==================== bidir_vector_serializer
### Clock distribution, bidir_vector_serializer

Bar = 20 um.
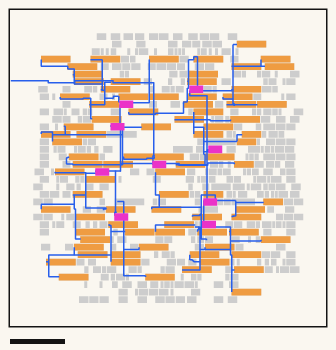

File: config.mk
export PLATFORM = sky130hd
export DESIGN_NAME = bidir_vector_serializer
export DESIGN_NICKNAME = d
export VERILOG_FILES = /design/src/rtl/lcmv_pkg.sv /design/src/rtl/elem_shift_register.sv /design/src/rtl/bidir_vector_serializer.sv
export SDC_FILE = /design/constraint.sdc
export NUM_CORES = 1
export LEC_CHECK = 0
export CORE_MARGIN = 8
export CORE_UTILIZATION = 47
export CTS_BUF_LIST = sky130_fd_sc_hd__clkbuf_8
export DETAILED_ROUTE_END_ITERATION = 6
export GPL_ROUTABILITY_DRIVEN = 0
export MAX_ROUTING_LAYER = met4
export PLACE_DENSITY = 0.79
export REMOVE_ABC_BUFFERS = 1
export SLEW_MARGIN = 30
export SYNTH_ARGS = -nofsm -noshare
export SYNTH_HDL_FRONTEND = slang
export SYNTH_HIERARCHICAL = 1
export SYNTH_SLANG_ARGS = --single-unit
File: constraint.sdc
create_clock -name clk -period 3.6 [get_ports clk]
set_input_delay 1.08 -clock clk [delete_from_list [all_inputs] [get_ports clk]]
set_output_delay 1.08 -clock clk [all_outputs]
set_load 0.005 [all_outputs]
File: src/rtl/lcmv_pkg.sv
// rtl/lcmv_pkg.sv - shared LCMV datapath types
// Purpose: enums shared by the LCMV shifters and serializers.
//   shift_dir_t : element order / shift direction (right = element 0 first)
//   ser_state_t : vector serializer control state
package lcmv_pkg;

   typedef enum logic {
      DIR_LEFT  = 1'b0,
      DIR_RIGHT = 1'b1
   } shift_dir_t;

   typedef enum logic {
      SER_IDLE,
      SER_SHIFTING
   } ser_state_t;

endpackage

File: src/rtl/elem_shift_register.sv
// rtl/elem_shift_register.sv - N-deep bidirectional element shifter with zero fill
// Purpose: holds one vector of elements and shifts it one slot per request.
// Ports:
//   clk, rst        : clock, synchronous active-high reset (clears all slots)
//   clear           : zero all slots (beats load and shift)
//   load, load_data : capture a full vector, element k at [k*DATA_WIDTH +: DATA_WIDTH]
//   shift           : move every element one slot toward the head
//   direction_right : 1 = head is slot 0, 0 = head is slot N_ELEMS-1
//   slot_first      : contents of slot 0
//   slot_last       : contents of slot N_ELEMS-1
module elem_shift_register #(
   parameter int N_ELEMS    = 5,
   parameter int DATA_WIDTH = 16
) (
   input  logic                          clk,
   input  logic                          rst,
   input  logic                          load,
   input  logic [N_ELEMS*DATA_WIDTH-1:0] load_data,
   input  logic                          shift,
   input  logic                          direction_right,
   input  logic                          clear,
   output logic [DATA_WIDTH-1:0]         slot_first,
   output logic [DATA_WIDTH-1:0]         slot_last
);

   logic [DATA_WIDTH-1:0] r_slots [N_ELEMS];

   always_ff @(posedge clk) begin
      if (rst || clear) begin
         for (int i = 0; i < N_ELEMS; i++) r_slots[i] <= '0;
      end else if (load) begin
         for (int i = 0; i < N_ELEMS; i++) r_slots[i] <= load_data[i*DATA_WIDTH +: DATA_WIDTH];
      end else if (shift) begin
         if (direction_right) begin
            // head is slot 0: pull everything down, zero enters at the top
            for (int i = 0; i < N_ELEMS-1; i++) r_slots[i] <= r_slots[i+1];
            r_slots[N_ELEMS-1] <= '0;
         end else begin
            // head is the top slot: push everything up, zero enters at slot 0
            for (int i = N_ELEMS-1; i > 0; i--) r_slots[i] <= r_slots[i-1];
            r_slots[0] <= '0;
         end
      end
   end

   assign slot_first = r_slots[0];
   assign slot_last  = r_slots[N_ELEMS-1];

endmodule

File: src/rtl/bidir_vector_serializer.sv
// rtl/bidir_vector_serializer.sv - parallel vector in, one element per cycle out
// Purpose: accepts an N_ELEMS vector in one handshake and streams its elements
// in the per-vector direction, with zero-bubble back-to-back reloads.
// Ports:
//   clk, rst                                 : clock, synchronous active-high reset
//   in_valid/in_ready/in_data                : parallel vector input handshake
//   in_direction_right                       : order for the vector being loaded
//   flush                                    : abort current vector, return to idle
//   out_valid/out_ready/out_data             : element output handshake
//   out_last                                 : final element of the vector
//   out_index                                : original index of the current element
module bidir_vector_serializer
   import lcmv_pkg::*;
#(
   parameter  int N_ELEMS    = 5,
   parameter  int DATA_WIDTH = 16,
   localparam int IDX_WIDTH  = $clog2(N_ELEMS)
) (
   input  logic                          clk,
   input  logic                          rst,
   input  logic                          in_valid,
   output logic                          in_ready,
   input  logic [N_ELEMS*DATA_WIDTH-1:0] in_data,
   input  logic                          in_direction_right,
   input  logic                          flush,
   output logic                          out_valid,
   input  logic                          out_ready,
   output logic [DATA_WIDTH-1:0]         out_data,
   output logic                          out_last,
   output logic [IDX_WIDTH-1:0]          out_index
);

   localparam logic [IDX_WIDTH-1:0] LAST_COUNT = IDX_WIDTH'(N_ELEMS - 1);

   ser_state_t           r_state;
   shift_dir_t           r_dir;
   logic [IDX_WIDTH-1:0] r_count;

   logic                  w_out_hs;
   logic                  w_is_last;
   logic                  w_load;
   logic [DATA_WIDTH-1:0] w_slot_first;
   logic [DATA_WIDTH-1:0] w_slot_last;

   assign out_valid = (r_state == SER_SHIFTING);
   assign w_is_last = out_valid && (r_count == LAST_COUNT);
   assign w_out_hs  = out_valid && out_ready;
   // Accepting while the last element leaves keeps the stream bubble-free.
   assign in_ready  = !flush && ((r_state == SER_IDLE) || (w_out_hs && w_is_last));
   assign w_load    = in_valid && in_ready;

   assign out_last  = w_is_last;
   assign out_data  = !out_valid ? '0 :
                      (r_dir == DIR_RIGHT) ? w_slot_first : w_slot_last;
   assign out_index = !out_valid ? '0 :
                      (r_dir == DIR_RIGHT) ? r_count : (LAST_COUNT - r_count);

   always_ff @(posedge clk) begin
      if (rst) begin
         r_state <= SER_IDLE;
         r_dir   <= DIR_RIGHT;
         r_count <= '0;
      end else if (flush) begin
         r_state <= SER_IDLE;
         r_count <= '0;
      end else if (w_load) begin
         r_state <= SER_SHIFTING;
         r_dir   <= in_direction_right ? DIR_RIGHT : DIR_LEFT;
         r_count <= '0;
      end else if (w_out_hs) begin
         if (w_is_last) begin
            r_state <= SER_IDLE;
            r_count <= '0;
         end else begin
            r_count <= r_count + 1'b1;
         end
      end
   end

   // The final element needs no shift: the vector is either reloaded or abandoned.
   elem_shift_register #(
      .N_ELEMS    (N_ELEMS),
      .DATA_WIDTH (DATA_WIDTH)
   ) u_elems (
      .clk             (clk),
      .rst             (rst),
      .load            (w_load),
      .load_data       (in_data),
      .shift           (w_out_hs && !w_is_last),
      .direction_right (r_dir == DIR_RIGHT),
      .clear           (flush),
      .slot_first      (w_slot_first),
      .slot_last       (w_slot_last)
   );

endmodule

==================== sysarr_skew_feeder
## config.mk

```make
export PLATFORM = sky130hd
export DESIGN_NAME = sysarr_skew_feeder
export DESIGN_NICKNAME = d
export VERILOG_FILES = /design/src/rtl/sysarr_pkg.sv /design/src/rtl/sysarr_skew_line.sv /design/src/rtl/sysarr_skew_feeder.sv
export SDC_FILE = /design/constraint.sdc
export NUM_CORES = 1
export LEC_CHECK = 0
export CORE_AREA = 2 2 195 159
export CTS_CLUSTER_DIAMETER = 100
export DETAILED_ROUTE_END_ITERATION = 16
export DIE_AREA = 0 0 197 161
export PLACE_DENSITY = 0.84
export SYNTH_ARGS = -nofsm -noshare
export SYNTH_HDL_FRONTEND = slang
export SYNTH_SLANG_ARGS = --single-unit
```

## constraint.sdc

```tcl
create_clock -name clk -period 2.7 [get_ports clk]
set_input_delay 0.54 -clock clk [delete_from_list [all_inputs] [get_ports clk]]
set_output_delay 0.54 -clock clk [all_outputs]
set_load 0.1 [all_outputs]
```

## src/rtl/sysarr_pkg.sv

```systemverilog
// sysarr_pkg: constants and FSM encoding shared by the systolic-array
// source side (skew feeder) and the PE row.
package sysarr_pkg;

    localparam int DATA_BW_DEF   = 8;
    localparam int WEIGHT_BW_DEF = 8;
    localparam int MATRIX_SIZE   = 8;
    localparam int PSUM_BW       = 19;

    typedef enum logic [1:0] {
        S_IDLE,
        S_LOAD_W,
        S_STREAM,
        S_DRAIN
    } feeder_state_e;

endpackage

```

## src/rtl/sysarr_skew_line.sv

```systemverilog
// sysarr_skew_line: DEPTH-stage delay line carrying one lane's data and
// valid bit; the feeder builds its diagonal skew from one per lane.
module sysarr_skew_line #(
    parameter int DEPTH = 1,
    parameter int W     = 8
) (
    input  logic         clk,
    input  logic         rst,
    input  logic [W-1:0] din,
    input  logic         vin,
    output logic [W-1:0] dout,
    output logic         vout
);

    logic [W-1:0]     d_r [DEPTH];
    logic [DEPTH-1:0] v_r;

    always_ff @(posedge clk) begin
        if (rst) begin
            v_r <= '0;
            for (int k = 0; k < DEPTH; k++) begin
                d_r[k] <= '0;
            end
        end else begin
            d_r[0] <= din;
            v_r[0] <= vin;
            for (int k = 1; k < DEPTH; k++) begin
                d_r[k] <= d_r[k-1];
                v_r[k] <= v_r[k-1];
            end
        end
    end

    assign dout = d_r[DEPTH-1];
    assign vout = v_r[DEPTH-1];

endmodule

```

## src/rtl/sysarr_skew_feeder.sv

```systemverilog
// sysarr_skew_feeder: loads PE-row weights and streams diagonally skewed
// input vectors. Optional SYSARR_FEEDER_STATS_EN adds a stall counter.
module sysarr_skew_feeder
    import sysarr_pkg::*;
#(
    parameter int DATA_BW     = DATA_BW_DEF,
    parameter int WEIGHT_BW   = WEIGHT_BW_DEF,
    parameter int MATRIX_SIZE = sysarr_pkg::MATRIX_SIZE,
    parameter int LEN_BW      = 16
) (
    input  logic                           clk,
    input  logic                           rstn,
    input  logic                           w_valid,
    output logic                           w_ready,
    input  logic [MATRIX_SIZE*WEIGHT_BW-1:0] w_data,
    input  logic                           start,
    input  logic [LEN_BW-1:0]              vec_len,
    input  logic                           in_valid,
    output logic                           in_ready,
    input  logic [MATRIX_SIZE*DATA_BW-1:0] in_data,
    output logic [MATRIX_SIZE*WEIGHT_BW-1:0] WEIGHTS,
    output logic                           we_rl,
    output logic [MATRIX_SIZE*DATA_BW-1:0] DIN,
    output logic [MATRIX_SIZE-1:0]         DIN_VLD,
    output logic                           busy,
    output logic                           done
`ifdef SYSARR_FEEDER_STATS_EN
    ,
    output logic [15:0]                    stall_cnt
`endif
);

    localparam int DCW = $clog2(MATRIX_SIZE);

    feeder_state_e     state;
    logic              loaded;
    logic [LEN_BW-1:0] len_q;
    logic [LEN_BW-1:0] vec_cnt;
    logic [DCW-1:0]    drain_cnt;
    logic              w_fire;
    logic              fire;
    logic              job_req;
    logic              job_start;
    logic              job_empty;

    assign w_fire    = w_valid && w_ready;
    assign fire      = in_valid && in_ready;
    assign job_req   = (state == S_IDLE) && !w_fire && start && loaded;
    assign job_start = job_req && (vec_len != '0);
    assign job_empty = job_req && (vec_len == '0);

    always_ff @(posedge clk) begin
        if (rstn) begin
            state     <= S_IDLE;
            w_ready   <= 1'b0;
            in_ready  <= 1'b0;
            WEIGHTS   <= '0;
            we_rl     <= 1'b0;
            busy      <= 1'b0;
            done      <= 1'b0;
            loaded    <= 1'b0;
            len_q     <= '0;
            vec_cnt   <= '0;
            drain_cnt <= '0;
        end else begin
            we_rl <= 1'b0;
            done  <= 1'b0;
            unique case (state)
                S_IDLE: begin
                    w_ready <= 1'b1;
                    if (w_fire) begin
                        WEIGHTS <= w_data;
                        we_rl   <= 1'b1;
                        w_ready <= 1'b0;
                        state   <= S_LOAD_W;
                    end else if (job_start) begin
                        len_q    <= vec_len;
                        vec_cnt  <= '0;
                        busy     <= 1'b1;
                        w_ready  <= 1'b0;
                        in_ready <= 1'b1;
                        state    <= S_STREAM;
                    end else if (job_empty) begin
                        done <= 1'b1;
                    end
                end
                S_LOAD_W: begin
                    loaded  <= 1'b1;
                    w_ready <= 1'b1;
                    state   <= S_IDLE;
                end
                S_STREAM: begin
                    if (fire) begin
                        vec_cnt <= vec_cnt + 1'b1;
                        if (vec_cnt == len_q - 1'b1) begin
                            in_ready  <= 1'b0;
                            drain_cnt <= '0;
                            state     <= S_DRAIN;
                        end
                    end
                end
                S_DRAIN: begin
                    // done lands when the last lane of the last vector is on DIN
                    if (done) begin
                        w_ready <= 1'b1;
                        state   <= S_IDLE;
                    end else if (drain_cnt == DCW'(MATRIX_SIZE - 2)) begin
                        done <= 1'b1;
                        busy <= 1'b0;
                    end else begin
                        drain_cnt <= drain_cnt + 1'b1;
                    end
                end
                default: state <= S_IDLE;
            endcase
        end
    end

`ifdef SYSARR_FEEDER_STATS_EN
    always_ff @(posedge clk) begin
        if (rstn || job_start) begin
            stall_cnt <= '0;
        end else if (state == S_STREAM && !in_valid && stall_cnt != 16'hFFFF) begin
            stall_cnt <= stall_cnt + 1'b1;
        end
    end
`endif

    for (genvar i = 0; i < MATRIX_SIZE; i++) begin : g_lane
        localparam int LO = (MATRIX_SIZE - 1 - i) * DATA_BW;
        sysarr_skew_line #(
            .DEPTH (i + 1),
            .W     (DATA_BW)
        ) u_line (
            .clk  (clk),
            .rst  (rstn),
            .din  (fire ? in_data[LO +: DATA_BW] : '0),
            .vin  (fire),
            .dout (DIN[LO +: DATA_BW]),
            .vout (DIN_VLD[MATRIX_SIZE-1-i])
        );
    end

endmodule

```

==================== pipe_stage_skid
--- src/rtl/pipe_stage_pkg.sv ---
// Shared types for valid/ready pipeline stage registers: skid FSM states and
// the occupancy encoding reported to the CPU tracker.
package pipe_stage_pkg;

    typedef enum logic [1:0] {
        EMPTY = 2'd0,
        FULL  = 2'd1,
        SKID  = 2'd2
    } skid_state_t;

    localparam logic [1:0] OCC_EMPTY = 2'd0;
    localparam logic [1:0] OCC_FULL  = 2'd1;
    localparam logic [1:0] OCC_SKID  = 2'd2;

    function automatic logic [1:0] occ_of(skid_state_t s);
        case (s)
            FULL:    return OCC_FULL;
            SKID:    return OCC_SKID;
            default: return OCC_EMPTY;
        endcase
    endfunction

endpackage

--- src/rtl/pipe_stage_skid_sat_counter.sv ---
// Saturating event counter with synchronous clear; shared by the perf counters.
// Clear wins over increment, and the count sticks at all-ones instead of wrapping.
module sat_counter #(
    parameter int W = 16
) (
    input  logic         clk,
    input  logic         rst,
    input  logic         inc,
    input  logic         clr,
    output logic [W-1:0] count
);

    logic [W-1:0] count_q;
    logic [W-1:0] count_d;

    always_comb begin
        count_d = count_q;
        if (clr) begin
            count_d = '0;
        end else if (inc && (count_q != {W{1'b1}})) begin
            count_d = count_q + W'(1);
        end
    end

    always_ff @(posedge clk or posedge rst) begin
        if (rst) begin
            count_q <= '0;
        end else begin
            count_q <= count_d;
        end
    end

    assign count = count_q;

endmodule

--- src/rtl/pipe_stage_skid.sv ---
// Valid/ready pipeline stage register with a 2-entry skid buffer so in_ready
// is a pure function of state; supports flush and counts back-pressure cycles.
module pipe_stage_skid
    import pipe_stage_pkg::*;
#(
    parameter int WIDTH          = 32,
    parameter bit CLEAR_ON_FLUSH = 1'b1,
    parameter int CNT_W          = 16
) (
    input  logic             CLK,
    input  logic             RST,
    input  logic             flush,
    input  logic             in_valid,
    output logic             in_ready,
    input  logic [WIDTH-1:0] in_data,
    output logic             out_valid,
    input  logic             out_ready,
    output logic [WIDTH-1:0] out_data,
    output logic [1:0]       occupancy,
    input  logic             stat_clr,
    output logic [CNT_W-1:0] stall_cnt
);

    skid_state_t      state_q, state_d;
    logic [WIDTH-1:0] main_q, main_d;
    logic [WIDTH-1:0] skid_q, skid_d;
    logic             accept;
    logic             drain;

    assign out_valid = (state_q != EMPTY);
    assign in_ready  = (state_q != SKID);
    assign occupancy = occ_of(state_q);
    assign out_data  = main_q;

    assign accept = in_valid & in_ready & ~flush;
    assign drain  = out_valid & out_ready & ~flush;

    always_comb begin
        state_d = state_q;
        main_d  = main_q;
        skid_d  = skid_q;
        if (flush) begin
            state_d = EMPTY;
            if (CLEAR_ON_FLUSH) begin
                main_d = '0;
                skid_d = '0;
            end
        end else begin
            case (state_q)
                EMPTY: begin
                    if (accept) begin
                        state_d = FULL;
                        main_d  = in_data;
                    end
                end
                FULL: begin
                    if (accept && drain) begin
                        main_d = in_data;
                    end else if (accept) begin
                        // Downstream stalled: park the new beat behind main.
                        state_d = SKID;
                        skid_d  = in_data;
                    end else if (drain) begin
                        state_d = EMPTY;
                    end
                end
                SKID: begin
                    if (drain) begin
                        state_d = FULL;
                        main_d  = skid_q;
                    end
                end
                default: state_d = EMPTY;
            endcase
        end
    end

    always_ff @(posedge CLK or posedge RST) begin
        if (RST) begin
            state_q <= EMPTY;
            main_q  <= '0;
            skid_q  <= '0;
        end else begin
            state_q <= state_d;
            main_q  <= main_d;
            skid_q  <= skid_d;
        end
    end

    sat_counter #(
        .W(CNT_W)
    ) u_stall_cnt (
        .clk   (CLK),
        .rst   (RST),
        .inc   (out_valid & ~out_ready & ~flush),
        .clr   (stat_clr),
        .count (stall_cnt)
    );

endmodule

--- config.mk ---
export PLATFORM = sky130hd
export DESIGN_NAME = pipe_stage_skid
export DESIGN_NICKNAME = d
export VERILOG_FILES = /design/src/rtl/pipe_stage_pkg.sv /design/src/rtl/pipe_stage_skid_sat_counter.sv /design/src/rtl/pipe_stage_skid.sv
export SDC_FILE = /design/constraint.sdc
export NUM_CORES = 1
export LEC_CHECK = 0
export ABC_AREA = 1
export ABC_CLOCK_PERIOD_IN_PS = 2700
export CELL_PAD_IN_SITES_DETAIL_PLACEMENT = 0
export CELL_PAD_IN_SITES_GLOBAL_PLACEMENT = 2
export CORE_ASPECT_RATIO = 1.1
export CORE_MARGIN = 2
export CORE_UTILIZATION = 29
export DETAILED_ROUTE_END_ITERATION = 8
export PLACE_DENSITY = 0.87
export SLEW_MARGIN = 40
export SYNTH_ARGS = -nofsm -noshare
export SYNTH_HDL_FRONTEND = slang
export SYNTH_HIERARCHICAL = 1
export SYNTH_SLANG_ARGS = --single-unit
--- constraint.sdc ---
create_clock -name CLK -period 2.7 [get_ports CLK]
set_input_delay 0.405 -clock CLK [delete_from_list [all_inputs] [get_ports CLK]]
set_output_delay 0.405 -clock CLK [all_outputs]
set_load 0.01 [all_outputs]
### Close-up of the layout, sysarr_skew_feeder

Window x 133 to 163, y 25 to 55 um. Cells in grey, sequential cells in the stronger grey; small squares are vias.
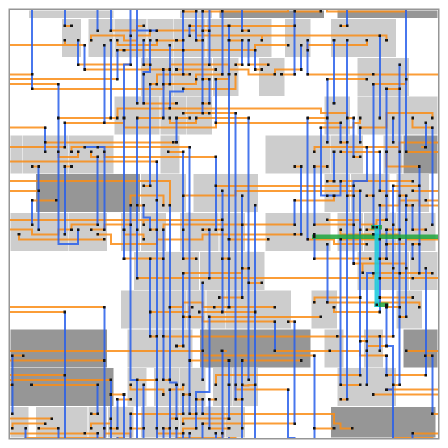
[orange] metal 1
[cyan] metal 4
[green] metal 3
[blue] metal 2
sequential cells in the window: 5
cells with their middle in the window: 71
most frequent: nand3_1 (8), ha_1 (8), nor2_1 (7)

==> results.txt, sysarr_skew_feeder <==
Flow results.

- The flow ran to the end, and the final reports show no timing, DRC or antenna violations.
- The initial antenna violation count is 5.
- The area recorded from the Yosys report for this design is between 10,000 and 15,000 um2.
- The capture point of the worst path is drain_cnt[0].
- Yosys attributes the largest share of cell area to sky130_fd_sc_hd__dfxtp_1 61%, sky130_fd_sc_hd__nor2b_1 11%, sky130_fd_sc_hd__nand2_1 3.9%.
- The maximum clock skew at final layout is approximately 8 ps.
- The worst pin sits at a relative slew slack of a little under three fifths.
- Setup repair after global routing left no endpoint under its margin.
- The number of violations of the max-capacitance limit is 0.
- The first-pass iteration count of the detailed router is 4.
- Multi-input logic gates represent a cell area share of 25.8%.
- The number of multi-input combinational cells in the layout is about 740.
- The sequential cell area is slightly above 8000 um2.
- Looking at the max-slew report, the worst-margin pin has a slew of between 600 and 700 ps.
- The floorplan die height is between 150 and 200 um.
- The number of antenna repair diodes is 2.
- The clock drives around 400 sinks.
- The required arrival time at the worst endpoint is about 3100 ps.
- Measured in cells, the most critical reg-to-reg path has a length of 9.
- The area added between synthesis and finish is 29.6%.
- The cell family contributing the most delay on the critical path is simple AND/OR/NAND/NOR gates.
[sysarr_skew_feeder: power groups by stage]
stage	combinational, mW	sequential (mW)	clock (mW)
6_report	2.47	6.35	5.51
2_1_floorplan	0.839	7.40	0
3_5_place_dp	2.48	6.48	0
5_1_grt	2.61	6.37	5.92
3_3_place_gp	2.45	6.47	0
4_1_cts	2.48	6.35	5.66
[sysarr_skew_feeder: metal layers]
metal / vias up / track usage (%)
met5: - / 0
met4: 2 / 5.50
met3: 46 / 6.79
met2: 292 / 27.0
met1: 4031 / 20.2
li1: 4497 / -
### Where the registers sit, bidir_vector_serializer

Bar = 20 um. Other sequential cells in the stronger grey, the rest of the logic in the fainter grey.
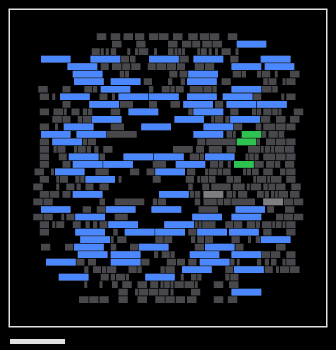
[blue] u_elems/r_slots | placed flops: 80
[green] r_count | placed flops: 3
not coloured: 2

## Picture notes: 'Clock distribution' of bidir_vector_serializer
[magenta] clock drivers | count: 9
[blue] clock wires | length: 1,030 um
[orange] flip-flops | count: 85
routed clock nets: 10

==> results.txt, bidir_vector_serializer <==
Flow results.

- Ranked by total cell area, the synthesized netlist is headed by sky130_fd_sc_hd__edfxtp_1 53%, sky130_fd_sc_hd__a2bb2oi_1 9.2%, sky130_fd_sc_hd__a22o_1 6.2%.
- The maximum clock skew at final layout is a little under 9 ps.
- The aggregate negative setup slack is 0 ps.
- roughly 110 I/O pins were placed.
- Max-slew check failures listed in the final report amount to 0.
- The flow ran to the end, and the final reports show no timing, DRC or antenna violations.
- The clock buffer count is 9.
- The largest area contributor in the synthesized netlist is sky130_fd_sc_hd__edfxtp_1.
- Measured on the final layout, buffering overhead outside the clock network stands at a little over a fifth.
- In the Yosys report the total cell count is 397.
- For this block, wires on met1 add up to about 5.3 mm.
- The reported leakage power is around 2.3 nW.
- The worst-margin pin slew is 856 ps.
- Warnings raised by the tools during the run amount to 26.
- The total length of routed met2 wires is about 5.3 mm.
- The power in sequential cells is roughly 1.2 mW.
-- bidir_vector_serializer: Yosys cell counts, drive strengths merged --
library cell	n
edfxtp	80
nand2	52
o21ai	50
a2bb2oi	48
buf	47
a22o	32
mux2i	19
nor2b	18
clkbuf	17
nor2	6
dfxtp	5
and2	4
inv	4
a21oi	3
ha	3
a21boi	1
nand4b	1
nor3	1
nor3b	1
nor4b	1
o21a	1
or3	1
or4	1
or4b	1
-- bidir_vector_serializer: tightest hold or removal path, delay by kind of cell, from the launching register on --
family | cells | cell delay, ps
DFF | 1 | 350
and+or+nand+nor | 1 | 70
AOI/OAI and AO/OA | 1 | 50
### Clock distribution, pipe_stage_skid

Bar = 20 um.
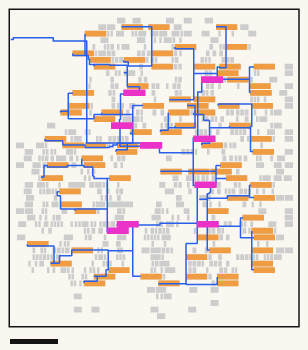
[magenta] clock drivers | count: 9
[orange] flip-flops | count: 82
[blue] clock wires | length: 1,100 um
flops lie: widely spread

==> results.txt, pipe_stage_skid <==
Flow results.

- The sequential area share after synthesis is a little under 50%.
- The worst-margin pin slew is 632 ps.
- The report lists the number of standard-cell rows as around 46.
- The critical path goes through inv_1 -> ha_1 -> inv_2 -> clkdlybuf4s50_1.
- Summed over all failing endpoints, the final setup total negative slack is 0 ps.
- STA classifies the critical path startpoint as a flop.
- Across the routed clock network, the largest skew measured is a little under 5 ps.
- Leaving out fill and tap cells, the most frequent cells in the layout are 167 x sky130_fd_sc_hd__nand2_1, 89 x sky130_fd_sc_hd__clkdlybuf4s50_1, 82 x sky130_fd_sc_hd__nand3_1, 82 x sky130_fd_sc_hd__dfrtp_1, 47 x sky130_fd_sc_hd__nor2_1.
- The repair_antennas step left the layout with diodes totalling 0.
- CTS placed an instance of sky130_fd_sc_hd__clkbuf_16 at the clock tree root.
- The core area is between 10,000 and 15,000 um2.
- The area of the multi-input gates is roughly 1900 um2.
- met2 is the most crowded layer.
- The source of the worst register-to-register timing path is state_q[0].
- The flow ran to the end, and the final reports show no timing, DRC or antenna violations.
- The worst VDD IR drop from the latest analysis is ~0.25 mV.
pipe_stage_skid: kinds of logic after synthesis:
logic type	share of synthesized area (%)
xor+xnor	0.826
fa+ha+maj	1.77
simple gates	33.7
flops	48.4
buf+inv	6.70
compound gates	8.61
pipe_stage_skid: power breakdown:
part	switching (mW)	internal, mW	total, mW
combinational	0.943	0.768	1.71
clock	0.468	0.757	1.22
sequential	0.179	1.55	1.73
total	1.59	3.07	4.66
pipe_stage_skid: per-layer routing:
layer / routed length (um) / up-vias
met5: 0 / -
met4: 110 / 0
met3: 626 / 11
met2: 5530 / 101
met1: 5420 / 1886
li1: - / 1958

==> gallery <==
The clock network.
picture 1
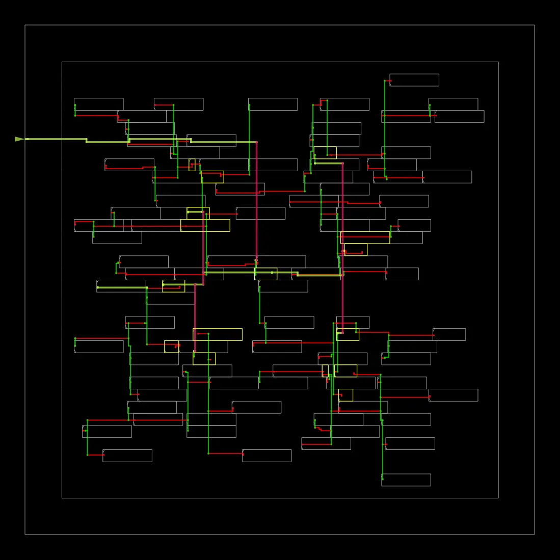
picture 2
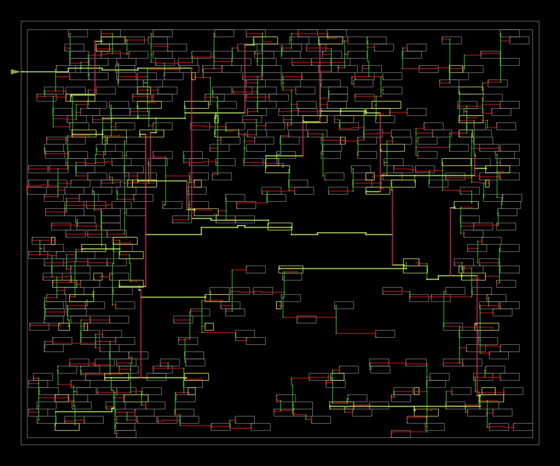
picture 3
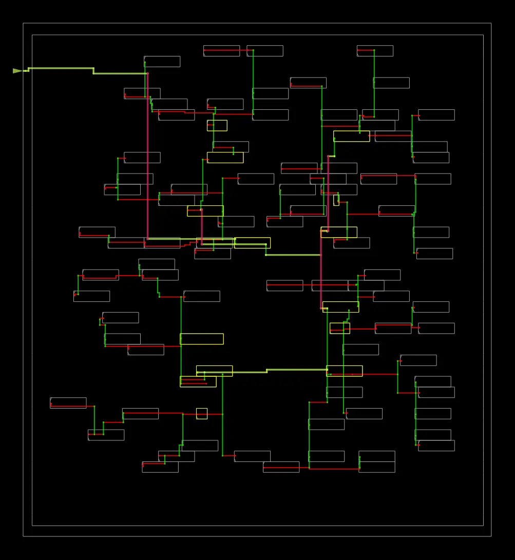
- most clock buffers: picture 2
- most sequential cells: picture 2
- bidir_vector_serializer = picture 1
- sysarr_skew_feeder = picture 2
- pipe_stage_skid = picture 3


==================== proc_run_sequencer
### Clock distribution, proc_run_sequencer

Bar = 20 um.
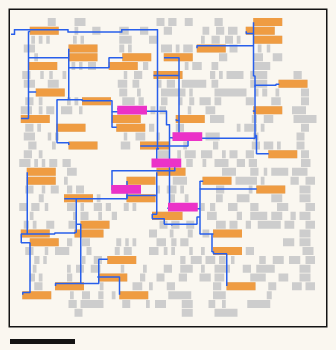

===== src/rtl/proc_run_sequencer_pkg.sv =====
// rtl/proc_run_sequencer_pkg.sv - shared types and constants for the processor run sequencer
// Purpose: state encoding, core geometry, branch-to-self decode shared by the sequencer files.
package proc_run_sequencer_pkg;

   localparam int ADDR_W           = 6;
   localparam int DATA_W           = 8;
   localparam int IMEM_DEPTH       = 1 << ADDR_W;
   localparam int BR_BIT           = 7;
   localparam int TGT_MSB          = 5;
   localparam int DRAIN_CYCLES_DEF = 2;

   typedef enum logic [2:0] {
      S_IDLE,
      S_LOAD,
      S_ARMED,
      S_RUN,
      S_DRAIN,
      S_DONE
   } state_t;

   // A branch whose target equals its own address never leaves: the core is halted.
   function automatic logic is_self_branch(input logic [DATA_W-1:0] instr,
                                           input logic [ADDR_W-1:0] pc);
      return instr[BR_BIT] && (instr[TGT_MSB:0] == pc);
   endfunction

endpackage


===== src/rtl/proc_run_counter.sv =====
// rtl/proc_run_counter.sv - saturating cycle counter with clear, enable and terminal-count flag
// Ports:
//   clk, rst_n : clock, asynchronous active-low reset
//   i_clr      : synchronous clear (wins over enable)
//   i_en       : count enable
//   o_count    : current count, sticks at all-ones
//   o_tc       : high while o_count equals TERM
module proc_run_counter #(
   parameter int           W    = 16,
   parameter logic [W-1:0] TERM = '1
) (
   input  logic         clk,
   input  logic         rst_n,
   input  logic         i_clr,
   input  logic         i_en,
   output logic [W-1:0] o_count,
   output logic         o_tc
);

   logic [W-1:0] r_count;

   always_ff @(posedge clk or negedge rst_n) begin
      if (!rst_n) begin
         r_count <= '0;
      end else if (i_clr) begin
         r_count <= '0;
      end else if (i_en && (r_count != '1)) begin
         r_count <= r_count + 1'b1;
      end
   end

   assign o_count = r_count;
   assign o_tc    = (r_count == TERM);

endmodule


===== src/rtl/proc_run_sequencer.sv =====
// rtl/proc_run_sequencer.sv - run controller for the 3-stage 8-bit pipelined processor
// Ports:
//   clk, reset                       : clock, asynchronous active-low reset
//   start                            : level, begin a run of the loaded image
//   load_valid/data/last, load_ready : host byte stream into instruction memory
//   step_mode, step_req              : single-step control
//   halt_req                         : external abort
//   pc, instr_fetched                : core fetch observation for halt detect
//   imem_we/addr/wdata               : instruction memory write port
//   core_rst_n, core_en              : core reset and pipeline advance enable
//   busy, done, err                  : status (err sticky on timeout)
//   cycle_count, load_count          : enabled cycles of run, bytes of last load
module proc_run_sequencer
   import proc_run_sequencer_pkg::*;
#(
   parameter int          DRAIN_CYCLES = DRAIN_CYCLES_DEF,
   parameter int          CYC_W        = 16,
   parameter int unsigned MAX_CYCLES   = 16'hFFFF
) (
   input  logic              clk,
   input  logic              reset,
   input  logic              start,
   input  logic              load_valid,
   input  logic [DATA_W-1:0] load_data,
   input  logic              load_last,
   output logic              load_ready,
   input  logic              step_mode,
   input  logic              step_req,
   input  logic              halt_req,
   input  logic [ADDR_W-1:0] pc,
   input  logic [DATA_W-1:0] instr_fetched,
   output logic              imem_we,
   output logic [ADDR_W-1:0] imem_addr,
   output logic [DATA_W-1:0] imem_wdata,
   output logic              core_rst_n,
   output logic              core_en,
   output logic              busy,
   output logic              done,
   output logic              err,
   output logic [CYC_W-1:0]  cycle_count,
   output logic [ADDR_W:0]   load_count
);

   localparam int               DRN_W      = $clog2(DRAIN_CYCLES) + 1;
   localparam logic [CYC_W-1:0] TIMEOUT_TC = CYC_W'(MAX_CYCLES - 1);

   state_t              r_state;
   logic                r_we;
   logic [ADDR_W-1:0]   r_waddr;
   logic [DATA_W-1:0]   r_wdata;
   logic [ADDR_W:0]     r_load_count;
   logic                r_full;
   logic                r_err;
   logic [DRN_W-1:0]    r_drain;

   logic                w_ready_state;
   logic                w_accept;
   logic                w_first;
   logic                w_last_slot;
   logic                w_core_en;
   logic                w_halt;
   logic                w_timeout;
   logic                w_tc;
   logic                w_clr;

   assign w_ready_state = (r_state == S_IDLE) || (r_state == S_LOAD) || (r_state == S_DONE);
   // After a full 64-byte image, hold off further beats until the host drops
   // load_valid so overflow bytes of the same stream are refused, not reloaded.
   assign load_ready    = reset && w_ready_state && !r_full;
   assign w_accept      = load_valid && load_ready;
   assign w_first       = (r_state == S_IDLE) || (r_state == S_DONE);
   assign w_last_slot   = (r_state == S_LOAD) &&
                          (r_load_count == (ADDR_W+1)'(IMEM_DEPTH - 1));

   assign w_core_en = (r_state == S_DRAIN) ||
                      ((r_state == S_RUN) && (!step_mode || step_req));
   assign w_halt    = w_core_en && is_self_branch(instr_fetched, pc);
   assign w_timeout = (r_state == S_RUN) && w_core_en && w_tc;
   assign w_clr     = (r_state == S_ARMED);

   proc_run_counter #(
      .W    (CYC_W),
      .TERM (TIMEOUT_TC)
   ) u_cycle_counter (
      .clk     (clk),
      .rst_n   (reset),
      .i_clr   (w_clr),
      .i_en    (w_core_en),
      .o_count (cycle_count),
      .o_tc    (w_tc)
   );

   always_ff @(posedge clk or negedge reset) begin
      if (!reset) begin
         r_state      <= S_IDLE;
         r_we         <= 1'b0;
         r_waddr      <= '0;
         r_wdata      <= '0;
         r_load_count <= '0;
         r_full       <= 1'b0;
         r_err        <= 1'b0;
         r_drain      <= '0;
      end else begin
         r_we <= w_accept;
         if (w_accept) begin
            r_wdata      <= load_data;
            r_waddr      <= w_first ? '0 : r_load_count[ADDR_W-1:0];
            r_load_count <= w_first ? (ADDR_W+1)'(1) : r_load_count + 1'b1;
         end

         if (w_accept && w_last_slot) begin
            r_full <= 1'b1;
         end else if (!load_valid) begin
            r_full <= 1'b0;
         end

         case (r_state)
            S_IDLE, S_DONE: begin
               if (w_accept) begin
                  r_state <= load_last ? S_IDLE : S_LOAD;
               end else if (start) begin
                  r_state <= S_ARMED;
               end
            end
            S_LOAD: begin
               if (w_accept && (load_last || w_last_slot)) begin
                  r_state <= S_IDLE;
               end
            end
            S_ARMED: begin
               r_err   <= 1'b0;
               r_state <= S_RUN;
            end
            S_RUN: begin
               if (w_timeout) begin
                  r_err <= 1'b1;
               end
               if (halt_req || w_halt || w_timeout) begin
                  r_drain <= '0;
                  r_state <= S_DRAIN;
               end
            end
            S_DRAIN: begin
               if (r_drain == DRN_W'(DRAIN_CYCLES - 1)) begin
                  r_state <= S_DONE;
               end else begin
                  r_drain <= r_drain + 1'b1;
               end
            end
            default: r_state <= S_IDLE;
         endcase
      end
   end

   assign imem_we    = r_we;
   assign imem_addr  = r_waddr;
   assign imem_wdata = r_wdata;
   assign core_en    = w_core_en;
   assign core_rst_n = (r_state == S_RUN) || (r_state == S_DRAIN) || (r_state == S_DONE);
   assign busy       = (r_state == S_LOAD) || (r_state == S_ARMED) ||
                       (r_state == S_RUN)  || (r_state == S_DRAIN);
   assign done       = (r_state == S_DONE);
   assign err        = r_err;
   assign load_count = r_load_count;

endmodule


===== config.mk =====
export PLATFORM = sky130hd
export DESIGN_NAME = proc_run_sequencer
export DESIGN_NICKNAME = d
export VERILOG_FILES = /design/src/rtl/proc_run_sequencer_pkg.sv /design/src/rtl/proc_run_counter.sv /design/src/rtl/proc_run_sequencer.sv
export SDC_FILE = /design/constraint.sdc
export NUM_CORES = 1
export LEC_CHECK = 0
export CAP_MARGIN = 20
export CELL_PAD_IN_SITES_DETAIL_PLACEMENT = 1
export CELL_PAD_IN_SITES_GLOBAL_PLACEMENT = 2
export CORE_MARGIN = 2
export CORE_UTILIZATION = 28
export CTS_BUF_LIST = sky130_fd_sc_hd__clkbuf_16
export DETAILED_ROUTE_END_ITERATION = 16
export PLACE_DENSITY_LB_ADDON = 0.1
export SLEW_MARGIN = 5
export SYNTH_ARGS = -nofsm -noshare
export SYNTH_HDL_FRONTEND = slang
export SYNTH_SLANG_ARGS = --single-unit
export TNS_END_PERCENT = 10

===== constraint.sdc =====
create_clock -name clk -period 2 [get_ports clk]
set_input_delay 0.6 -clock clk [delete_from_list [all_inputs] [get_ports clk]]
set_output_delay 0.6 -clock clk [all_outputs]
set_load 0.05 [all_outputs]

==================== ins_issuer
$ cat src/rtl/ins_issuer.sv
// Instruction fetch/issue sequencer: program store plus IDLE/RUN/DONE issue FSM.
// Optional build macro FETCH_LOOP_EN adds a `loop` input that restarts at word 0 after the last word.
module ins_issuer #(
    parameter int INS_WIDTH  = 18,
    parameter int PROG_DEPTH = 16,
    parameter int ADDR_WIDTH = $clog2(PROG_DEPTH)
) (
    input  logic                  clk,
    input  logic                  rst,
    input  logic                  ld_en,
    input  logic [ADDR_WIDTH-1:0] ld_addr,
    input  logic [INS_WIDTH-1:0]  ld_data,
    input  logic [ADDR_WIDTH:0]   prog_len,
    input  logic                  start,
    input  logic                  stall,
    input  logic                  halt,
`ifdef FETCH_LOOP_EN
    input  logic                  loop,
`endif
    output logic [INS_WIDTH-1:0]  ins,
    output logic                  ins_valid,
    output logic [ADDR_WIDTH-1:0] pc,
    output logic                  busy,
    output logic                  done
);

    typedef enum logic [1:0] {
        ST_IDLE = 2'd0,
        ST_RUN  = 2'd1,
        ST_DONE = 2'd2
    } state_t;

    localparam logic [ADDR_WIDTH:0]   LEN_DEPTH = (ADDR_WIDTH+1)'(PROG_DEPTH);
    localparam logic [ADDR_WIDTH:0]   LEN_ONE   = (ADDR_WIDTH+1)'(1);
    localparam logic [ADDR_WIDTH-1:0] PC_LAST   = ADDR_WIDTH'(PROG_DEPTH - 1);
    localparam logic [ADDR_WIDTH-1:0] PC_ONE    = ADDR_WIDTH'(1);

    logic [INS_WIDTH-1:0]  r_mem [PROG_DEPTH];
    state_t                r_state;
    logic [ADDR_WIDTH:0]   r_len;
    logic [ADDR_WIDTH-1:0] r_pc;
    logic [INS_WIDTH-1:0]  r_ins;
    logic                  r_ins_valid;
    logic                  r_busy;
    logic                  r_done;

    state_t                w_state_nxt;
    logic [ADDR_WIDTH:0]   w_len_nxt;
    logic [ADDR_WIDTH-1:0] w_pc_nxt;
    logic [INS_WIDTH-1:0]  w_ins_nxt;
    logic                  w_vld_nxt;
    logic [ADDR_WIDTH:0]   w_len_clip;
    logic [ADDR_WIDTH-1:0] w_pc_inc;
    logic                  w_last;
    logic                  w_loop;

`ifdef FETCH_LOOP_EN
    assign w_loop = loop;
`else
    assign w_loop = 1'b0;
`endif

    assign w_len_clip = (prog_len > LEN_DEPTH) ? LEN_DEPTH : prog_len;
    assign w_pc_inc   = (r_pc == PC_LAST) ? '0 : r_pc + PC_ONE;
    assign w_last     = ({1'b0, r_pc} == (r_len - LEN_ONE));

    // Store has no reset; writes are locked out while a run is fetching from it.
    always_ff @(posedge clk) begin
        if (ld_en && (r_state != ST_RUN)) begin
            r_mem[ld_addr] <= ld_data;
        end
    end

    always_ff @(posedge clk or posedge rst) begin
        if (rst) begin
            r_state <= ST_IDLE;
        end else begin
            r_state <= w_state_nxt;
        end
    end

    always_comb begin
        w_state_nxt = r_state;
        w_len_nxt   = r_len;
        w_pc_nxt    = r_pc;
        w_ins_nxt   = r_ins;
        w_vld_nxt   = 1'b0;
        unique case (r_state)
            ST_IDLE, ST_DONE: begin
                if (start) begin
                    w_len_nxt   = w_len_clip;
                    w_pc_nxt    = '0;
                    w_state_nxt = (w_len_clip == '0) ? ST_DONE : ST_RUN;
                end
            end
            ST_RUN: begin
                if (halt) begin
                    w_state_nxt = ST_IDLE;
                    w_pc_nxt    = '0;
                end else if (!stall) begin
                    w_ins_nxt = r_mem[r_pc];
                    w_vld_nxt = 1'b1;
                    w_pc_nxt  = w_pc_inc;
                    if (w_last) begin
                        if (w_loop) begin
                            w_pc_nxt = '0;
                        end else begin
                            w_state_nxt = ST_DONE;
                        end
                    end
                end
            end
            default: begin
                w_state_nxt = ST_IDLE;
            end
        endcase
    end

    // busy/done are registered from the next state so they line up with ins_valid.
    always_ff @(posedge clk or posedge rst) begin
        if (rst) begin
            r_len       <= '0;
            r_pc        <= '0;
            r_ins       <= '0;
            r_ins_valid <= 1'b0;
            r_busy      <= 1'b0;
            r_done      <= 1'b0;
        end else begin
            r_len       <= w_len_nxt;
            r_pc        <= w_pc_nxt;
            r_ins       <= w_ins_nxt;
            r_ins_valid <= w_vld_nxt;
            r_busy      <= (w_state_nxt == ST_RUN);
            r_done      <= (w_state_nxt == ST_DONE);
        end
    end

    assign ins       = r_ins;
    assign ins_valid = r_ins_valid;
    assign pc        = r_pc;
    assign busy      = r_busy;
    assign done      = r_done;

endmodule

$ cat config.mk
export PLATFORM = sky130hd
export DESIGN_NAME = ins_issuer
export DESIGN_NICKNAME = d
export VERILOG_FILES = /design/src/rtl/ins_issuer.sv
export SDC_FILE = /design/constraint.sdc
export NUM_CORES = 1
export LEC_CHECK = 0
export CAP_MARGIN = 10
export CORE_ASPECT_RATIO = 1.25
export CORE_MARGIN = 3
export CORE_UTILIZATION = 40
export DETAILED_ROUTE_END_ITERATION = 10
export GPL_TIMING_DRIVEN = 0
export SKIP_LAST_GASP = 1
export SYNTH_ARGS = -nofsm -noshare
export SYNTH_HDL_FRONTEND = slang
export SYNTH_SLANG_ARGS = --single-unit
$ cat constraint.sdc
create_clock -name clk -period 3.61 [get_ports clk]
set_input_delay 0.722 -clock clk [delete_from_list [all_inputs] [get_ports clk]]
set_output_delay 0.722 -clock clk [all_outputs]
set_load 0.005 [all_outputs]

## Gallery

Cells by drive strength.
panel A
Bar = 50 um.
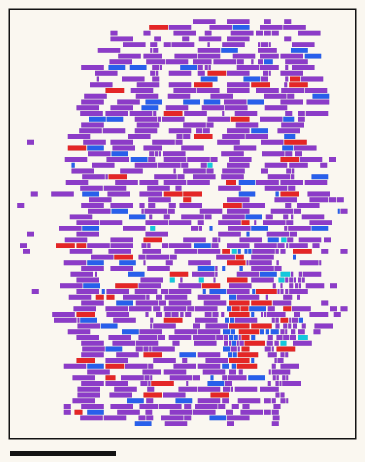
panel B
Bar = 20 um.
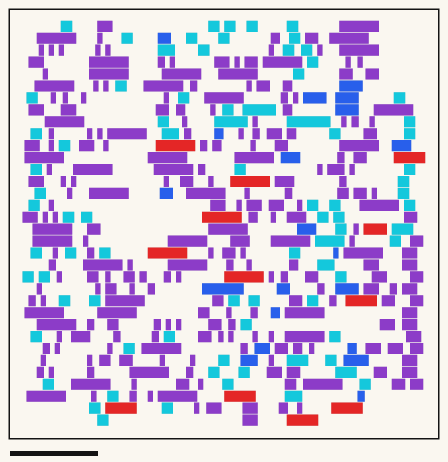
The one with the largest die is panel A.
The one with the most cells is panel A.
panel A: ins_issuer
panel B: proc_run_sequencer

Key to panel B:
[cyan] _3 and _4 cells | cells: 80 | share: 22% | most used: buf_4
[blue] _2 cells | cells: 20 | share: 5.5% | most used: a21oi_2
[red] _6 and larger | cells: 12 | share: 3.3% | most used: buf_12
[purple] _0 and _1 cells | cells: 251 | share: 69% | most used: nand2_1

### Close-up of the layout, proc_run_sequencer

Window x 58 to 88, y 9 to 39 um. Cells in grey, sequential cells in the stronger grey; small squares are vias.
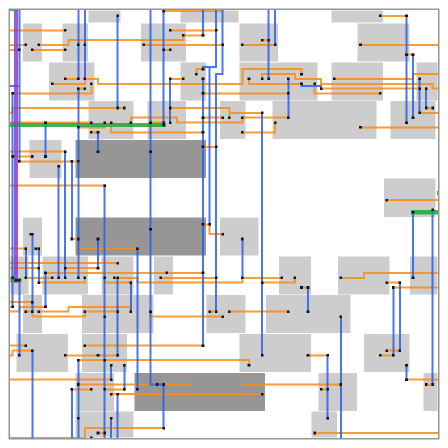
[blue] metal 2
[green] metal 3
[purple] metal 4
[orange] metal 1
sequential cells in the window: 3
cells with their middle in the window: 40
most frequent: clkdlybuf4s50_1 (5), buf_4 (5), dfrtp_1 (3)
netlist names of flops here include: r_state (2), r_full (1)

Notes on 'Clock distribution' of proc_run_sequencer above:
[orange] flip-flops | count: 45
[magenta] clock drivers | count: 5
[blue] clock wires | length: 710 um
flops lie: widely spread
routed clock nets: 6
worst skew pair latency: 280 ps
Clk power: 801 uW
final setup skew: 6.62 ps
clock power share: 16.2%

==> results.txt, proc_run_sequencer <==
Flow results.

- The tap cell instance count is between 100 and 150.
- The final hold violation count is 0.
- The final max-slew violation count is 0.
- Across every metal layer, demand over resource in global routing totals roughly 15%.
- By instance count after routing, the leading logic cell types are 68 x sky130_fd_sc_hd__buf_4, 59 x sky130_fd_sc_hd__nand2_1, 44 x sky130_fd_sc_hd__dfrtp_1.
- The report puts the hold buffer count at CTS at 0.
- The flow ran to the end, but the final reports show violations.
- The number of setup violations in the final report is 3.
- The final critical path takes up 104% of the cycle.
- The worst setup slack after layout is -72.1 ps.
- Of all the cell area in the finished design, the clock network holds under 10%.
- The final antenna diode tally reported by the flow is 0.
- The floorplan die height is roughly 98 um.
- As logged by OpenROAD, the buffers inserted on ports number 72.
- At the end of routability-driven placement, the weighted congestion stood at a little under 0.8.
- The yosys stat cell total is approximately 260.
- The critical register-to-register path endpoint is u_cycle_counter.o_count[14].
- The final reports fail on negative setup slack.
- Per the layout report, the design carries 5 clock buffers.
- The commonest register cell is sky130_fd_sc_hd__dfrtp_1.
- Each instance of the synthesized netlist takes up on average 9.39 um2.
- The area recorded from the Yosys report for this design is between 2000 and 2500 um2.
- The worst hold slack is 425 ps.
- The kind of cell with the highest combined delay along the critical path is flip-flops.
- The routing layer with the top usage in global route is met2.
- The upper clock frequency limit is just under 0.5 GHz.
proc_run_sequencer: sequential cells by signal, indices dropped and copies added, names as in the netlist:
register / flops
u_cycle_counter.o_count: 16
imem_wdata: 8
load_count: 7
imem_addr: 6
r_state: 3
r_drain: 2
err: 1
imem_we: 1
r_full: 1
proc_run_sequencer: what timing repair did:
action / CTS / global route
resized: 9 / 11
endpoints found under the setup margin: 3 / 15
buffers inserted: 4 / 0
pin swaps: 2 / 1
### Where the registers sit, ins_issuer

Bar = 50 um. Other sequential cells in the stronger grey, the rest of the logic in the fainter grey.
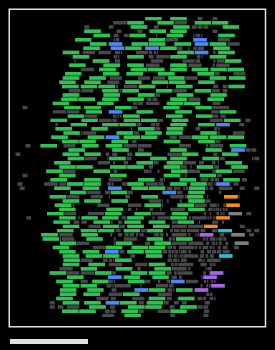
[green] r_mem | placed flops: 288
[cyan] r_state | placed flops: 2
[purple] r_len | placed flops: 5 | where: bottom right
[orange] pc | placed flops: 4
[blue] ins | placed flops: 18

### Close-up of the layout, ins_issuer

Window x 108 to 138, y 36 to 66 um. Cells in grey, sequential cells in the stronger grey; small squares are vias.
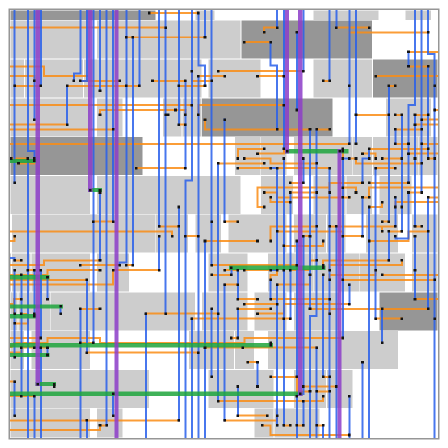
[green] metal 3
[blue] metal 2
[orange] metal 1
[purple] metal 4
most frequent: buf_16 (9), buf_6 (5), xnor2_1 (4)
cells with their middle in the window: 58
sequential cells in the window: 3

==> results.txt, ins_issuer <==
Flow results.

- In the final layout, the share of cells above drive strength 1 is 22.3%.
- The aggregate negative setup slack is 0 ps.
- The source of the worst register-to-register timing path is pc[2].
- The largest area contributor in the synthesized netlist is sky130_fd_sc_hd__edfxtp_1.
- The flow ran to the end, and the final reports show no timing, DRC or antenna violations.
- Setup slack closes at 1040 ps.
- The total length of routed met2 wires is roughly 16 mm.
- Post-synth the commonest register cell is sky130_fd_sc_hd__edfxtp_1.
- Per the final timing report, the hold violations number 0.
- The largest cell class by area is sequential cells.
- The remaining max-slew budget at the tightest pin is between 20 and 25%.
- The power share of the sequential group is 50.7%.
- The analysis attributes to net switching a power of about 1.9 mW.
- Final hold analysis gives a worst-case slack of between 500 and 600 ps.
- The cell family contributing the most delay on the critical path is buffers and inverters.
- Of all the cell area in the finished design, non-clock buffers hold 7.79%.
- Summed over all combinational cells, the power is about 930 uW.
- The post-synthesis cell count is 621.
- Post-synthesis, Yosys gives the total cell area as approximately 12,000 um2.
- No sink is reached through more buffers than the 3 on the longest clock path.
- The final max-slew violation count is 0.
- In the final layout, flip-flops and latches occupy 9450 um2.
- The number of antenna repair diodes is 0.
- The register name with the most flops is r_mem.
- Global routing used about a fifth of the available met1 tracks.
## ins_issuer: how the worst max path moves through the flow
| stage | cells after the start | from | slack, ps | to |
|---|---|---|---|---|
| finish | 7 | pc[2] | 1040 | ins[3] |
| global route | 7 | pc[2] | 890 | ins[4] |
| floorplan | 2 | ld_addr[1] | 770 | r_mem[0][0] |
| CTS | 7 | pc[2] | 1020 | ins[3] |
| global placement | 4 | ld_en | -1410 | r_mem[0][14] |
| detailed placement | 5 | ld_en | 580 | r_mem[0][14] |

==================== modaddsub_sequencer
$ cat src/rtl/modaddsub_sequencer.sv
// modaddsub_sequencer: shares a dual-rail modular add/sub datapath between two requesters
module modaddsub_sequencer #(
    parameter int MOD        = 11,
    parameter int SETTLE_MIN = 2,
    parameter int TIMEOUT    = 15
) (
    input  logic        clk,
    input  logic        rst_n,
    input  logic        req0_valid,
    output logic        req0_ready,
    input  logic        req0_s,
    input  logic [3:0]  req0_x,
    input  logic [3:0]  req0_y,
    input  logic        req1_valid,
    output logic        req1_ready,
    input  logic        req1_s,
    input  logic [3:0]  req1_x,
    input  logic [3:0]  req1_y,
    output logic        dp_s,
    output logic [3:0]  dp_x,
    output logic [3:0]  dp_y,
    input  logic [15:0] dp_rail,
    input  logic [3:0]  dp_result,
    output logic        rsp_valid,
    input  logic        rsp_ready,
    output logic        rsp_id,
    output logic [3:0]  rsp_result,
    output logic [1:0]  rsp_err,
    output logic        busy
);
    typedef enum logic [2:0] {IDLE, CHECK, SETTLE, WAIT, RESP} state_t;

    localparam logic [4:0] MOD_W    = 5'(MOD);
    localparam logic [7:0] SET_LAST = 8'(SETTLE_MIN - 1);
    localparam logic [7:0] TO_LAST  = 8'(TIMEOUT - 1);

    state_t     state, state_nx;
    logic       s_r, id_r, last;
    logic [3:0] x_r, y_r;
    logic [7:0] cnt;
    logic [7:0] rail_hi, rail_lo;
    logic       grant1, accept, range_bad, rail_any11, rail_done, wait_end;

    // Split the rail bus into the _0 and _1 halves of each pair
    always_comb begin
        rail_hi = '0;
        rail_lo = '0;
        for (int i = 0; i < 8; i++) begin
            rail_hi[i] = dp_rail[2*i+1];
            rail_lo[i] = dp_rail[2*i];
        end
    end

    assign rail_any11 = |(rail_hi & rail_lo);
    assign rail_done  = &(rail_hi ^ rail_lo);
    assign wait_end   = rail_any11 || rail_done || cnt == TO_LAST;
    assign range_bad  = {1'b0, x_r} >= MOD_W || {1'b0, y_r} >= MOD_W;
    assign grant1     = req1_valid && (!req0_valid || !last);
    assign accept     = req0_ready || req1_ready;
    assign busy       = state != IDLE;

    // State register
    always_ff @(posedge clk or negedge rst_n)
        if (!rst_n) state <= IDLE;
        else        state <= state_nx;

    // Next-state and round-robin ready generation
    always_comb begin
        state_nx   = state;
        req0_ready = state == IDLE && req0_valid && !grant1;
        req1_ready = state == IDLE && grant1;
        case (state)
            IDLE:    state_nx = accept ? CHECK : IDLE;
            CHECK:   state_nx = range_bad ? RESP : SETTLE;
            SETTLE:  state_nx = cnt == SET_LAST ? WAIT : SETTLE;
            WAIT:    state_nx = wait_end ? RESP : WAIT;
            RESP:    state_nx = rsp_ready ? IDLE : RESP;
            default: state_nx = IDLE;
        endcase
    end

    // Operation capture, datapath drive, completion sampling and response registers
    always_ff @(posedge clk or negedge rst_n)
        if (!rst_n) begin
            s_r        <= 1'b0;
            x_r        <= '0;
            y_r        <= '0;
            id_r       <= 1'b0;
            last       <= 1'b1;
            cnt        <= '0;
            dp_s       <= 1'b0;
            dp_x       <= '0;
            dp_y       <= '0;
            rsp_valid  <= 1'b0;
            rsp_id     <= 1'b0;
            rsp_result <= '0;
            rsp_err    <= '0;
        end else begin
            case (state)
                IDLE: if (accept) begin
                    s_r  <= grant1 ? req1_s : req0_s;
                    x_r  <= grant1 ? req1_x : req0_x;
                    y_r  <= grant1 ? req1_y : req0_y;
                    id_r <= grant1;
                    last <= grant1;
                end
                CHECK: if (range_bad) begin
                    rsp_valid  <= 1'b1;
                    rsp_id     <= id_r;
                    rsp_err    <= 2'b01;
                    rsp_result <= '0;
                end else begin
                    dp_s <= s_r;
                    dp_x <= x_r;
                    dp_y <= y_r;
                    cnt  <= '0;
                end
                SETTLE: cnt <= cnt == SET_LAST ? 8'd0 : cnt + 8'd1;
                WAIT: if (wait_end) begin
                    rsp_valid  <= 1'b1;
                    rsp_id     <= id_r;
                    rsp_err    <= rail_any11 ? 2'b10 : rail_done ? 2'b00 : 2'b11;
                    rsp_result <= (!rail_any11 && rail_done) ? dp_result : 4'd0;
                end else begin
                    cnt <= cnt + 8'd1;
                end
                RESP: if (rsp_ready) rsp_valid <= 1'b0;
                default: ;
            endcase
        end
endmodule

$ cat config.mk
export PLATFORM = sky130hd
export DESIGN_NAME = modaddsub_sequencer
export DESIGN_NICKNAME = d
export VERILOG_FILES = /design/src/rtl/modaddsub_sequencer.sv
export SDC_FILE = /design/constraint.sdc
export NUM_CORES = 1
export LEC_CHECK = 0
export CORE_UTILIZATION = 40
export DETAILED_ROUTE_END_ITERATION = 8
export PLACE_DENSITY = 0.7
export SETUP_SLACK_MARGIN = 0.15
export SKIP_CTS_REPAIR_TIMING = 1
export SYNTH_ARGS = -nofsm -noshare
export SYNTH_HDL_FRONTEND = slang
export SYNTH_SLANG_ARGS = --single-unit
$ cat constraint.sdc
create_clock -name clk -period 4.07 [get_ports clk]
set_input_delay 1.0175 -clock clk [delete_from_list [all_inputs] [get_ports clk]]
set_output_delay 1.0175 -clock clk [all_outputs]
set_load 0.03 [all_outputs]
==================== multi_edge_pulse_gen
<file path="config.mk">
export PLATFORM = sky130hd
export DESIGN_NAME = multi_edge_pulse_gen
export DESIGN_NICKNAME = d
export VERILOG_FILES = /design/src/rtl/multi_edge_pulse_gen.sv
export SDC_FILE = /design/constraint.sdc
export NUM_CORES = 1
export LEC_CHECK = 0
export CAP_MARGIN = 20
export CORE_MARGIN = 1
export CORE_UTILIZATION = 23
export DETAILED_ROUTE_END_ITERATION = 16
export GPL_TIMING_DRIVEN = 0
export HOLD_SLACK_MARGIN = 0.12
export SYNTH_ARGS = -nofsm -noshare
export SYNTH_HDL_FRONTEND = slang
export SYNTH_SLANG_ARGS = --single-unit
</file>
<file path="constraint.sdc">
create_clock -name clk -period 2.3 [get_ports clk]
set_input_delay 0.575 -clock clk [delete_from_list [all_inputs] [get_ports clk]]
set_output_delay 0.575 -clock clk [all_outputs]
set_load 0.01 [all_outputs]
</file>
<file path="src/rtl/multi_edge_pulse_gen.sv">
// ----------------------------------------------------------------------------
// multi_edge_pulse_gen
//
// Multi-channel edge-to-pulse converter. Every channel samples a level input,
// detects rising, falling or both edges (shared mode select) and emits a
// clk-synchronous pulse stretched to STRETCH cycles. An edge that lands on a
// pulse still in flight either reloads the stretch counter (i_retrig = 1) or
// is dropped (i_retrig = 0); in both cases the channel's sticky overrun flag
// is set.
//
// Optional build macro:
//   MULTI_EDGE_PULSE_SYNC_EN  - inserts a two-flop synchronizer per channel
//                               ahead of the sample register (asynchronous
//                               inputs). Adds 2 cycles of latency.
//                               Undefined: i_in must be synchronous to clk.
//
// Parameters:
//   CHANNELS  number of independent channels (>= 1)
//   CNT_W     width of the per-channel stretch counter
//   STRETCH   pulse width in cycles, 1 .. 2^CNT_W-1
//
// Ports:
//   clk          clock, all state updates on the rising edge
//   rst_n        asynchronous active-low reset
//   i_in         level inputs, one bit per channel
//   i_mode       edge select: 00 rising, 01 falling, 10 both, 11 disabled
//   i_retrig     1: edge during an active pulse reloads the counter
//   i_ovr_clr    synchronous clear of all overrun flags (a new set wins)
//   o_pulse      stretched pulses, registered
//   o_overrun    sticky per-channel overrun flags, registered
// ----------------------------------------------------------------------------
module multi_edge_pulse_gen #(
    parameter int unsigned CHANNELS = 4,
    parameter int unsigned CNT_W    = 8,
    parameter int unsigned STRETCH  = 1
) (
    input  logic                clk,
    input  logic                rst_n,
    input  logic [CHANNELS-1:0] i_in,
    input  logic [1:0]          i_mode,
    input  logic                i_retrig,
    input  logic                i_ovr_clr,
    output logic [CHANNELS-1:0] o_pulse,
    output logic [CHANNELS-1:0] o_overrun
);

    // ------------------------------------------------------------------------
    // Elaboration-time parameter checks
    // ------------------------------------------------------------------------
    if (CHANNELS < 1) begin : g_bad_channels
        $error("multi_edge_pulse_gen: CHANNELS must be at least 1");
    end

    if (CNT_W < 1 || CNT_W > 62) begin : g_bad_cnt_w
        $error("multi_edge_pulse_gen: CNT_W must be in 1..62");
    end

    if (STRETCH < 1 || longint'(STRETCH) > ((longint'(1) << CNT_W) - 1)) begin : g_bad_stretch
        $error("multi_edge_pulse_gen: STRETCH must be in 1 .. 2^CNT_W-1");
    end

    // ------------------------------------------------------------------------
    // Local constants and types
    // ------------------------------------------------------------------------
`ifdef MULTI_EDGE_PULSE_SYNC_EN
    localparam int unsigned PRIME = 3;
`else
    localparam int unsigned PRIME = 1;
`endif

    // The prime counter saturates at PRIME + 1, so it needs room for that value.
    localparam int unsigned PW = $clog2(PRIME + 2);

    localparam logic [PW-1:0]    PRIME_DONE = PW'(PRIME + 1);
    localparam logic [CNT_W-1:0] STRETCH_V  = CNT_W'(STRETCH);
    localparam logic [CNT_W-1:0] CNT_ONE    = CNT_W'(1);

    typedef enum logic [1:0] {
        MODE_RISE = 2'b00,
        MODE_FALL = 2'b01,
        MODE_BOTH = 2'b10,
        MODE_OFF  = 2'b11
    } edge_mode_e;

    // ------------------------------------------------------------------------
    // Signals
    // ------------------------------------------------------------------------
    logic [CHANNELS-1:0] w_samp_src;      // what the sample register captures
    logic [CHANNELS-1:0] r_s;             // sample register
    logic [CHANNELS-1:0] r_h;             // history register (r_s delayed)
    logic [PW-1:0]       r_prime;         // clocks elapsed since reset, saturating
    logic                w_primed;        // sample and history both hold real data
    logic [CHANNELS-1:0] w_edge_raw;      // edge term for the selected mode
    logic [CHANNELS-1:0] w_edge;          // edge term after priming gate
    logic [CNT_W-1:0]    r_cnt   [CHANNELS];
    logic [CNT_W-1:0]    w_cnt_d [CHANNELS];
    logic [CHANNELS-1:0] w_ovr_set;
    logic [CHANNELS-1:0] w_pulse_d;
    logic [CHANNELS-1:0] r_pulse;
    logic [CHANNELS-1:0] r_overrun;
    edge_mode_e          w_mode;

    assign w_mode = edge_mode_e'(i_mode);

    // ------------------------------------------------------------------------
    // Optional input synchronizer
    // ------------------------------------------------------------------------
`ifdef MULTI_EDGE_PULSE_SYNC_EN
    logic [CHANNELS-1:0] r_sync1;
    logic [CHANNELS-1:0] r_sync2;

    always_ff @(posedge clk or negedge rst_n) begin
        if (!rst_n) begin
            r_sync1 <= '0;
            r_sync2 <= '0;
        end else begin
            r_sync1 <= i_in;
            r_sync2 <= r_sync1;
        end
    end

    assign w_samp_src = r_sync2;
`else
    assign w_samp_src = i_in;
`endif

    // ------------------------------------------------------------------------
    // Priming
    // ------------------------------------------------------------------------
    // PRIME clocks fill the stages up to and including r_s with real input
    // data; one further clock is needed before r_h is real too. Until then
    // the s/h pair would compare live data against a reset zero and report a
    // phantom edge for any input that was already high at reset release.
    assign w_primed = (r_prime == PRIME_DONE);

    always_ff @(posedge clk or negedge rst_n) begin
        if (!rst_n) begin
            r_prime <= '0;
        end else if (!w_primed) begin
            r_prime <= r_prime + PW'(1);
        end
    end

    // ------------------------------------------------------------------------
    // Edge detection
    // ------------------------------------------------------------------------
    always_comb begin
        w_edge_raw = '0;
        case (w_mode)
            MODE_RISE: w_edge_raw = r_s & ~r_h;
            MODE_FALL: w_edge_raw = ~r_s & r_h;
            MODE_BOTH: w_edge_raw = r_s ^ r_h;
            MODE_OFF:  w_edge_raw = '0;
            default:   w_edge_raw = '0;
        endcase
    end

    assign w_edge = w_primed ? w_edge_raw : '0;

    // ------------------------------------------------------------------------
    // Stretch counters and overrun detection
    // ------------------------------------------------------------------------
    // An edge arriving in the cycle the counter is already 0 is a normal load,
    // so back-to-back pulses with no gap never flag an overrun.
    always_comb begin
        for (int i = 0; i < int'(CHANNELS); i++) begin
            w_cnt_d[i]   = r_cnt[i];
            w_ovr_set[i] = 1'b0;

            if (w_edge[i]) begin
                if (r_cnt[i] == '0) begin
                    w_cnt_d[i] = STRETCH_V;
                end else begin
                    w_ovr_set[i] = 1'b1;
                    w_cnt_d[i]   = i_retrig ? STRETCH_V : (r_cnt[i] - CNT_ONE);
                end
            end else if (r_cnt[i] != '0) begin
                w_cnt_d[i] = r_cnt[i] - CNT_ONE;
            end

            // Registered pulse mirrors the next counter value, so it is high
            // exactly while the counter is non-zero.
            w_pulse_d[i] = (w_cnt_d[i] != '0);
        end
    end

    // ------------------------------------------------------------------------
    // State registers
    // ------------------------------------------------------------------------
    always_ff @(posedge clk or negedge rst_n) begin
        if (!rst_n) begin
            r_s       <= '0;
            r_h       <= '0;
            r_pulse   <= '0;
            r_overrun <= '0;
            for (int i = 0; i < int'(CHANNELS); i++) begin
                r_cnt[i] <= '0;
            end
        end else begin
            r_s       <= w_samp_src;
            r_h       <= r_s;
            r_pulse   <= w_pulse_d;
            // A new overrun in the clear cycle survives the clear.
            r_overrun <= w_ovr_set | (r_overrun & ~{CHANNELS{i_ovr_clr}});
            for (int i = 0; i < int'(CHANNELS); i++) begin
                r_cnt[i] <= w_cnt_d[i];
            end
        end
    end

    // ------------------------------------------------------------------------
    // Outputs
    // ------------------------------------------------------------------------
    assign o_pulse   = r_pulse;
    assign o_overrun = r_overrun;

endmodule

</file>
==================== int_controller
`src/rtl/int_controller.sv`:
```
// -----------------------------------------------------------------------------
// int_controller : vectored interrupt controller with fixed priority.
//
// NUM_CHANNELS request lines are synchronised (2 flops), latched per channel as
// edge or level, masked and arbitrated (channel 0 highest). A single REQ/ACK
// handshake hands the winner to the core together with its vector address.
//
// Optional feature macro: INTC_NESTING_EN
//   defined   : a strictly higher priority channel may interrupt SERVICE
//   undefined : no new request is raised from SERVICE until EOI
//
// Ports
//   CLK, RESETN           clock (rising) / async active-low reset
//   IRQ[NUM_CHANNELS]     raw asynchronous interrupt lines, active high
//   INT_REQ / INT_ACK     handshake to/from the core
//   INT_VECTOR, INT_ID    vector and index of the acknowledged channel
//   REG_CS, REG_ADDR,     word-addressed register port:
//   REG_WRN, REG_DIN,       0 MASK (RW), 1 MODE (RW, 1=edge),
//   REG_DOUT                2 PENDING (R, W1C edge bits), 3 INSERVICE (R, write=EOI)
// -----------------------------------------------------------------------------

// Per-channel synchroniser and pending latch.
module int_channel (
    input  logic gclk,
    input  logic grst_n,
    input  logic irq,
    input  logic edge_mode,
    input  logic clr,
    output logic pend
);
    logic s1, s2, s2_d;

    always_ff @(posedge gclk or negedge grst_n) begin
        if (!grst_n) begin
            s1   <= 1'b0;
            s2   <= 1'b0;
            s2_d <= 1'b0;
            pend <= 1'b0;
        end else begin
            s1   <= irq;
            s2   <= s1;
            s2_d <= s2;
            // a fresh edge beats a simultaneous clear
            if (edge_mode) pend <= (pend & ~clr) | (s2 & ~s2_d);
            else           pend <= s2;
        end
    end
endmodule

module int_controller #(
    parameter int          NUM_CHANNELS  = 4,
    parameter logic [15:0] VECTOR_BASE   = 16'h0004,
    parameter logic [15:0] VECTOR_STRIDE = 16'h0002
) (
    input  logic                    CLK,
    input  logic                    RESETN,
    input  logic [NUM_CHANNELS-1:0] IRQ,
    output logic                    INT_REQ,
    input  logic                    INT_ACK,
    output logic [15:0]             INT_VECTOR,
    output logic [3:0]              INT_ID,
    input  logic                    REG_CS,
    input  logic [1:0]              REG_ADDR,
    input  logic                    REG_WRN,
    input  logic [15:0]             REG_DIN,
    output logic [15:0]             REG_DOUT
);
    localparam int N = NUM_CHANNELS;

    typedef enum logic [1:0] {S_IDLE, S_REQ, S_SERVICE} state_t;

    typedef struct packed {
        logic        wr;
        logic [1:0]  addr;
        logic [15:0] din;
    } reg_req_t;

    state_t   state_q, state_d;
    reg_req_t rq;

    logic [N-1:0] mask_q, mode_q, ins_q, ins_d;
    logic [N-1:0] pend, w1c, ack_oh, ack_clr, elig, ins_low;
    logic [3:0]   win, win_q, ack_win;
    logic         any_elig, ack_fire, eoi;
    logic [15:0]  rd_val, vec_d;

    assign rq.wr   = REG_CS & ~REG_WRN;
    assign rq.addr = REG_ADDR;
    assign rq.din  = REG_DIN;

    assign w1c = (rq.wr && rq.addr == 2'd2) ? rq.din[N-1:0] : '0;
    assign eoi = rq.wr && rq.addr == 2'd3;

    int_channel u_ch [N-1:0] (
        .gclk      (CLK),
        .grst_n    (RESETN),
        .irq       (IRQ),
        .edge_mode (mode_q),
        .clr       (w1c | ack_clr),
        .pend      (pend)
    );

    // A channel is blocked by any in-service channel at equal or higher priority.
    for (genvar i = 0; i < N; i++) begin : g_elig
        assign elig[i] = pend[i] & mask_q[i] & ~(|ins_q[i:0]);
    end

    always_comb begin
        win = '0;
        for (int i = N - 1; i >= 0; i--)
            if (elig[i]) win = 4'(i);
    end

    assign any_elig = |elig;
    assign ack_fire = (state_q == S_REQ) && INT_ACK;
    // if eligibility vanished in the ACK cycle, the last valid winner is served
    assign ack_win  = any_elig ? win : win_q;

    always_comb begin
        for (int i = 0; i < N; i++)
            ack_oh[i] = ack_fire && (ack_win == 4'(i));
    end

    assign ack_clr = ack_oh & mode_q;
    assign vec_d   = VECTOR_BASE + VECTOR_STRIDE * {12'd0, ack_win};

    // EOI retires the lowest-index (highest priority) bit, then ACK sets
    assign ins_low = ins_q & (~ins_q + N'(1));
    assign ins_d   = (eoi ? (ins_q & ~ins_low) : ins_q) | ack_oh;

    always_comb begin
        rd_val = '0;
        case (REG_ADDR)
            2'd0:    rd_val[N-1:0] = mask_q;
            2'd1:    rd_val[N-1:0] = mode_q;
            2'd2:    rd_val[N-1:0] = pend;
            default: rd_val[N-1:0] = ins_q;
        endcase
    end

    always_ff @(posedge CLK or negedge RESETN) begin
        if (!RESETN) begin
            state_q    <= S_IDLE;
            mask_q     <= '0;
            mode_q     <= '0;
            ins_q      <= '0;
            win_q      <= '0;
            INT_ID     <= '0;
            INT_VECTOR <= '0;
            REG_DOUT   <= '0;
        end else begin
            state_q <= state_d;
            ins_q   <= ins_d;
            if (rq.wr && rq.addr == 2'd0) mask_q <= rq.din[N-1:0];
            if (rq.wr && rq.addr == 2'd1) mode_q <= rq.din[N-1:0];
            if (any_elig) win_q <= win;
            if (ack_fire) begin
                INT_ID     <= ack_win;
                INT_VECTOR <= vec_d;
            end
            if (REG_CS) REG_DOUT <= rd_val;
        end
    end

    always_comb begin
        state_d = state_q;
        case (state_q)
            S_IDLE:
                if (any_elig) state_d = S_REQ;
            S_REQ:
                if (INT_ACK)        state_d = S_SERVICE;
                else if (!any_elig) state_d = (|ins_q) ? S_SERVICE : S_IDLE;
            S_SERVICE: begin
`ifdef INTC_NESTING_EN
                if (any_elig)    state_d = S_REQ;
                else if (~|ins_q) state_d = S_IDLE;
`else
                if (~|ins_q) state_d = S_IDLE;
`endif
            end
            default: state_d = S_IDLE;
        endcase
    end

    assign INT_REQ = (state_q == S_REQ);
endmodule

```
`config.mk`:
```
export PLATFORM = sky130hd
export DESIGN_NAME = int_controller
export DESIGN_NICKNAME = d
export VERILOG_FILES = /design/src/rtl/int_controller.sv
export SDC_FILE = /design/constraint.sdc
export NUM_CORES = 1
export LEC_CHECK = 0
export CAP_MARGIN = 10
export CELL_PAD_IN_SITES_DETAIL_PLACEMENT = 0
export CELL_PAD_IN_SITES_GLOBAL_PLACEMENT = 2
export CORE_MARGIN = 10
export CORE_UTILIZATION = 30
export DETAILED_ROUTE_END_ITERATION = 8
export PLACE_DENSITY_LB_ADDON = 0.1
export SLEW_MARGIN = 10
export SYNTH_ARGS = -nofsm -noshare
export SYNTH_HDL_FRONTEND = slang
export SYNTH_SLANG_ARGS = --single-unit
```
`constraint.sdc`:
```
create_clock -name CLK -period 2.5 [get_ports CLK]
set_clock_uncertainty 0.05 [all_clocks]
set_input_delay 0.375 -clock CLK [delete_from_list [all_inputs] [get_ports CLK]]
set_output_delay 0.375 -clock CLK [all_outputs]
set_load 0.05 [all_outputs]
```
### The clock network, modaddsub_sequencer

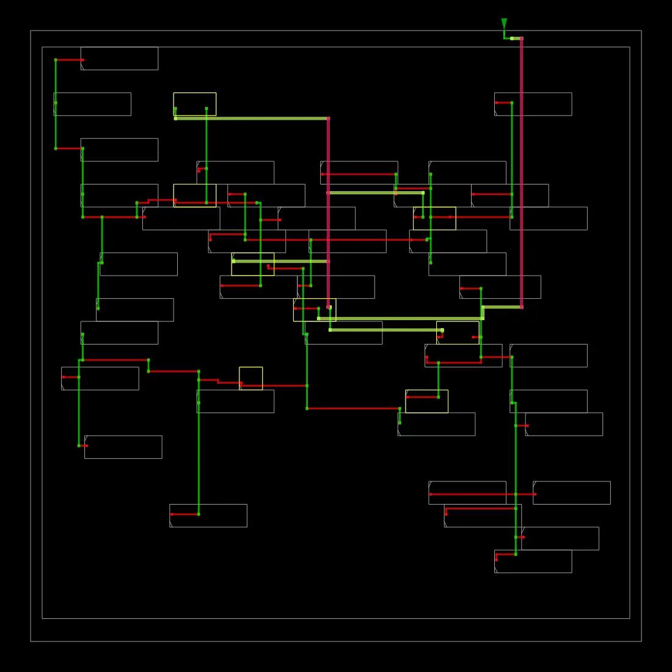
clock buf count: 7
Num Clock Sinks: 39
final setup skew: 5.09 ps
clock buffer count from CTS: 5
worst skew pair latency: 290 ps

==> results.txt, modaddsub_sequencer <==
Flow results.

- The flow ran to the end, and the final reports show no timing, DRC or antenna violations.
- The number of setup violations in the final report is 0.
- The number of multi-input combinational cells in the layout is 133.
- The largest area contributor in the synthesized netlist is sky130_fd_sc_hd__dfrtp_1.
- The top cell types in the final layout, fill and taps aside, are 61 x sky130_fd_sc_hd__clkdlybuf4s50_1, 38 x sky130_fd_sc_hd__dfrtp_1, 20 x sky130_fd_sc_hd__nor2_1.
- The remaining max-slew budget at the tightest pin is between 40% and 50%.
- The reported leakage power is 1.22 nW.
- The CTS clock-pin slew for the worst setup and hold paths is ~70 ps.
- The total number of warnings across the stage logs is 28.
- Per the power-grid run, VDD falls by no more than 0.278 mV.
- The number of antenna repair diodes is 0.
- For reference, XOR and XNOR gates occupy less than 1% of the area reported after synthesis.
- The post-placement cell area is 2690 um2.
- In this design, the largest share of critical-path delay is due to buffers and inverters.
- The routed length on met3 is about 170 um.
- Switching power as a fraction of the total was reported as between 30% and 40%.
- The count of nets left with antenna violations once routing finished came out at 0.
- The capture point of the worst path is req1_ready.
- In the Yosys stats the netlist draws on about 44 distinct library cells.
- From bottom edge to top edge, the die measures roughly 73 um.
- After synthesis, the share of cell area in mux cells is 11.1%.
- The upper clock frequency limit is roughly 0.28 GHz.
## modaddsub_sequencer: through the flow
stage / total power, mW / utilization, % / cells / hold WS [ps]
2_1_floorplan: 1.13 / - / 182 / 450
3_3_place_gp: 1.40 / 56.6 / 309 / 462
3_5_place_dp: 1.42 / 56.6 / 309 / 469
4_1_cts: 1.72 / 58.8 / 317 / 489
5_1_grt: 1.81 / 58.8 / 317 / 517
6_report: 1.70 / 58.8 / 317 / 484
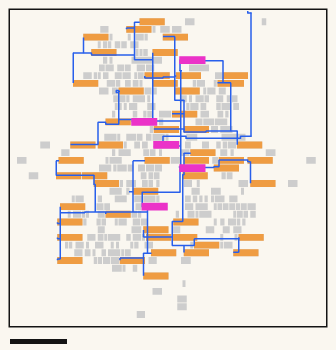
*Clock distribution, multi_edge_pulse_gen*
Bar = 20 um.
[orange] flip-flops | count: 50
[blue] clock wires | length: 705 um
[magenta] clock drivers | count: 5
routed clock nets: 6

==> results.txt, multi_edge_pulse_gen <==
Flow results.

- The run finished, with violations left.
- The checks that failed: design-rule violations.
- Per the placement report, the placed cell count is 440.
- The endpoint identified for the worst register-to-register timing path is o_pulse[3].
- At the worst endpoint, the arrival time is about 2400 ps.
- The detail route stage leaves a number of antenna-violating nets equal to 0.
- The script parses the final routing iteration and logs DRC violations as 2.
- The count of H-tree levels built during CTS is 2.
- The overall routing resource usage is a little under a tenth.
- The global route stage reports its total congestion overflow as 0.
- The count of cells in the finished layout, fillers not included, comes to between 400 and 500.
- Summed over the clock group, the power is about 840 uW.
- The main logic family after synthesis is simple AND/OR/NAND/NOR gates.
- The total number of warnings across the stage logs is 34.
- The sequential area share after synthesis is 45.3%.
- VDD sags by at most about 0.32 mV.
- The number of setup buffers added after CTS is 1.
- The multiplexer area fraction after synthesis is 2.17%.
- Counting only logic cells after layout, the most numerous master is sky130_fd_sc_hd__dfrtp_1.
- The critical path is of the reg2reg type.
- The setup check on the worst reg-to-reg path leaves a slack of between 90 and 100 ps.
- The clock insertion delay at the later pin of the skew report is 290 ps.
- At the placement stage, the worst setup path has a slack of -488 ps.
-- multi_edge_pulse_gen: layer usage --
metal  GRT usage (%)  up-vias  share of wire [%]
li1                -     1039                  -
met1            11.1     1001                 46
met2            16.3       21                 50
met3            1.69        8                2.3
met4            3.78        0                1.7
met5               0        -                  0
-- multi_edge_pulse_gen: layout make-up --
type                       instances  area, um2  area share, %
timing repair buffer              21        203           6.12
tap                              143        179           5.40
buffer                             6       32.5          0.983
clock inverter                     2       37.5           1.13
multi-input combinational        202       1400           42.3
inverter                          21       78.8           2.38
clock buffer                       6        129           3.89
sequential                        50       1250           37.8
### Cells by drive strength, int_controller

Bar = 20 um.
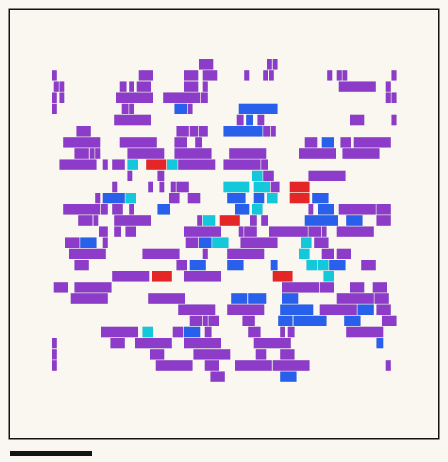
[blue] _2 cells | cells: 31 | share: 14% | most used: mux2_2
[red] _6 and larger | cells: 6 | share: 2.8% | most used: clkbuf_8
[cyan] _3 and _4 cells | cells: 16 | share: 7.4% | most used: buf_4
[purple] _0 and _1 cells | cells: 162 | share: 75% | most used: dfrtp_1

==> results.txt, int_controller <==
Flow results.

- The data arrival time of the critical path is between 2000 and 3000 ps.
- The share of the core filled with cells in the final layout is 37.9%.
- For the worst flop-to-flop path, the logic depth is 7.
- Yosys printed 0 warnings.
- The clock network burns between 10% and 20% of the power.
- The initialized floorplan defines 30 standard-cell rows.
- The synth_stat.txt file lists the number of cells as approximately 170.
- The first detailed-routing pass took 5 iterations.
- The source of the worst register-to-register timing path is ins_q[2].
- The total number of vias is around 1,400.
- Of the synthesized area, sequential elements account for between 50% and 60%.
- Per report_power, the sequential group accounts for slightly below 40% of the total.
- The final hold violation count is 20.
- Summed over all layers, the routed wires come to 4.88 mm.
- The finished layout holds 311 standard cells, fillers aside.
- In this run the critical path is formed by or4_4 -> o22a_4 -> nand3_1 -> inv_1 -> ha_2 -> or4_1 -> a31oi_1.
- The cell family contributing the most delay on the critical path is simple AND/OR/NAND/NOR gates.
- Buffers inserted during clock tree synthesis total 5.
- Leaving out fill and tap cells, the most frequent cell in the layout is sky130_fd_sc_hd__dfrtp_1.
- The run finished, with violations left.
- The commonest cells after synthesis are 46 x sky130_fd_sc_hd__dfrtp_1, 24 x sky130_fd_sc_hd__buf_4, 16 x sky130_fd_sc_hd__nand2_1.
- The most critical hold endpoint after final layout shows a slack of -11.2 ps.
- The routed length per instance is about 16 um.
- The worst setup slack after layout is 124 ps.
- The wire length of the first global-routing pass is 8.22 mm.
- The combinational cell fraction of total power is 42.8%.
- The core area is just under 7000 um2.
- In the power breakdown, the internal column shows 1.59 mW.
- The checks that failed: negative hold slack.
- The synthesized netlist contains about 45 unique library cells.
-- int_controller: repair_timing --
action | 4_1_cts | 5_1_grt
endpoints found under the hold margin | 0 | 0
endpoints found under the setup margin | 0 | 1
gates resized | 0 | 6
setup buffers | 0 | 3
-- int_controller: cell type report --
cell class / count / area, um2 / area share (%)
sequential: 46 / 1150 / 44.3
clock buffer: 7 / 86.3 / 3.32
timing repair buffer: 40 / 365 / 14.0
multi-input combinational: 117 / 855 / 32.9
tap: 96 / 120 / 4.62
clock inverter: 1 / 5.00 / 0.192
inverter: 4 / 16.3 / 0.625

==================== wb_write_arbiter
### The clock network, wb_write_arbiter

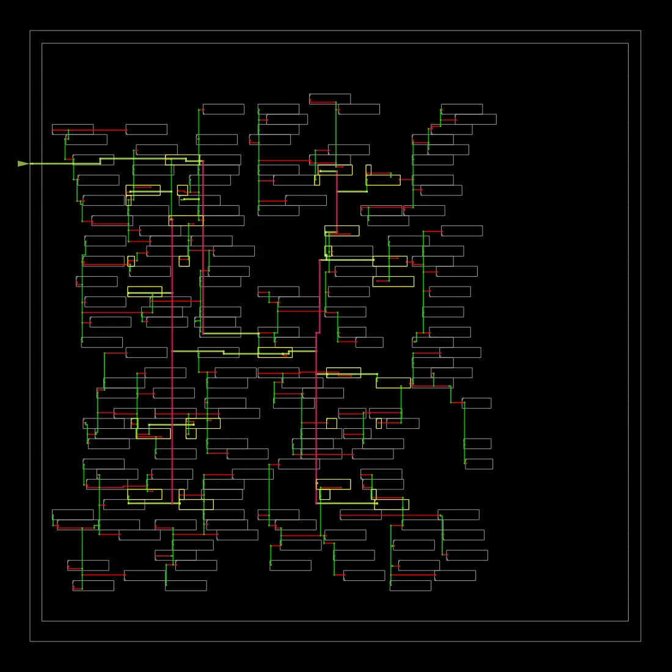

`config.mk`:
```
export PLATFORM = sky130hd
export DESIGN_NAME = wb_write_arbiter
export DESIGN_NICKNAME = d
export VERILOG_FILES = /design/src/rtl/wb_write_arbiter_pkg.sv /design/src/rtl/wb_write_arbiter_fifo.sv /design/src/rtl/wb_write_arbiter.sv
export SDC_FILE = /design/constraint.sdc
export NUM_CORES = 1
export LEC_CHECK = 0
export ABC_AREA = 0
export CAP_MARGIN = 20
export CORE_MARGIN = 3
export CORE_UTILIZATION = 30
export CTS_BUF_LIST = sky130_fd_sc_hd__clkbuf_16
export CTS_CLUSTER_SIZE = 28
export DETAILED_ROUTE_END_ITERATION = 7
export GPL_TIMING_DRIVEN = 0
export PLACE_DENSITY = 0.51
export SLEW_MARGIN = 25
export SYNTH_ARGS = -nofsm -noshare
export SYNTH_HDL_FRONTEND = slang
export SYNTH_HIERARCHICAL = 1
export SYNTH_SLANG_ARGS = --single-unit
```
`constraint.sdc`:
```
create_clock -name clock -period 3.1 [get_ports clock]
set_clock_uncertainty 0.05 [all_clocks]
set_input_delay 0.62 -clock clock [delete_from_list [all_inputs] [get_ports clock]]
set_output_delay 0.62 -clock clock [all_outputs]
set_load 0.01 [all_outputs]
```
`src/rtl/wb_write_arbiter_pkg.sv`:
```
// Shared writeback-entry layout and register-index helper for the writeback arbiter.
package wb_write_arbiter_pkg;

    localparam int REG_ADDR_W     = 5;
    localparam int FP_BANK_OFFSET = 32;
    localparam int WB_ENTRY_W     = 38;
    localparam int REG_IDX_W      = 6;

    typedef struct packed {
        logic                  isFloat;
        logic [REG_ADDR_W-1:0] wa;
        logic [31:0]           wd;
    } wbEntry_t;

    // Flat 0..63 register index; FP bank sits above the integer bank.
    function automatic logic [REG_IDX_W-1:0] regIndex(input logic isFloat,
                                                      input logic [REG_ADDR_W-1:0] wa);
        return (isFloat ? REG_IDX_W'(FP_BANK_OFFSET) : '0) + REG_IDX_W'(wa);
    endfunction

endpackage

```
`src/rtl/wb_write_arbiter_fifo.sv`:
```
// Circular buffer of queued long-latency results; 1-cycle enqueue-to-head, no bypass.
// Caller must not push when full or pop when empty; per-entry valid/tag feed the hazard compare.
module wb_write_arbiter_fifo
    import wb_write_arbiter_pkg::*;
#(
    parameter int DEPTH = 4
) (
    input  logic                 clock,
    input  logic                 reset,
    input  logic                 push,
    input  wbEntry_t             pushEntry,
    input  logic                 pop,
    output wbEntry_t             headEntry,
    output logic                 full,
    output logic                 empty,
    output logic [DEPTH-1:0]     entryValid,
    output logic [REG_IDX_W-1:0] entryTag [DEPTH]
);
    localparam int PTR_W = (DEPTH > 1) ? $clog2(DEPTH) : 1;

    logic [WB_ENTRY_W-1:0] mem [DEPTH];
    logic [PTR_W-1:0]      head;
    logic [PTR_W-1:0]      tail;
    logic [PTR_W:0]        count;

    always_ff @(posedge clock) begin
        if (!reset) begin
            head  <= '0;
            tail  <= '0;
            count <= '0;
        end else begin
            if (push) tail <= tail + 1'b1;
            if (pop)  head <= head + 1'b1;
            count <= count + (PTR_W+1)'(push) - (PTR_W+1)'(pop);
        end
    end

    always_ff @(posedge clock) begin
        if (push) mem[tail] <= pushEntry;
    end

    assign headEntry = wbEntry_t'(mem[head]);
    assign full      = (count == (PTR_W+1)'(DEPTH));
    assign empty     = (count == '0);

    // Slot i is live when its distance from head (mod DEPTH) is below count.
    always_comb begin
        for (int i = 0; i < DEPTH; i++) begin
            entryValid[i] = ({1'b0, PTR_W'(i) - head} < count);
            entryTag[i]   = regIndex(mem[i][WB_ENTRY_W-1],
                                     mem[i][WB_ENTRY_W-2 -: REG_ADDR_W]);
        end
    end

endmodule

```
`src/rtl/wb_write_arbiter.sv`:
```
// Merges pipeline writeback (absolute priority, 0-cycle mux) with queued long-latency results.
// mc_ready drops when the FIFO is full; optional WBARB_STARVE_EN raises drain_req after a long wait.
module wb_write_arbiter
    import wb_write_arbiter_pkg::*;
#(
    parameter int DEPTH        = 4,
    parameter int STARVE_LIMIT = 8
) (
    input  logic        clock,
    input  logic        reset,
    input  logic        wb_wen,
    input  logic [4:0]  wb_wa,
    input  logic        wb_float,
    input  logic [31:0] wb_wd,
    input  logic        mc_valid,
    output logic        mc_ready,
    input  logic [4:0]  mc_wa,
    input  logic        mc_float,
    input  logic [31:0] mc_wd,
    input  logic [4:0]  q_raA,
    input  logic [4:0]  q_raB,
    input  logic        q_float,
    output logic        q_hitA,
    output logic        q_hitB,
    output logic        rf_wen,
    output logic [4:0]  rf_wa,
    output logic        rf_float,
    output logic [31:0] rf_wd,
    output logic        drain_req
);
    wbEntry_t             headEntry;
    wbEntry_t             pushEntry;
    logic                 full;
    logic                 empty;
    logic                 wbLive;
    logic                 doPush;
    logic                 doPop;
    logic [DEPTH-1:0]     entryValid;
    logic [REG_IDX_W-1:0] entryTag [DEPTH];
    logic [REG_IDX_W-1:0] tagA;
    logic [REG_IDX_W-1:0] tagB;
    logic                 matchA;
    logic                 matchB;

    // A pipeline write to r0 is a free slot for the FIFO.
    assign wbLive    = wb_wen && (wb_wa != '0);
    assign mc_ready  = reset && !full;
    assign doPush    = mc_valid && mc_ready && (mc_wa != '0);
    assign doPop     = reset && !wbLive && !empty;
    assign pushEntry = '{isFloat: mc_float, wa: mc_wa, wd: mc_wd};

    wb_write_arbiter_fifo #(.DEPTH(DEPTH)) fifo (
        .clock      (clock),
        .reset      (reset),
        .push       (doPush),
        .pushEntry  (pushEntry),
        .pop        (doPop),
        .headEntry  (headEntry),
        .full       (full),
        .empty      (empty),
        .entryValid (entryValid),
        .entryTag   (entryTag)
    );

    always_comb begin
        rf_wen   = 1'b0;
        rf_wa    = '0;
        rf_float = 1'b0;
        rf_wd    = '0;
        if (reset) begin
            if (wbLive) begin
                rf_wen   = 1'b1;
                rf_wa    = wb_wa;
                rf_float = wb_float;
                rf_wd    = wb_wd;
            end else if (!empty) begin
                rf_wen   = 1'b1;
                rf_wa    = headEntry.wa;
                rf_float = headEntry.isFloat;
                rf_wd    = headEntry.wd;
            end
        end
    end

    // The head still reports a hit in its drain cycle; RegFile bypass covers that cycle.
    always_comb begin
        tagA   = regIndex(q_float, q_raA);
        tagB   = regIndex(q_float, q_raB);
        matchA = 1'b0;
        matchB = 1'b0;
        for (int i = 0; i < DEPTH; i++) begin
            if (entryValid[i] && entryTag[i] == tagA) matchA = 1'b1;
            if (entryValid[i] && entryTag[i] == tagB) matchB = 1'b1;
        end
    end

    assign q_hitA = reset && (q_raA != '0) && matchA;
    assign q_hitB = reset && (q_raB != '0) && matchB;

`ifdef WBARB_STARVE_EN
    localparam int SC_W = $clog2(STARVE_LIMIT + 1);
    logic [SC_W-1:0] starveCnt;

    always_ff @(posedge clock) begin
        if (!reset) begin
            starveCnt <= '0;
        end else if (doPop || empty) begin
            starveCnt <= '0;
        end else if (wbLive && starveCnt < SC_W'(STARVE_LIMIT)) begin
            starveCnt <= starveCnt + 1'b1;
        end
    end

    assign drain_req = reset && (starveCnt >= SC_W'(STARVE_LIMIT));
`else
    assign drain_req = 1'b0;
`endif

endmodule

```
==================== alu_multicycle
===== src/rtl/alu_multicycle.sv =====
// Execute-stage ALU: single-cycle logic/arith/compare ops, iterative one-bit-per-cycle shifts.
// Requests use a valid/ready handshake; done pulses for one cycle when ALUResult/Zero update.
module alu_multicycle #(
    parameter int DATA_WIDTH  = 32,
    parameter int SHAMT_WIDTH = $clog2(DATA_WIDTH)
) (
    input  logic                  clk,
    input  logic                  reset,
    input  logic                  in_valid,
    output logic                  in_ready,
    input  logic [3:0]            Operation,
    input  logic [DATA_WIDTH-1:0] SrcA,
    input  logic [DATA_WIDTH-1:0] SrcB,
    output logic                  done,
    output logic [DATA_WIDTH-1:0] ALUResult,
    output logic                  Zero
);

    typedef enum logic [1:0] {IDLE, SHIFT, DONE} state_t;

    localparam logic [3:0] OP_AND = 4'b0000;
    localparam logic [3:0] OP_OR  = 4'b0001;
    localparam logic [3:0] OP_ADD = 4'b0010;
    localparam logic [3:0] OP_XOR = 4'b0011;
    localparam logic [3:0] OP_SLL = 4'b0100;
    localparam logic [3:0] OP_SRL = 4'b0101;
    localparam logic [3:0] OP_SUB = 4'b0110;
    localparam logic [3:0] OP_SRA = 4'b0111;
    localparam logic [3:0] OP_EQ  = 4'b1000;
    localparam logic [3:0] OP_SLT = 4'b1100;

    state_t                  state_q, state_d;
    logic [SHAMT_WIDTH-1:0]  count_q, count_d;
    logic [DATA_WIDTH-1:0]   work_q, work_d;
    logic [1:0]              kind_q, kind_d;
    logic [DATA_WIDTH-1:0]   result_q, result_d;
    logic                    zero_q, zero_d;
    logic                    done_q, done_d;

    function automatic logic is_shift(input logic [3:0] op);
        is_shift = (op == OP_SLL) || (op == OP_SRL) || (op == OP_SRA);
    endfunction

    function automatic logic [DATA_WIDTH-1:0] alu_single(input logic [3:0] op,
                                                         input logic [DATA_WIDTH-1:0] a,
                                                         input logic [DATA_WIDTH-1:0] b);
        logic signed [DATA_WIDTH-1:0] sa;
        logic signed [DATA_WIDTH-1:0] sb;
        sa = a;
        sb = b;
        case (op)
            OP_AND:  alu_single = a & b;
            OP_OR:   alu_single = a | b;
            OP_ADD:  alu_single = a + b;
            OP_XOR:  alu_single = a ^ b;
            OP_SUB:  alu_single = a - b;
            OP_EQ:   alu_single = {{(DATA_WIDTH-1){1'b0}}, (a == b)};
            OP_SLT:  alu_single = {{(DATA_WIDTH-1){1'b0}}, (sa < sb)};
            default: alu_single = '0;
        endcase
    endfunction

    // kind is Operation[1:0]: 00 SLL, 01 SRL, 11 SRA
    function automatic logic [DATA_WIDTH-1:0] shift_one(input logic [1:0] kind,
                                                        input logic [DATA_WIDTH-1:0] w);
        case (kind)
            2'b00:   shift_one = {w[DATA_WIDTH-2:0], 1'b0};
            2'b01:   shift_one = {1'b0, w[DATA_WIDTH-1:1]};
            default: shift_one = {w[DATA_WIDTH-1], w[DATA_WIDTH-1:1]};
        endcase
    endfunction

    always_comb begin
        state_d  = state_q;
        count_d  = count_q;
        work_d   = work_q;
        kind_d   = kind_q;
        result_d = result_q;
        zero_d   = zero_q;
        done_d   = 1'b0;
        case (state_q)
            IDLE: begin
                if (in_valid) begin
                    if (is_shift(Operation)) begin
                        work_d  = SrcA;
                        count_d = SrcB[SHAMT_WIDTH-1:0];
                        kind_d  = Operation[1:0];
                        state_d = SHIFT;
                    end else begin
                        result_d = alu_single(Operation, SrcA, SrcB);
                        zero_d   = (result_d == '0);
                        done_d   = 1'b1;
                        state_d  = DONE;
                    end
                end
            end
            SHIFT: begin
                if (count_q != '0) begin
                    work_d  = shift_one(kind_q, work_q);
                    count_d = count_q - SHAMT_WIDTH'(1);
                end else begin
                    result_d = work_q;
                    zero_d   = (work_q == '0);
                    done_d   = 1'b1;
                    state_d  = DONE;
                end
            end
            default: state_d = IDLE;
        endcase
    end

    always_ff @(posedge clk) begin
        if (reset) begin
            state_q  <= IDLE;
            count_q  <= '0;
            result_q <= '0;
            zero_q   <= 1'b1;
            done_q   <= 1'b0;
        end else begin
            state_q  <= state_d;
            count_q  <= count_d;
            result_q <= result_d;
            zero_q   <= zero_d;
            done_q   <= done_d;
        end
        // Working register and op kind are reloaded on every shift accept, so they need no reset
        work_q <= work_d;
        kind_q <= kind_d;
    end

    assign in_ready  = (state_q == IDLE);
    assign done      = done_q;
    assign ALUResult = result_q;
    assign Zero      = zero_q;

endmodule

===== config.mk =====
export PLATFORM = sky130hd
export DESIGN_NAME = alu_multicycle
export DESIGN_NICKNAME = d
export VERILOG_FILES = /design/src/rtl/alu_multicycle.sv
export SDC_FILE = /design/constraint.sdc
export NUM_CORES = 1
export LEC_CHECK = 0
export CORE_AREA = 2 2 158 160
export CTS_CLUSTER_DIAMETER = 120
export DETAILED_ROUTE_END_ITERATION = 8
export DIE_AREA = 0 0 160 162
export SETUP_SLACK_MARGIN = 0.1
export SLEW_MARGIN = 20
export SYNTH_ARGS = -nofsm -noshare
export SYNTH_HDL_FRONTEND = slang
export SYNTH_SLANG_ARGS = --single-unit

===== constraint.sdc =====
create_clock -name clk -period 4.8 [get_ports clk]
set_input_delay 0.96 -clock clk [delete_from_list [all_inputs] [get_ports clk]]
set_output_delay 0.96 -clock clk [all_outputs]
set_load 0.01 [all_outputs]

### Cells by drive strength, alu_multicycle

Bar = 50 um.
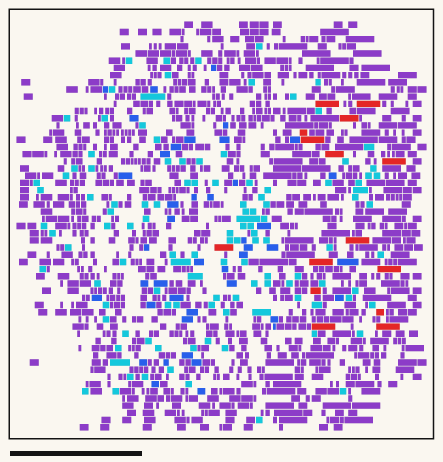
[cyan] _3 and _4 cells | cells: 116 | share: 8.1% | most used: buf_4
[red] _6 and larger | cells: 15 | share: 1.1% | most used: clkbuf_16
[purple] _0 and _1 cells | cells: 1,251 | share: 88% | most used: a21oi_1
[blue] _2 cells | cells: 43 | share: 3.0% | most used: or2_2
final setup margin: 342 ps
area growth from synthesis to layout: 23.9%

==> results.txt, alu_multicycle <==
Flow results.

- The total of cells resized after clock tree synthesis is 0.
- From left edge to right edge, the die measures about 160 um.
- The combined area of all synthesized cells is around 9500 um2.
- The I/O pin count is between 100 and 150.
- For reference, XOR and XNOR gates occupy 0.185% of the area reported after synthesis.
- The maximum ir drop on the vdd rail is roughly 0.18 mV.
- STA puts the critical path data arrival time at 4730 ps.
- The final hold violation count is 0.
- The leakage power in the latest report is between 4 and 5 nW.
- The final max-slew violation count is 0.
- The number of antenna repair diodes is 0.
- The pre-CTS setup slack is ~16 ps.
- The initial core utilization is 39.4%.
- The largest cell class by area is logic gates.
- The flow ran to the end, and the final reports show no timing, DRC or antenna violations.
- The number of post-CTS setup repair buffers is 0.
- For reference, the top logic cell family by area is AND-OR/OR-AND gates.
- In the synthesized netlist, mux cells make up under 10% of the area.
- The first-pass iteration count of the detailed router is 5.
- The number of buffers and inverters on the critical path is 2.
- The worst path uses 92.9% of the clock period.
- Counting distinct cell types in the post-synthesis netlist gives 97.
## alu_multicycle: flip-flops by register name (all words and copies together) (netlist names)
| name | cells |
|---|---|
| ALUResult | 32 |
| work_q | 32 |
| Zero | 1 |
| count_q | 5 |
| done | 1 |
| kind_q | 2 |
| state_q | 2 |
## alu_multicycle: worst paths after layout
kind / cells past startpoint / slack [ps] / endpoint
max: 14 / 340 / Zero
min: 2 / 450 / ALUResult[3]
max reg2reg: 11 / 1490 / Zero
min reg2reg: 2 / 450 / ALUResult[3]
### Close-up of the layout, wb_write_arbiter

Window x 108 to 138, y 26 to 56 um. Cells in grey, sequential cells in the stronger grey; small squares are vias.
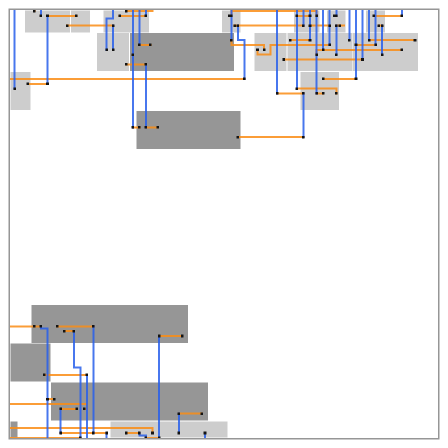
[orange] metal 1
[blue] metal 2
most frequent: inv_1 (4)
cells with their middle in the window: 16
netlist names of flops here include: fifo/count (2), fifo/mem (2)
sequential cells in the window: 4

Notes on 'The clock network' of wb_write_arbiter above:
sequential cells: 161
clock buf count: 17

==> results.txt, wb_write_arbiter <==
Flow results.

- In this run, post-CTS repair resized a total of ~200 instances.
- On the critical path, the stage with the largest delay is an instance of sky130_fd_sc_hd__clkdlybuf4s50_1.
- In the final timing run, aggregate negative setup slack is 0 ps.
- Setup slack on the critical path of the routed design comes to slightly above 70 ps.
- The run finished with clean final reports.
- After synthesis, the chip area reported by Yosys is roughly 7500 um2.
- The endpoint type of the worst setup path is an output pin.
- The post-synth tally of flip-flops with integrated enable is approximately 150.
- The power consumed by the clock network is approximately 1.9 mW.
- The group drawing the most power is sequential cells.
- The power share of the sequential group is between 40% and 50%.
- The number of placed instances with taps included is around 950.
- The register name with the most flops is fifo/mem.
- Internal power comes to 4.23 mW.
- The switching share of power is between 20% and 30%.
- According to the floorplan log, the row count is about 57.
- Warnings reported by Yosys during synthesis add up to 6.
- In this run the cell area measured after placement is around 9100 um2.
- The depth of the worst register-to-register path is 6.
- The maximum fanout encountered on the critical timing path is 4.
- OpenROAD reports that the post-layout worst path occupies between 90% and 100% of the period.
- The critical path launch point is q_float.
- around 280 cells are multi-input combinational gates.
- For the worst reg-to-reg path, the endpoint reported by OpenROAD is fifo/mem[2][7].
- The worst setup path is of the in2out kind.
- The most used flip-flop cell after synthesis is sky130_fd_sc_hd__edfxtp_1.
- The floorplan die height is 164 um.
- The CTS clock-pin slew for the worst setup and hold paths is about 60 ps.
- The highest cell delay on the worst timing path is between 500 and 600 ps.
- The number of flip-flops in the largest register is 152.
==> wb_write_arbiter: kinds of logic (layout without fill, tap and decap cells) <==
| family | after synthesis | after routing | synth area share, % |
|---|---|---|---|
| AND/OR/NAND/NOR | 121 | 121 | 7.51 |
| flip-flops | 161 | 161 | 63.4 |
| other | 1 | 1 | 0.0501 |
| buffers and inverters | 64 | 232 | 5.64 |
| XOR/XNOR | 50 | 50 | 5.85 |
| multiplexers | 39 | 39 | 11.6 |
| adder cells (fa/ha/maj) | 11 | 11 | 1.94 |
| AND-OR/OR-AND | 53 | 53 | 4.00 |

==================== alu_op_seq
### Close-up of the layout, alu_op_seq

Window x 65 to 95, y 12 to 42 um. Cells in grey, sequential cells in the stronger grey; small squares are vias.
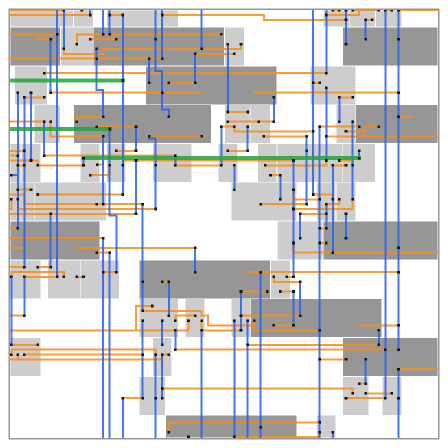

===== src/rtl/alu_pkg.sv =====
// alu_pkg: shared constants for the ALU operation sequencer.
//   - opcode encodings accepted on the request interface
//   - one-hot select encodings, bit order identical to the MuxOut sel port
//   - sequencer FSM state type
//   - sel_for_op(): opcode -> one-hot select (all-zero for reserved)
package alu_pkg;

  localparam logic [2:0] OP_AND  = 3'd0;
  localparam logic [2:0] OP_OR   = 3'd1;
  localparam logic [2:0] OP_XOR  = 3'd2;
  localparam logic [2:0] OP_NOT  = 3'd3;
  localparam logic [2:0] OP_ADD  = 3'd4;
  localparam logic [2:0] OP_SUB  = 3'd5;
  localparam logic [2:0] OP_MUL  = 3'd6;
  localparam logic [2:0] OP_RSVD = 3'd7;

  localparam logic [5:0] SEL_NONE = 6'b000000;
  localparam logic [5:0] SEL_AND  = 6'b000001;
  localparam logic [5:0] SEL_OR   = 6'b000010;
  localparam logic [5:0] SEL_XOR  = 6'b000100;
  localparam logic [5:0] SEL_NOT  = 6'b001000;
  localparam logic [5:0] SEL_ADD  = 6'b010000;  // shared by ADD and SUB
  localparam logic [5:0] SEL_MUL  = 6'b100000;

  typedef enum logic [1:0] {
    ST_IDLE = 2'd0,
    ST_MUL  = 2'd1,
    ST_HOLD = 2'd2
  } state_t;

  function automatic logic [5:0] sel_for_op(input logic [2:0] op);
    logic [5:0] s;
    s = SEL_NONE;
    case (op)
      OP_AND:  s = SEL_AND;
      OP_OR:   s = SEL_OR;
      OP_XOR:  s = SEL_XOR;
      OP_NOT:  s = SEL_NOT;
      OP_ADD:  s = SEL_ADD;
      OP_SUB:  s = SEL_ADD;
      OP_MUL:  s = SEL_MUL;
      default: s = SEL_NONE;
    endcase
    return s;
  endfunction

endpackage


===== src/rtl/shift_add_mult.sv =====
// shift_add_mult: iterative unsigned k x k multiplier, one partial product
// per cycle.
//   clk, rst : clock, asynchronous active-high reset
//   start    : load operands, clear accumulator, begin k iterations
//   a, b     : multiplicand / multiplier (sampled on start)
//   busy     : iterations in progress
//   done     : high during the final iteration cycle
//   prod     : accumulator value after the current iteration; equals the
//              full 2k-bit product while done is high
module shift_add_mult
  import alu_pkg::*;
#(
  parameter int k = 7
) (
  input  logic           clk,
  input  logic           rst,
  input  logic           start,
  input  logic [k-1:0]   a,
  input  logic [k-1:0]   b,
  output logic           busy,
  output logic           done,
  output logic [2*k-1:0] prod
);

  localparam int CW = $clog2(k + 1);

  logic [2*k-1:0] acc_q,    acc_d;
  logic [2*k-1:0] mcand_q,  mcand_d;
  logic [k-1:0]   mplier_q, mplier_d;
  logic [CW-1:0]  cnt_q,    cnt_d;
  logic           busy_q,   busy_d;
  logic [2*k-1:0] step_sum;

  assign step_sum = acc_q + (mplier_q[0] ? mcand_q : '0);

  // done/prod look one step ahead so the caller can capture the product on
  // the same edge that performs the last iteration.
  assign busy = busy_q;
  assign done = busy_q && (cnt_q == CW'(1));
  assign prod = step_sum;

  always_comb begin
    acc_d    = acc_q;
    mcand_d  = mcand_q;
    mplier_d = mplier_q;
    cnt_d    = cnt_q;
    busy_d   = busy_q;
    if (start) begin
      acc_d    = '0;
      mcand_d  = {{k{1'b0}}, a};
      mplier_d = b;
      cnt_d    = CW'(k);
      busy_d   = 1'b1;
    end else if (busy_q) begin
      acc_d    = step_sum;
      mcand_d  = mcand_q << 1;
      mplier_d = mplier_q >> 1;
      cnt_d    = cnt_q - CW'(1);
      if (cnt_q == CW'(1)) busy_d = 1'b0;
    end
  end

  always_ff @(posedge clk or posedge rst) begin
    if (rst) begin
      acc_q    <= '0;
      mcand_q  <= '0;
      mplier_q <= '0;
      cnt_q    <= '0;
      busy_q   <= 1'b0;
    end else begin
      acc_q    <= acc_d;
      mcand_q  <= mcand_d;
      mplier_q <= mplier_d;
      cnt_q    <= cnt_d;
      busy_q   <= busy_d;
    end
  end

endmodule


===== src/rtl/alu_op_seq.sv =====
// alu_op_seq: request sequencer in front of the ALU output mux.
// Accepts one operation over op_valid/op_ready, registers the operands,
// drives the one-hot mux select and add/sub control, computes MUL locally
// with shift_add_mult, and holds the result until res_ready.
//   clk, rst           : clock, asynchronous active-high reset
//   op_valid/op_ready  : request handshake (op_ready high only in IDLE)
//   opcode, a, b       : operation and k-bit operands
//   opA, opB           : registered operands for the logic/addSub units
//   sub                : subtract control for the addSub unit
//   sel                : one-hot MuxOut select (all-zero when idle/illegal)
//   mult, mult_ovf     : low k bits of A*B, and upper-half-nonzero flag
//   illegal            : accepted opcode was the reserved one
//   res_valid/res_ready: result handshake
//
// state | meaning
// IDLE  | waiting for a request, op_ready=1, sel=0
// MUL   | shift-add multiply in progress, outputs other than mult stable
// HOLD  | result presented, all outputs frozen until res_ready
module alu_op_seq
  import alu_pkg::*;
#(
  parameter int k = 7
) (
  input  logic         clk,
  input  logic         rst,
  input  logic         op_valid,
  output logic         op_ready,
  input  logic [2:0]   opcode,
  input  logic [k-1:0] a,
  input  logic [k-1:0] b,
  output logic [k-1:0] opA,
  output logic [k-1:0] opB,
  output logic         sub,
  output logic [5:0]   sel,
  output logic [k-1:0] mult,
  output logic         mult_ovf,
  output logic         illegal,
  output logic         res_valid,
  input  logic         res_ready
);

  state_t         state_q, state_d;
  logic [k-1:0]   opa_q,   opa_d;
  logic [k-1:0]   opb_q,   opb_d;
  logic           sub_q,   sub_d;
  logic [5:0]     sel_q,   sel_d;
  logic [k-1:0]   mult_q,  mult_d;
  logic           ovf_q,   ovf_d;
  logic           ill_q,   ill_d;

  logic           mul_start;
  logic           mul_busy;
  logic           mul_done;
  logic [2*k-1:0] mul_prod;

  // Operands go straight from the request bus so the first iteration
  // starts on the cycle after accept.
  shift_add_mult #(.k(k)) u_mult (
    .clk   (clk),
    .rst   (rst),
    .start (mul_start),
    .a     (a),
    .b     (b),
    .busy  (mul_busy),
    .done  (mul_done),
    .prod  (mul_prod)
  );

  always_comb begin
    state_d   = state_q;
    opa_d     = opa_q;
    opb_d     = opb_q;
    sub_d     = sub_q;
    sel_d     = sel_q;
    mult_d    = mult_q;
    ovf_d     = ovf_q;
    ill_d     = ill_q;
    mul_start = 1'b0;

    case (state_q)
      ST_IDLE: begin
        if (op_valid) begin
          opa_d  = a;
          opb_d  = b;
          mult_d = '0;
          ovf_d  = 1'b0;
          ill_d  = 1'b0;
          sub_d  = (opcode == OP_SUB);
          sel_d  = sel_for_op(opcode);
          if (opcode == OP_MUL) begin
            mul_start = 1'b1;
            state_d   = ST_MUL;
          end else begin
            ill_d   = (opcode == OP_RSVD);
            state_d = ST_HOLD;
          end
        end
      end

      ST_MUL: begin
        if (mul_done) begin
          mult_d  = mul_prod[k-1:0];
          ovf_d   = |mul_prod[2*k-1:k];
          state_d = ST_HOLD;
        end else if (!mul_busy) begin
          // Engine idle without completing: never expected, recover to IDLE.
          sel_d   = SEL_NONE;
          state_d = ST_IDLE;
        end
      end

      ST_HOLD: begin
        if (res_ready) begin
          sel_d   = SEL_NONE;
          state_d = ST_IDLE;
        end
      end

      default: begin
        sel_d   = SEL_NONE;
        state_d = ST_IDLE;
      end
    endcase
  end

  always_ff @(posedge clk or posedge rst) begin
    if (rst) begin
      state_q <= ST_IDLE;
      opa_q   <= '0;
      opb_q   <= '0;
      sub_q   <= 1'b0;
      sel_q   <= SEL_NONE;
      mult_q  <= '0;
      ovf_q   <= 1'b0;
      ill_q   <= 1'b0;
    end else begin
      state_q <= state_d;
      opa_q   <= opa_d;
      opb_q   <= opb_d;
      sub_q   <= sub_d;
      sel_q   <= sel_d;
      mult_q  <= mult_d;
      ovf_q   <= ovf_d;
      ill_q   <= ill_d;
    end
  end

  assign op_ready  = (state_q == ST_IDLE);
  assign res_valid = (state_q == ST_HOLD);
  assign opA       = opa_q;
  assign opB       = opb_q;
  assign sub       = sub_q;
  assign sel       = sel_q;
  assign mult      = mult_q;
  assign mult_ovf  = ovf_q;
  assign illegal   = ill_q;

endmodule


===== config.mk =====
export PLATFORM = sky130hd
export DESIGN_NAME = alu_op_seq
export DESIGN_NICKNAME = d
export VERILOG_FILES = /design/src/rtl/alu_pkg.sv /design/src/rtl/shift_add_mult.sv /design/src/rtl/alu_op_seq.sv
export SDC_FILE = /design/constraint.sdc
export NUM_CORES = 1
export LEC_CHECK = 0
export CAP_MARGIN = 20
export CORE_MARGIN = 2
export CORE_UTILIZATION = 35
export CTS_CLUSTER_DIAMETER = 50
export CTS_CLUSTER_SIZE = 24
export DETAILED_ROUTE_END_ITERATION = 8
export PLACE_DENSITY = 0.55
export SLEW_MARGIN = 20
export SYNTH_ARGS = -nofsm -noshare
export SYNTH_HDL_FRONTEND = slang
export SYNTH_SLANG_ARGS = --single-unit

===== constraint.sdc =====
create_clock -name clk -period 3.7 [get_ports clk]
set_clock_uncertainty 0.15 [all_clocks]
set_input_delay 0.74 -clock clk [delete_from_list [all_inputs] [get_ports clk]]
set_output_delay 0.74 -clock clk [all_outputs]
set_load 0.005 [all_outputs]

==================== sonar_scheduler
`src/rtl/sonar_scheduler.sv`:
```
// Round-robin ultrasonic ranging sequencer: triggers enabled sensors in turn and muxes echo to one capture unit.
// Optional SONAR_SCHED_TOCNT_EN adds a saturating timeout counter output to_count.
module sonar_scheduler #(
  parameter int N_CH           = 4,
  parameter int CHW            = 2,
  parameter int CW             = 8,
  parameter int TRIG_CYCLES    = 10,
  parameter int TIMEOUT_CYCLES = 300,
  parameter int GAP_CYCLES     = 50
) (
  input  logic            clk,
  input  logic            rst,
  input  logic            start,
  input  logic            continuous,
  input  logic [N_CH-1:0] ch_enable,
  input  logic [N_CH-1:0] echo,
  output logic [N_CH-1:0] trig,
  output logic            cap_signal,
  output logic            cap_rst,
  input  logic [CW-1:0]   cap_cnt,
  input  logic            cap_done,
  output logic [CW-1:0]   result,
  output logic [CHW-1:0]  result_ch,
  output logic            result_valid,
  output logic            result_timeout,
  output logic            busy
`ifdef SONAR_SCHED_TOCNT_EN
  ,
  output logic [7:0]      to_count
`endif
);

  localparam int TW = 16;

  typedef enum logic [2:0] {S_IDLE, S_SELECT, S_TRIG, S_WAIT, S_GAP} state_t;

  state_t          state_q, state_d;
  logic [CHW-1:0]  ch_q, ch_d;
  logic [N_CH-1:0] en_q, en_d;
  logic [TW-1:0]   timer_q, timer_d;
  logic [CW-1:0]   result_d;
  logic [CHW-1:0]  result_ch_d;
  logic            result_timeout_d;
  logic            result_valid_d;
  logic            cap_rst_to_q, cap_rst_to_d;
  logic            to_inc;
  logic [CHW:0]    nxt;

  function automatic logic [CHW-1:0] lowest_ch(input logic [N_CH-1:0] m);
    lowest_ch = '0;
    for (int i = N_CH - 1; i >= 0; i--)
      if (m[i]) lowest_ch = CHW'(i);
  endfunction

  // {found, channel} of the lowest enabled channel strictly above cur
  function automatic logic [CHW:0] next_ch(input logic [N_CH-1:0] m, input logic [CHW-1:0] cur);
    next_ch = '0;
    for (int i = N_CH - 1; i >= 0; i--)
      if (m[i] && (i > int'(cur))) next_ch = {1'b1, CHW'(i)};
  endfunction

  function automatic logic [7:0] sat_inc8(input logic [7:0] v);
    sat_inc8 = (v == 8'hFF) ? v : v + 8'd1;
  endfunction

  assign nxt = next_ch(en_q, ch_q);

  always_comb begin
    state_d          = state_q;
    ch_d             = ch_q;
    en_d             = en_q;
    timer_d          = timer_q + TW'(1);
    result_d         = result;
    result_ch_d      = result_ch;
    result_timeout_d = result_timeout;
    result_valid_d   = 1'b0;
    cap_rst_to_d     = 1'b0;
    to_inc           = 1'b0;
    case (state_q)
      S_IDLE: begin
        timer_d = '0;
        if ((start || continuous) && (ch_enable != '0)) begin
          state_d = S_SELECT;
          en_d    = ch_enable;
          ch_d    = lowest_ch(ch_enable);
        end
      end
      S_SELECT: begin
        timer_d = '0;
        state_d = S_TRIG;
      end
      S_TRIG: begin
        if (timer_q == TW'(TRIG_CYCLES - 1)) begin
          timer_d = '0;
          state_d = S_WAIT;
        end
      end
      S_WAIT: begin
        // a completed capture takes priority over an expiring timer
        if (cap_done) begin
          result_d         = cap_cnt;
          result_ch_d      = ch_q;
          result_timeout_d = 1'b0;
          result_valid_d   = 1'b1;
          timer_d          = '0;
          state_d          = S_GAP;
        end else if (timer_q == TW'(TIMEOUT_CYCLES - 1)) begin
          result_d         = '1;
          result_ch_d      = ch_q;
          result_timeout_d = 1'b1;
          result_valid_d   = 1'b1;
          cap_rst_to_d     = 1'b1;
          to_inc           = 1'b1;
          timer_d          = '0;
          state_d          = S_GAP;
        end
      end
      S_GAP: begin
        if (timer_q == TW'(GAP_CYCLES - 1)) begin
          timer_d = '0;
          if (nxt[CHW]) begin
            ch_d    = nxt[CHW-1:0];
            state_d = S_SELECT;
          end else if (continuous && (ch_enable != '0)) begin
            en_d    = ch_enable;
            ch_d    = lowest_ch(ch_enable);
            state_d = S_SELECT;
          end else begin
            state_d = S_IDLE;
          end
        end
      end
      default: state_d = S_IDLE;
    endcase
  end

  always_ff @(posedge clk or negedge rst) begin
    if (!rst) begin
      state_q        <= S_IDLE;
      ch_q           <= '0;
      en_q           <= '0;
      timer_q        <= '0;
      result         <= '0;
      result_ch      <= '0;
      result_timeout <= 1'b0;
      result_valid   <= 1'b0;
      cap_rst_to_q   <= 1'b0;
    end else begin
      state_q        <= state_d;
      ch_q           <= ch_d;
      en_q           <= en_d;
      timer_q        <= timer_d;
      result         <= result_d;
      result_ch      <= result_ch_d;
      result_timeout <= result_timeout_d;
      result_valid   <= result_valid_d;
      cap_rst_to_q   <= cap_rst_to_d;
    end
  end

`ifdef SONAR_SCHED_TOCNT_EN
  always_ff @(posedge clk or negedge rst) begin
    if (!rst)        to_count <= '0;
    else if (to_inc) to_count <= sat_inc8(to_count);
  end
`else
  logic unused_to;
  assign unused_to = to_inc ^ (sat_inc8(8'h00) == 8'h00);
`endif

  // decoded from state so an async reset drops trig in the same cycle
  assign trig       = (state_q == S_TRIG) ? ({{(N_CH-1){1'b0}}, 1'b1} << ch_q) : '0;
  assign cap_signal = (state_q == S_WAIT) & echo[ch_q];
  assign cap_rst    = (state_q == S_SELECT) | cap_rst_to_q;
  assign busy       = (state_q != S_IDLE);

endmodule
```
`config.mk`:
```
export PLATFORM = sky130hd
export DESIGN_NAME = sonar_scheduler
export DESIGN_NICKNAME = d
export VERILOG_FILES = /design/src/rtl/sonar_scheduler.sv
export SDC_FILE = /design/constraint.sdc
export NUM_CORES = 1
export LEC_CHECK = 0
export CORE_MARGIN = 4
export CORE_UTILIZATION = 30
export CTS_BUF_LIST = sky130_fd_sc_hd__clkbuf_16
export DETAILED_ROUTE_END_ITERATION = 16
export GPL_TIMING_DRIVEN = 0
export HOLD_SLACK_MARGIN = 0.08
export PLACE_DENSITY_LB_ADDON = 0.05
export SYNTH_ARGS = -nofsm -noshare
export SYNTH_HDL_FRONTEND = slang
export SYNTH_SLANG_ARGS = --single-unit
```
`constraint.sdc`:
```
create_clock -name clk -period 3.1 [get_ports clk]
set_input_delay 0.465 -clock clk [delete_from_list [all_inputs] [get_ports clk]]
set_output_delay 0.465 -clock clk [all_outputs]
set_load 0.03 [all_outputs]
```

## Gallery

Clock distribution.
Bar = 20 um.
Plate I
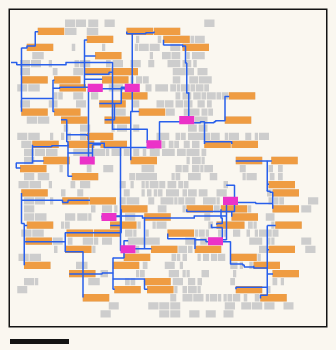
Plate II
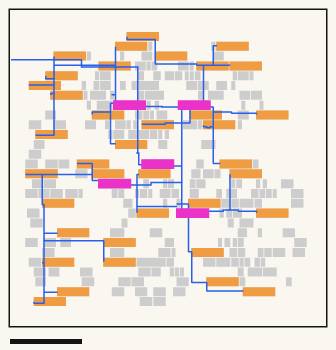
| picture | from |
|---|---|
| Plate I | alu_op_seq |
| Plate II | sonar_scheduler |
The one with the most sequential cells is Plate I.
The one with the largest die is Plate I.

### Close-up of the layout, sonar_scheduler

Window x 51 to 81, y 7 to 37 um. Cells in grey, sequential cells in the stronger grey; small squares are vias.
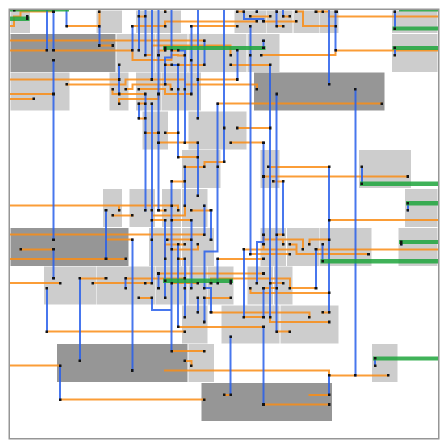
[blue] metal 2
[green] metal 3
[orange] metal 1
sequential cells in the window: 5
cells with their middle in the window: 49
netlist names of flops here include: ch_q (2), en_q (2)
most frequent: clkdlybuf4s50_1 (6), dfrtp_1 (5)

==> results.txt, sonar_scheduler <==
Flow results.

- The run finished with clean final reports.
- The cell area that synthesis handed to floorplanning was around 1900 um2.
- The total power is about 2.2 mW.
- In this run, CTS created clock tree buffers numbering 5.
- By count the netlist is led by 37 x sky130_fd_sc_hd__dfrtp_1, 30 x sky130_fd_sc_hd__nor2_1, 11 x sky130_fd_sc_hd__nand2_1.
- In this run the full chip footprint comes out at 7670 um2.
- The maximum number of pins on one net before global-route repair is 38.
- The final timing report derives a shortest allowable period of between 2000 and 3000 ps.
- CTS placed an instance of sky130_fd_sc_hd__clkbuf_16 at the clock tree root.
- The summed standard-cell area reported by yosys is 1900 um2.
- In the post-route report, total wirelength is listed as between 4 and 5 mm.
- Counting the clock-network buffers in the layout gives 5.
- The internal power of the cells is around 1.4 mW.
- Per the detail_route report, vias per standard cell equal 4.91.
- The top cell type by area accounts for 48.7% of the synthesized area.
- The global routing report lists met2 layer usage as approximately a fifth.
==> sonar_scheduler: how the worst max path moves through the flow <==
stage          slack [ps]  startpoint  depth (start not counted)          to
2_1_floorplan        1050  state_q[0]                          3     trig[0]
3_3_place_gp          590         rst                          1  timer_q[0]
3_5_place_dp          580     echo[3]                          4  cap_signal
4_1_cts               410  state_q[1]                          5     trig[1]
5_1_grt               250  state_q[1]                          5     trig[1]
6_report              450  state_q[1]                          5     trig[1]
### The clock network, alu_op_seq

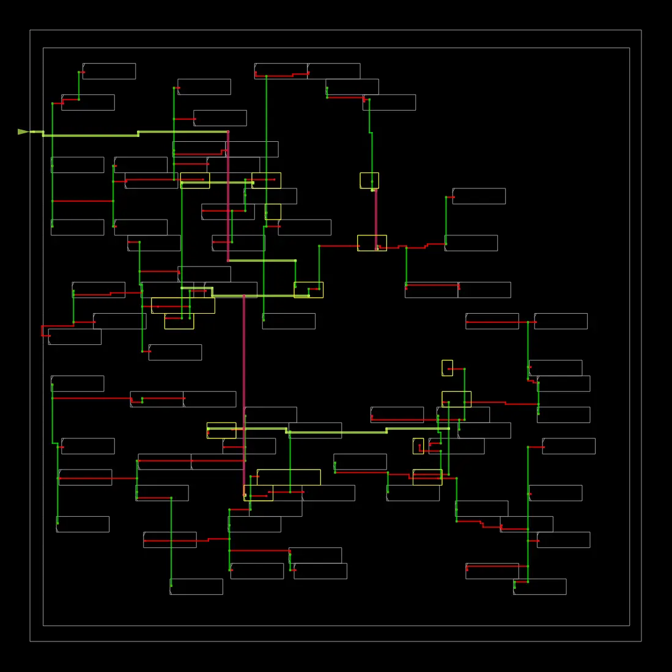
sequential cells: 71
Num Clock Sinks: 71
worst skew pair latency: 350 ps

### Cells by drive strength, alu_op_seq

Bar = 20 um.
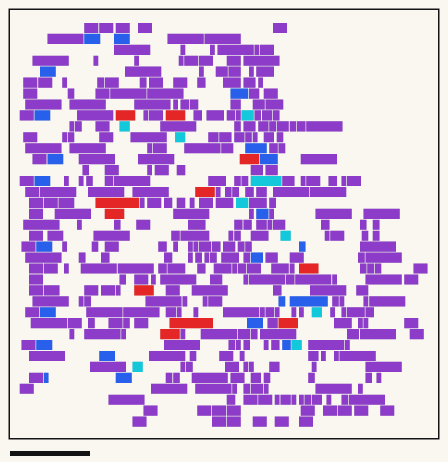
[red] _6 and larger | cells: 11 | share: 2.7% | most used: clkbuf_8
[blue] _2 cells | cells: 22 | share: 5.3% | most used: mux2_2
[cyan] _3 and _4 cells | cells: 9 | share: 2.2% | most used: buf_4
[purple] _0 and _1 cells | cells: 372 | share: 90% | most used: dfrtp_1
buffers outside the clock class: 57
area growth from synthesis to layout: 23.8%

## Picture notes: 'Close-up of the layout' of alu_op_seq
[orange] metal 1
[green] metal 3
[blue] metal 2
sequential cells in the window: 11
netlist names of flops here include: sel (3), u_mult.cnt_q (3)
cells with their middle in the window: 46
most frequent: nand2_1 (13), dfrtp_1 (10)

==> results.txt, alu_op_seq <==
Flow results.

- The largest area contributor in the synthesized netlist is sky130_fd_sc_hd__dfrtp_1.
- The tap cell instance count is approximately 140.
- The total power is 3.05 mW.
- The switching power total is between 1 and 1.5 mW.
- The arrival time of data at the worst endpoint is listed as 2870 ps.
- The report shows a maximum critical-path fanout of 15.
- The routed length per instance is 14.2 um.
- Per the OpenROAD floorplan log, the height of the die is between 100 and 150 um.
- The total length of routed met2 wires is 3.53 mm.
- Per report_power, the combinational group accounts for 38.0% of the total.
- In the Yosys report, the sequential cells make up between 40% and 50% of the chip area.
- The flow ran to the end, and the final reports show no timing, DRC or antenna violations.
- For this run, the slowest stage of the critical path takes around 550 ps.
- After Yosys synthesis, full adders, half adders and majority gates account for about 5.7% of the synthesized area.
- The share of the core filled with cells in the final layout is between 40% and 50%.
- The cell with the largest stage delay on the worst path is sky130_fd_sc_hd__dfrtp_1.
- Registers are responsible for about two fifths of the overall power.
- Checking hold timing, the worst path is listed with class reg2reg.
- The count of nets left with antenna violations after detail routing is 0.
- Counting both buffers and inverters, the worst setup path holds a total of 1.
- The synthesized netlist devotes around 11% of its cell area to compound gates.
- The number of buffers inserted during clock tree synthesis is 9.
- In the layout the commonest cells are 70 x sky130_fd_sc_hd__dfrtp_1, 52 x sky130_fd_sc_hd__clkdlybuf4s50_1, 47 x sky130_fd_sc_hd__nand2_1.
- In this run the most critical hold path is launched from sel[2].
- The synthesized design contains around 70 register bits.
- met1 track demand over resource after global routing is between 10% and 20%.
## alu_op_seq: worst max path at each step
stage | start | end | slack (ps) | cells after the start
after global routing | u_mult.mplier_q[0] | mult_ovf | 690 | 11
after floorplan | rst | illegal | 1010 | 1
final | u_mult.mplier_q[0] | mult_ovf | 900 | 11
after CTS | u_mult.mplier_q[0] | mult_ovf | 890 | 11
after global placement | u_mult.mplier_q[0] | mult_ovf | 1010 | 11
after detailed placement | u_mult.mplier_q[0] | mult_ovf | 910 | 11


==> notes/layouts.md <==
Pictures saved along the way, in no particular order.

The clock network.
shot_01.png
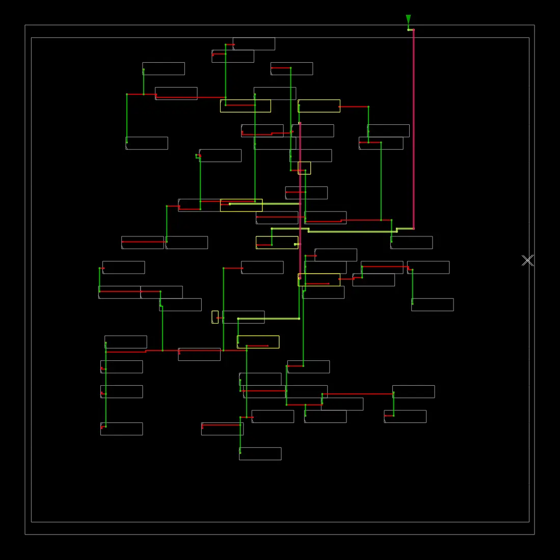
shot_02.png
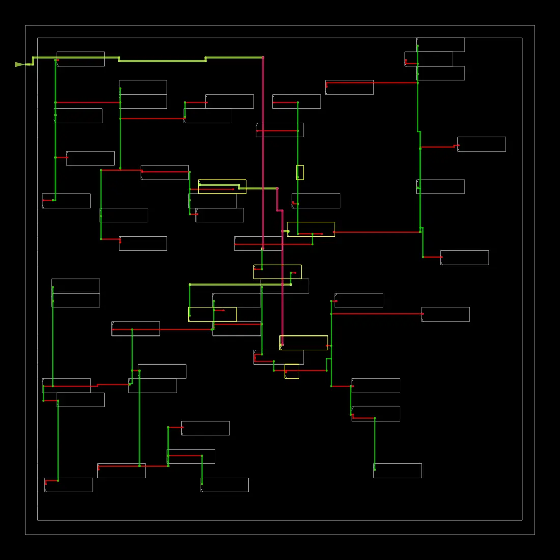
shot_03.png
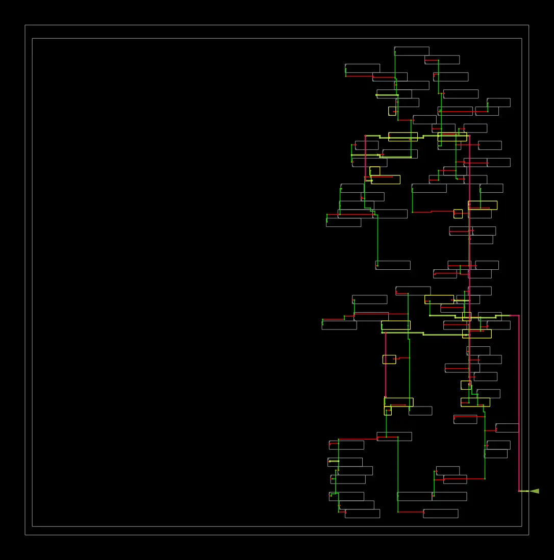
shot_04.png
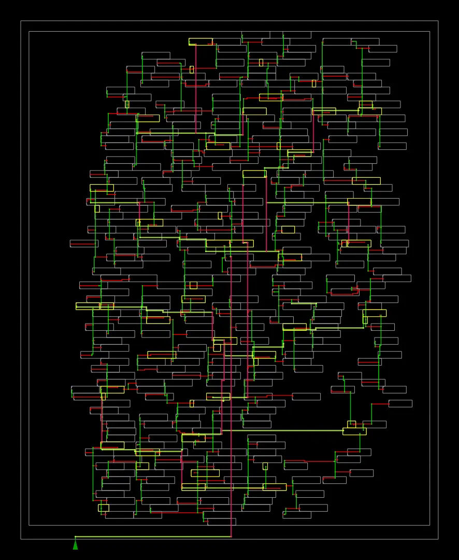
shot_05.png
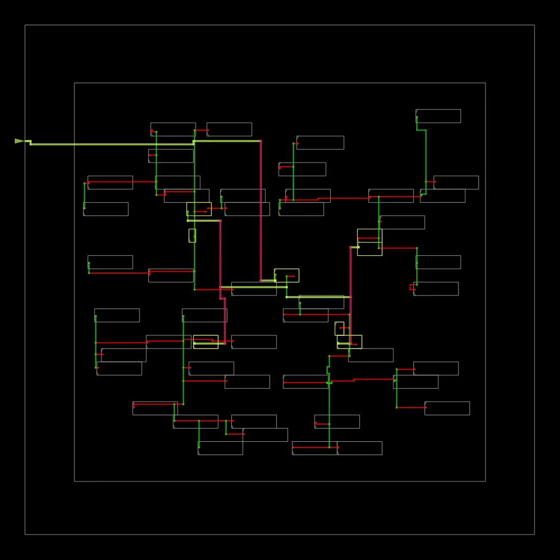
The one with the most sequential cells is shot_04.png.
The one with the most clock buffers is shot_04.png.
| picture | from |
|---|---|
| shot_01.png | multi_edge_pulse_gen |
| shot_03.png | alu_multicycle |
| shot_04.png | ins_issuer |
| shot_02.png | proc_run_sequencer |
| shot_05.png | int_controller |


==> gallery <==
Close-up of the layout.
image #1
Window x 40 to 70, y 3 to 33 um. Cells in grey, sequential cells in the stronger grey; small squares are vias.
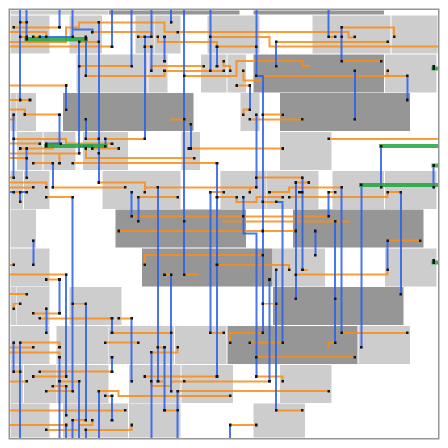
image #2
Window x 71 to 101, y 14 to 44 um. Cells in grey, sequential cells in the stronger grey; small squares are vias.
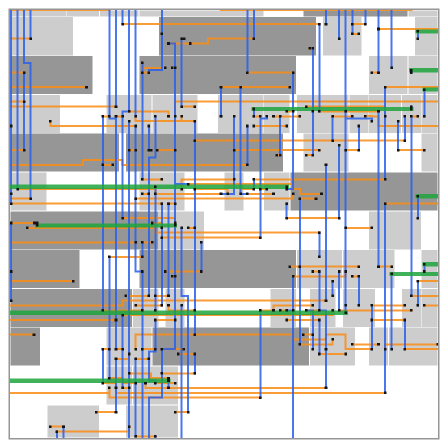
image #3
Window x 63 to 93, y 11 to 41 um. Cells in grey, sequential cells in the stronger grey; small squares are vias.
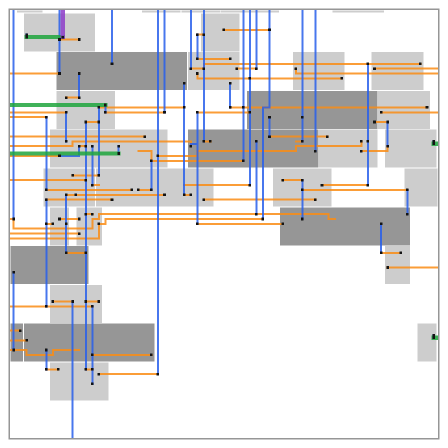
image #4
Window x 105 to 135, y 26 to 56 um. Cells in grey, sequential cells in the stronger grey; small squares are vias.
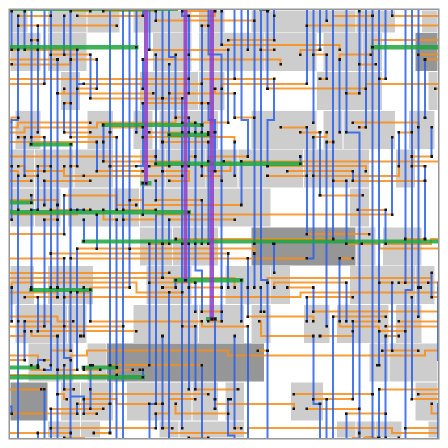
image #5
Window x 69 to 99, y 13 to 43 um. Cells in grey, sequential cells in the stronger grey; small squares are vias.
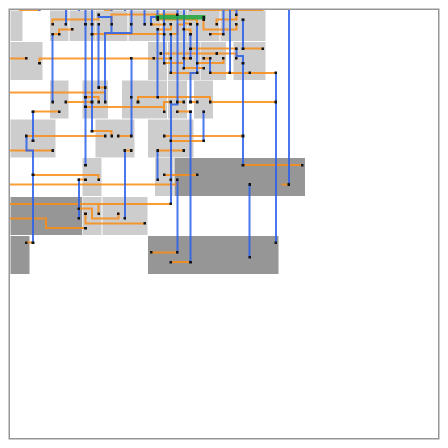
image #6
Window x 74 to 104, y 18 to 48 um. Cells in grey, sequential cells in the stronger grey; small squares are vias.
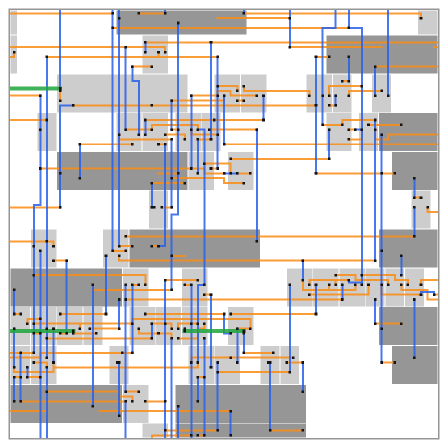
int_controller: image #3
modaddsub_sequencer: image #1
bidir_vector_serializer: image #2
alu_multicycle: image #4
pipe_stage_skid: image #6
multi_edge_pulse_gen: image #5

Key to image #6:
[orange] metal 1
[green] metal 3
[blue] metal 2
netlist names of flops here include: skid_q (5), out_data (2)
sequential cells in the window: 7
most frequent: nand3_1 (12), o21ai_0 (11)
cells with their middle in the window: 51

Power figures rest on the tool's default switching activity, not on a simulated workload.
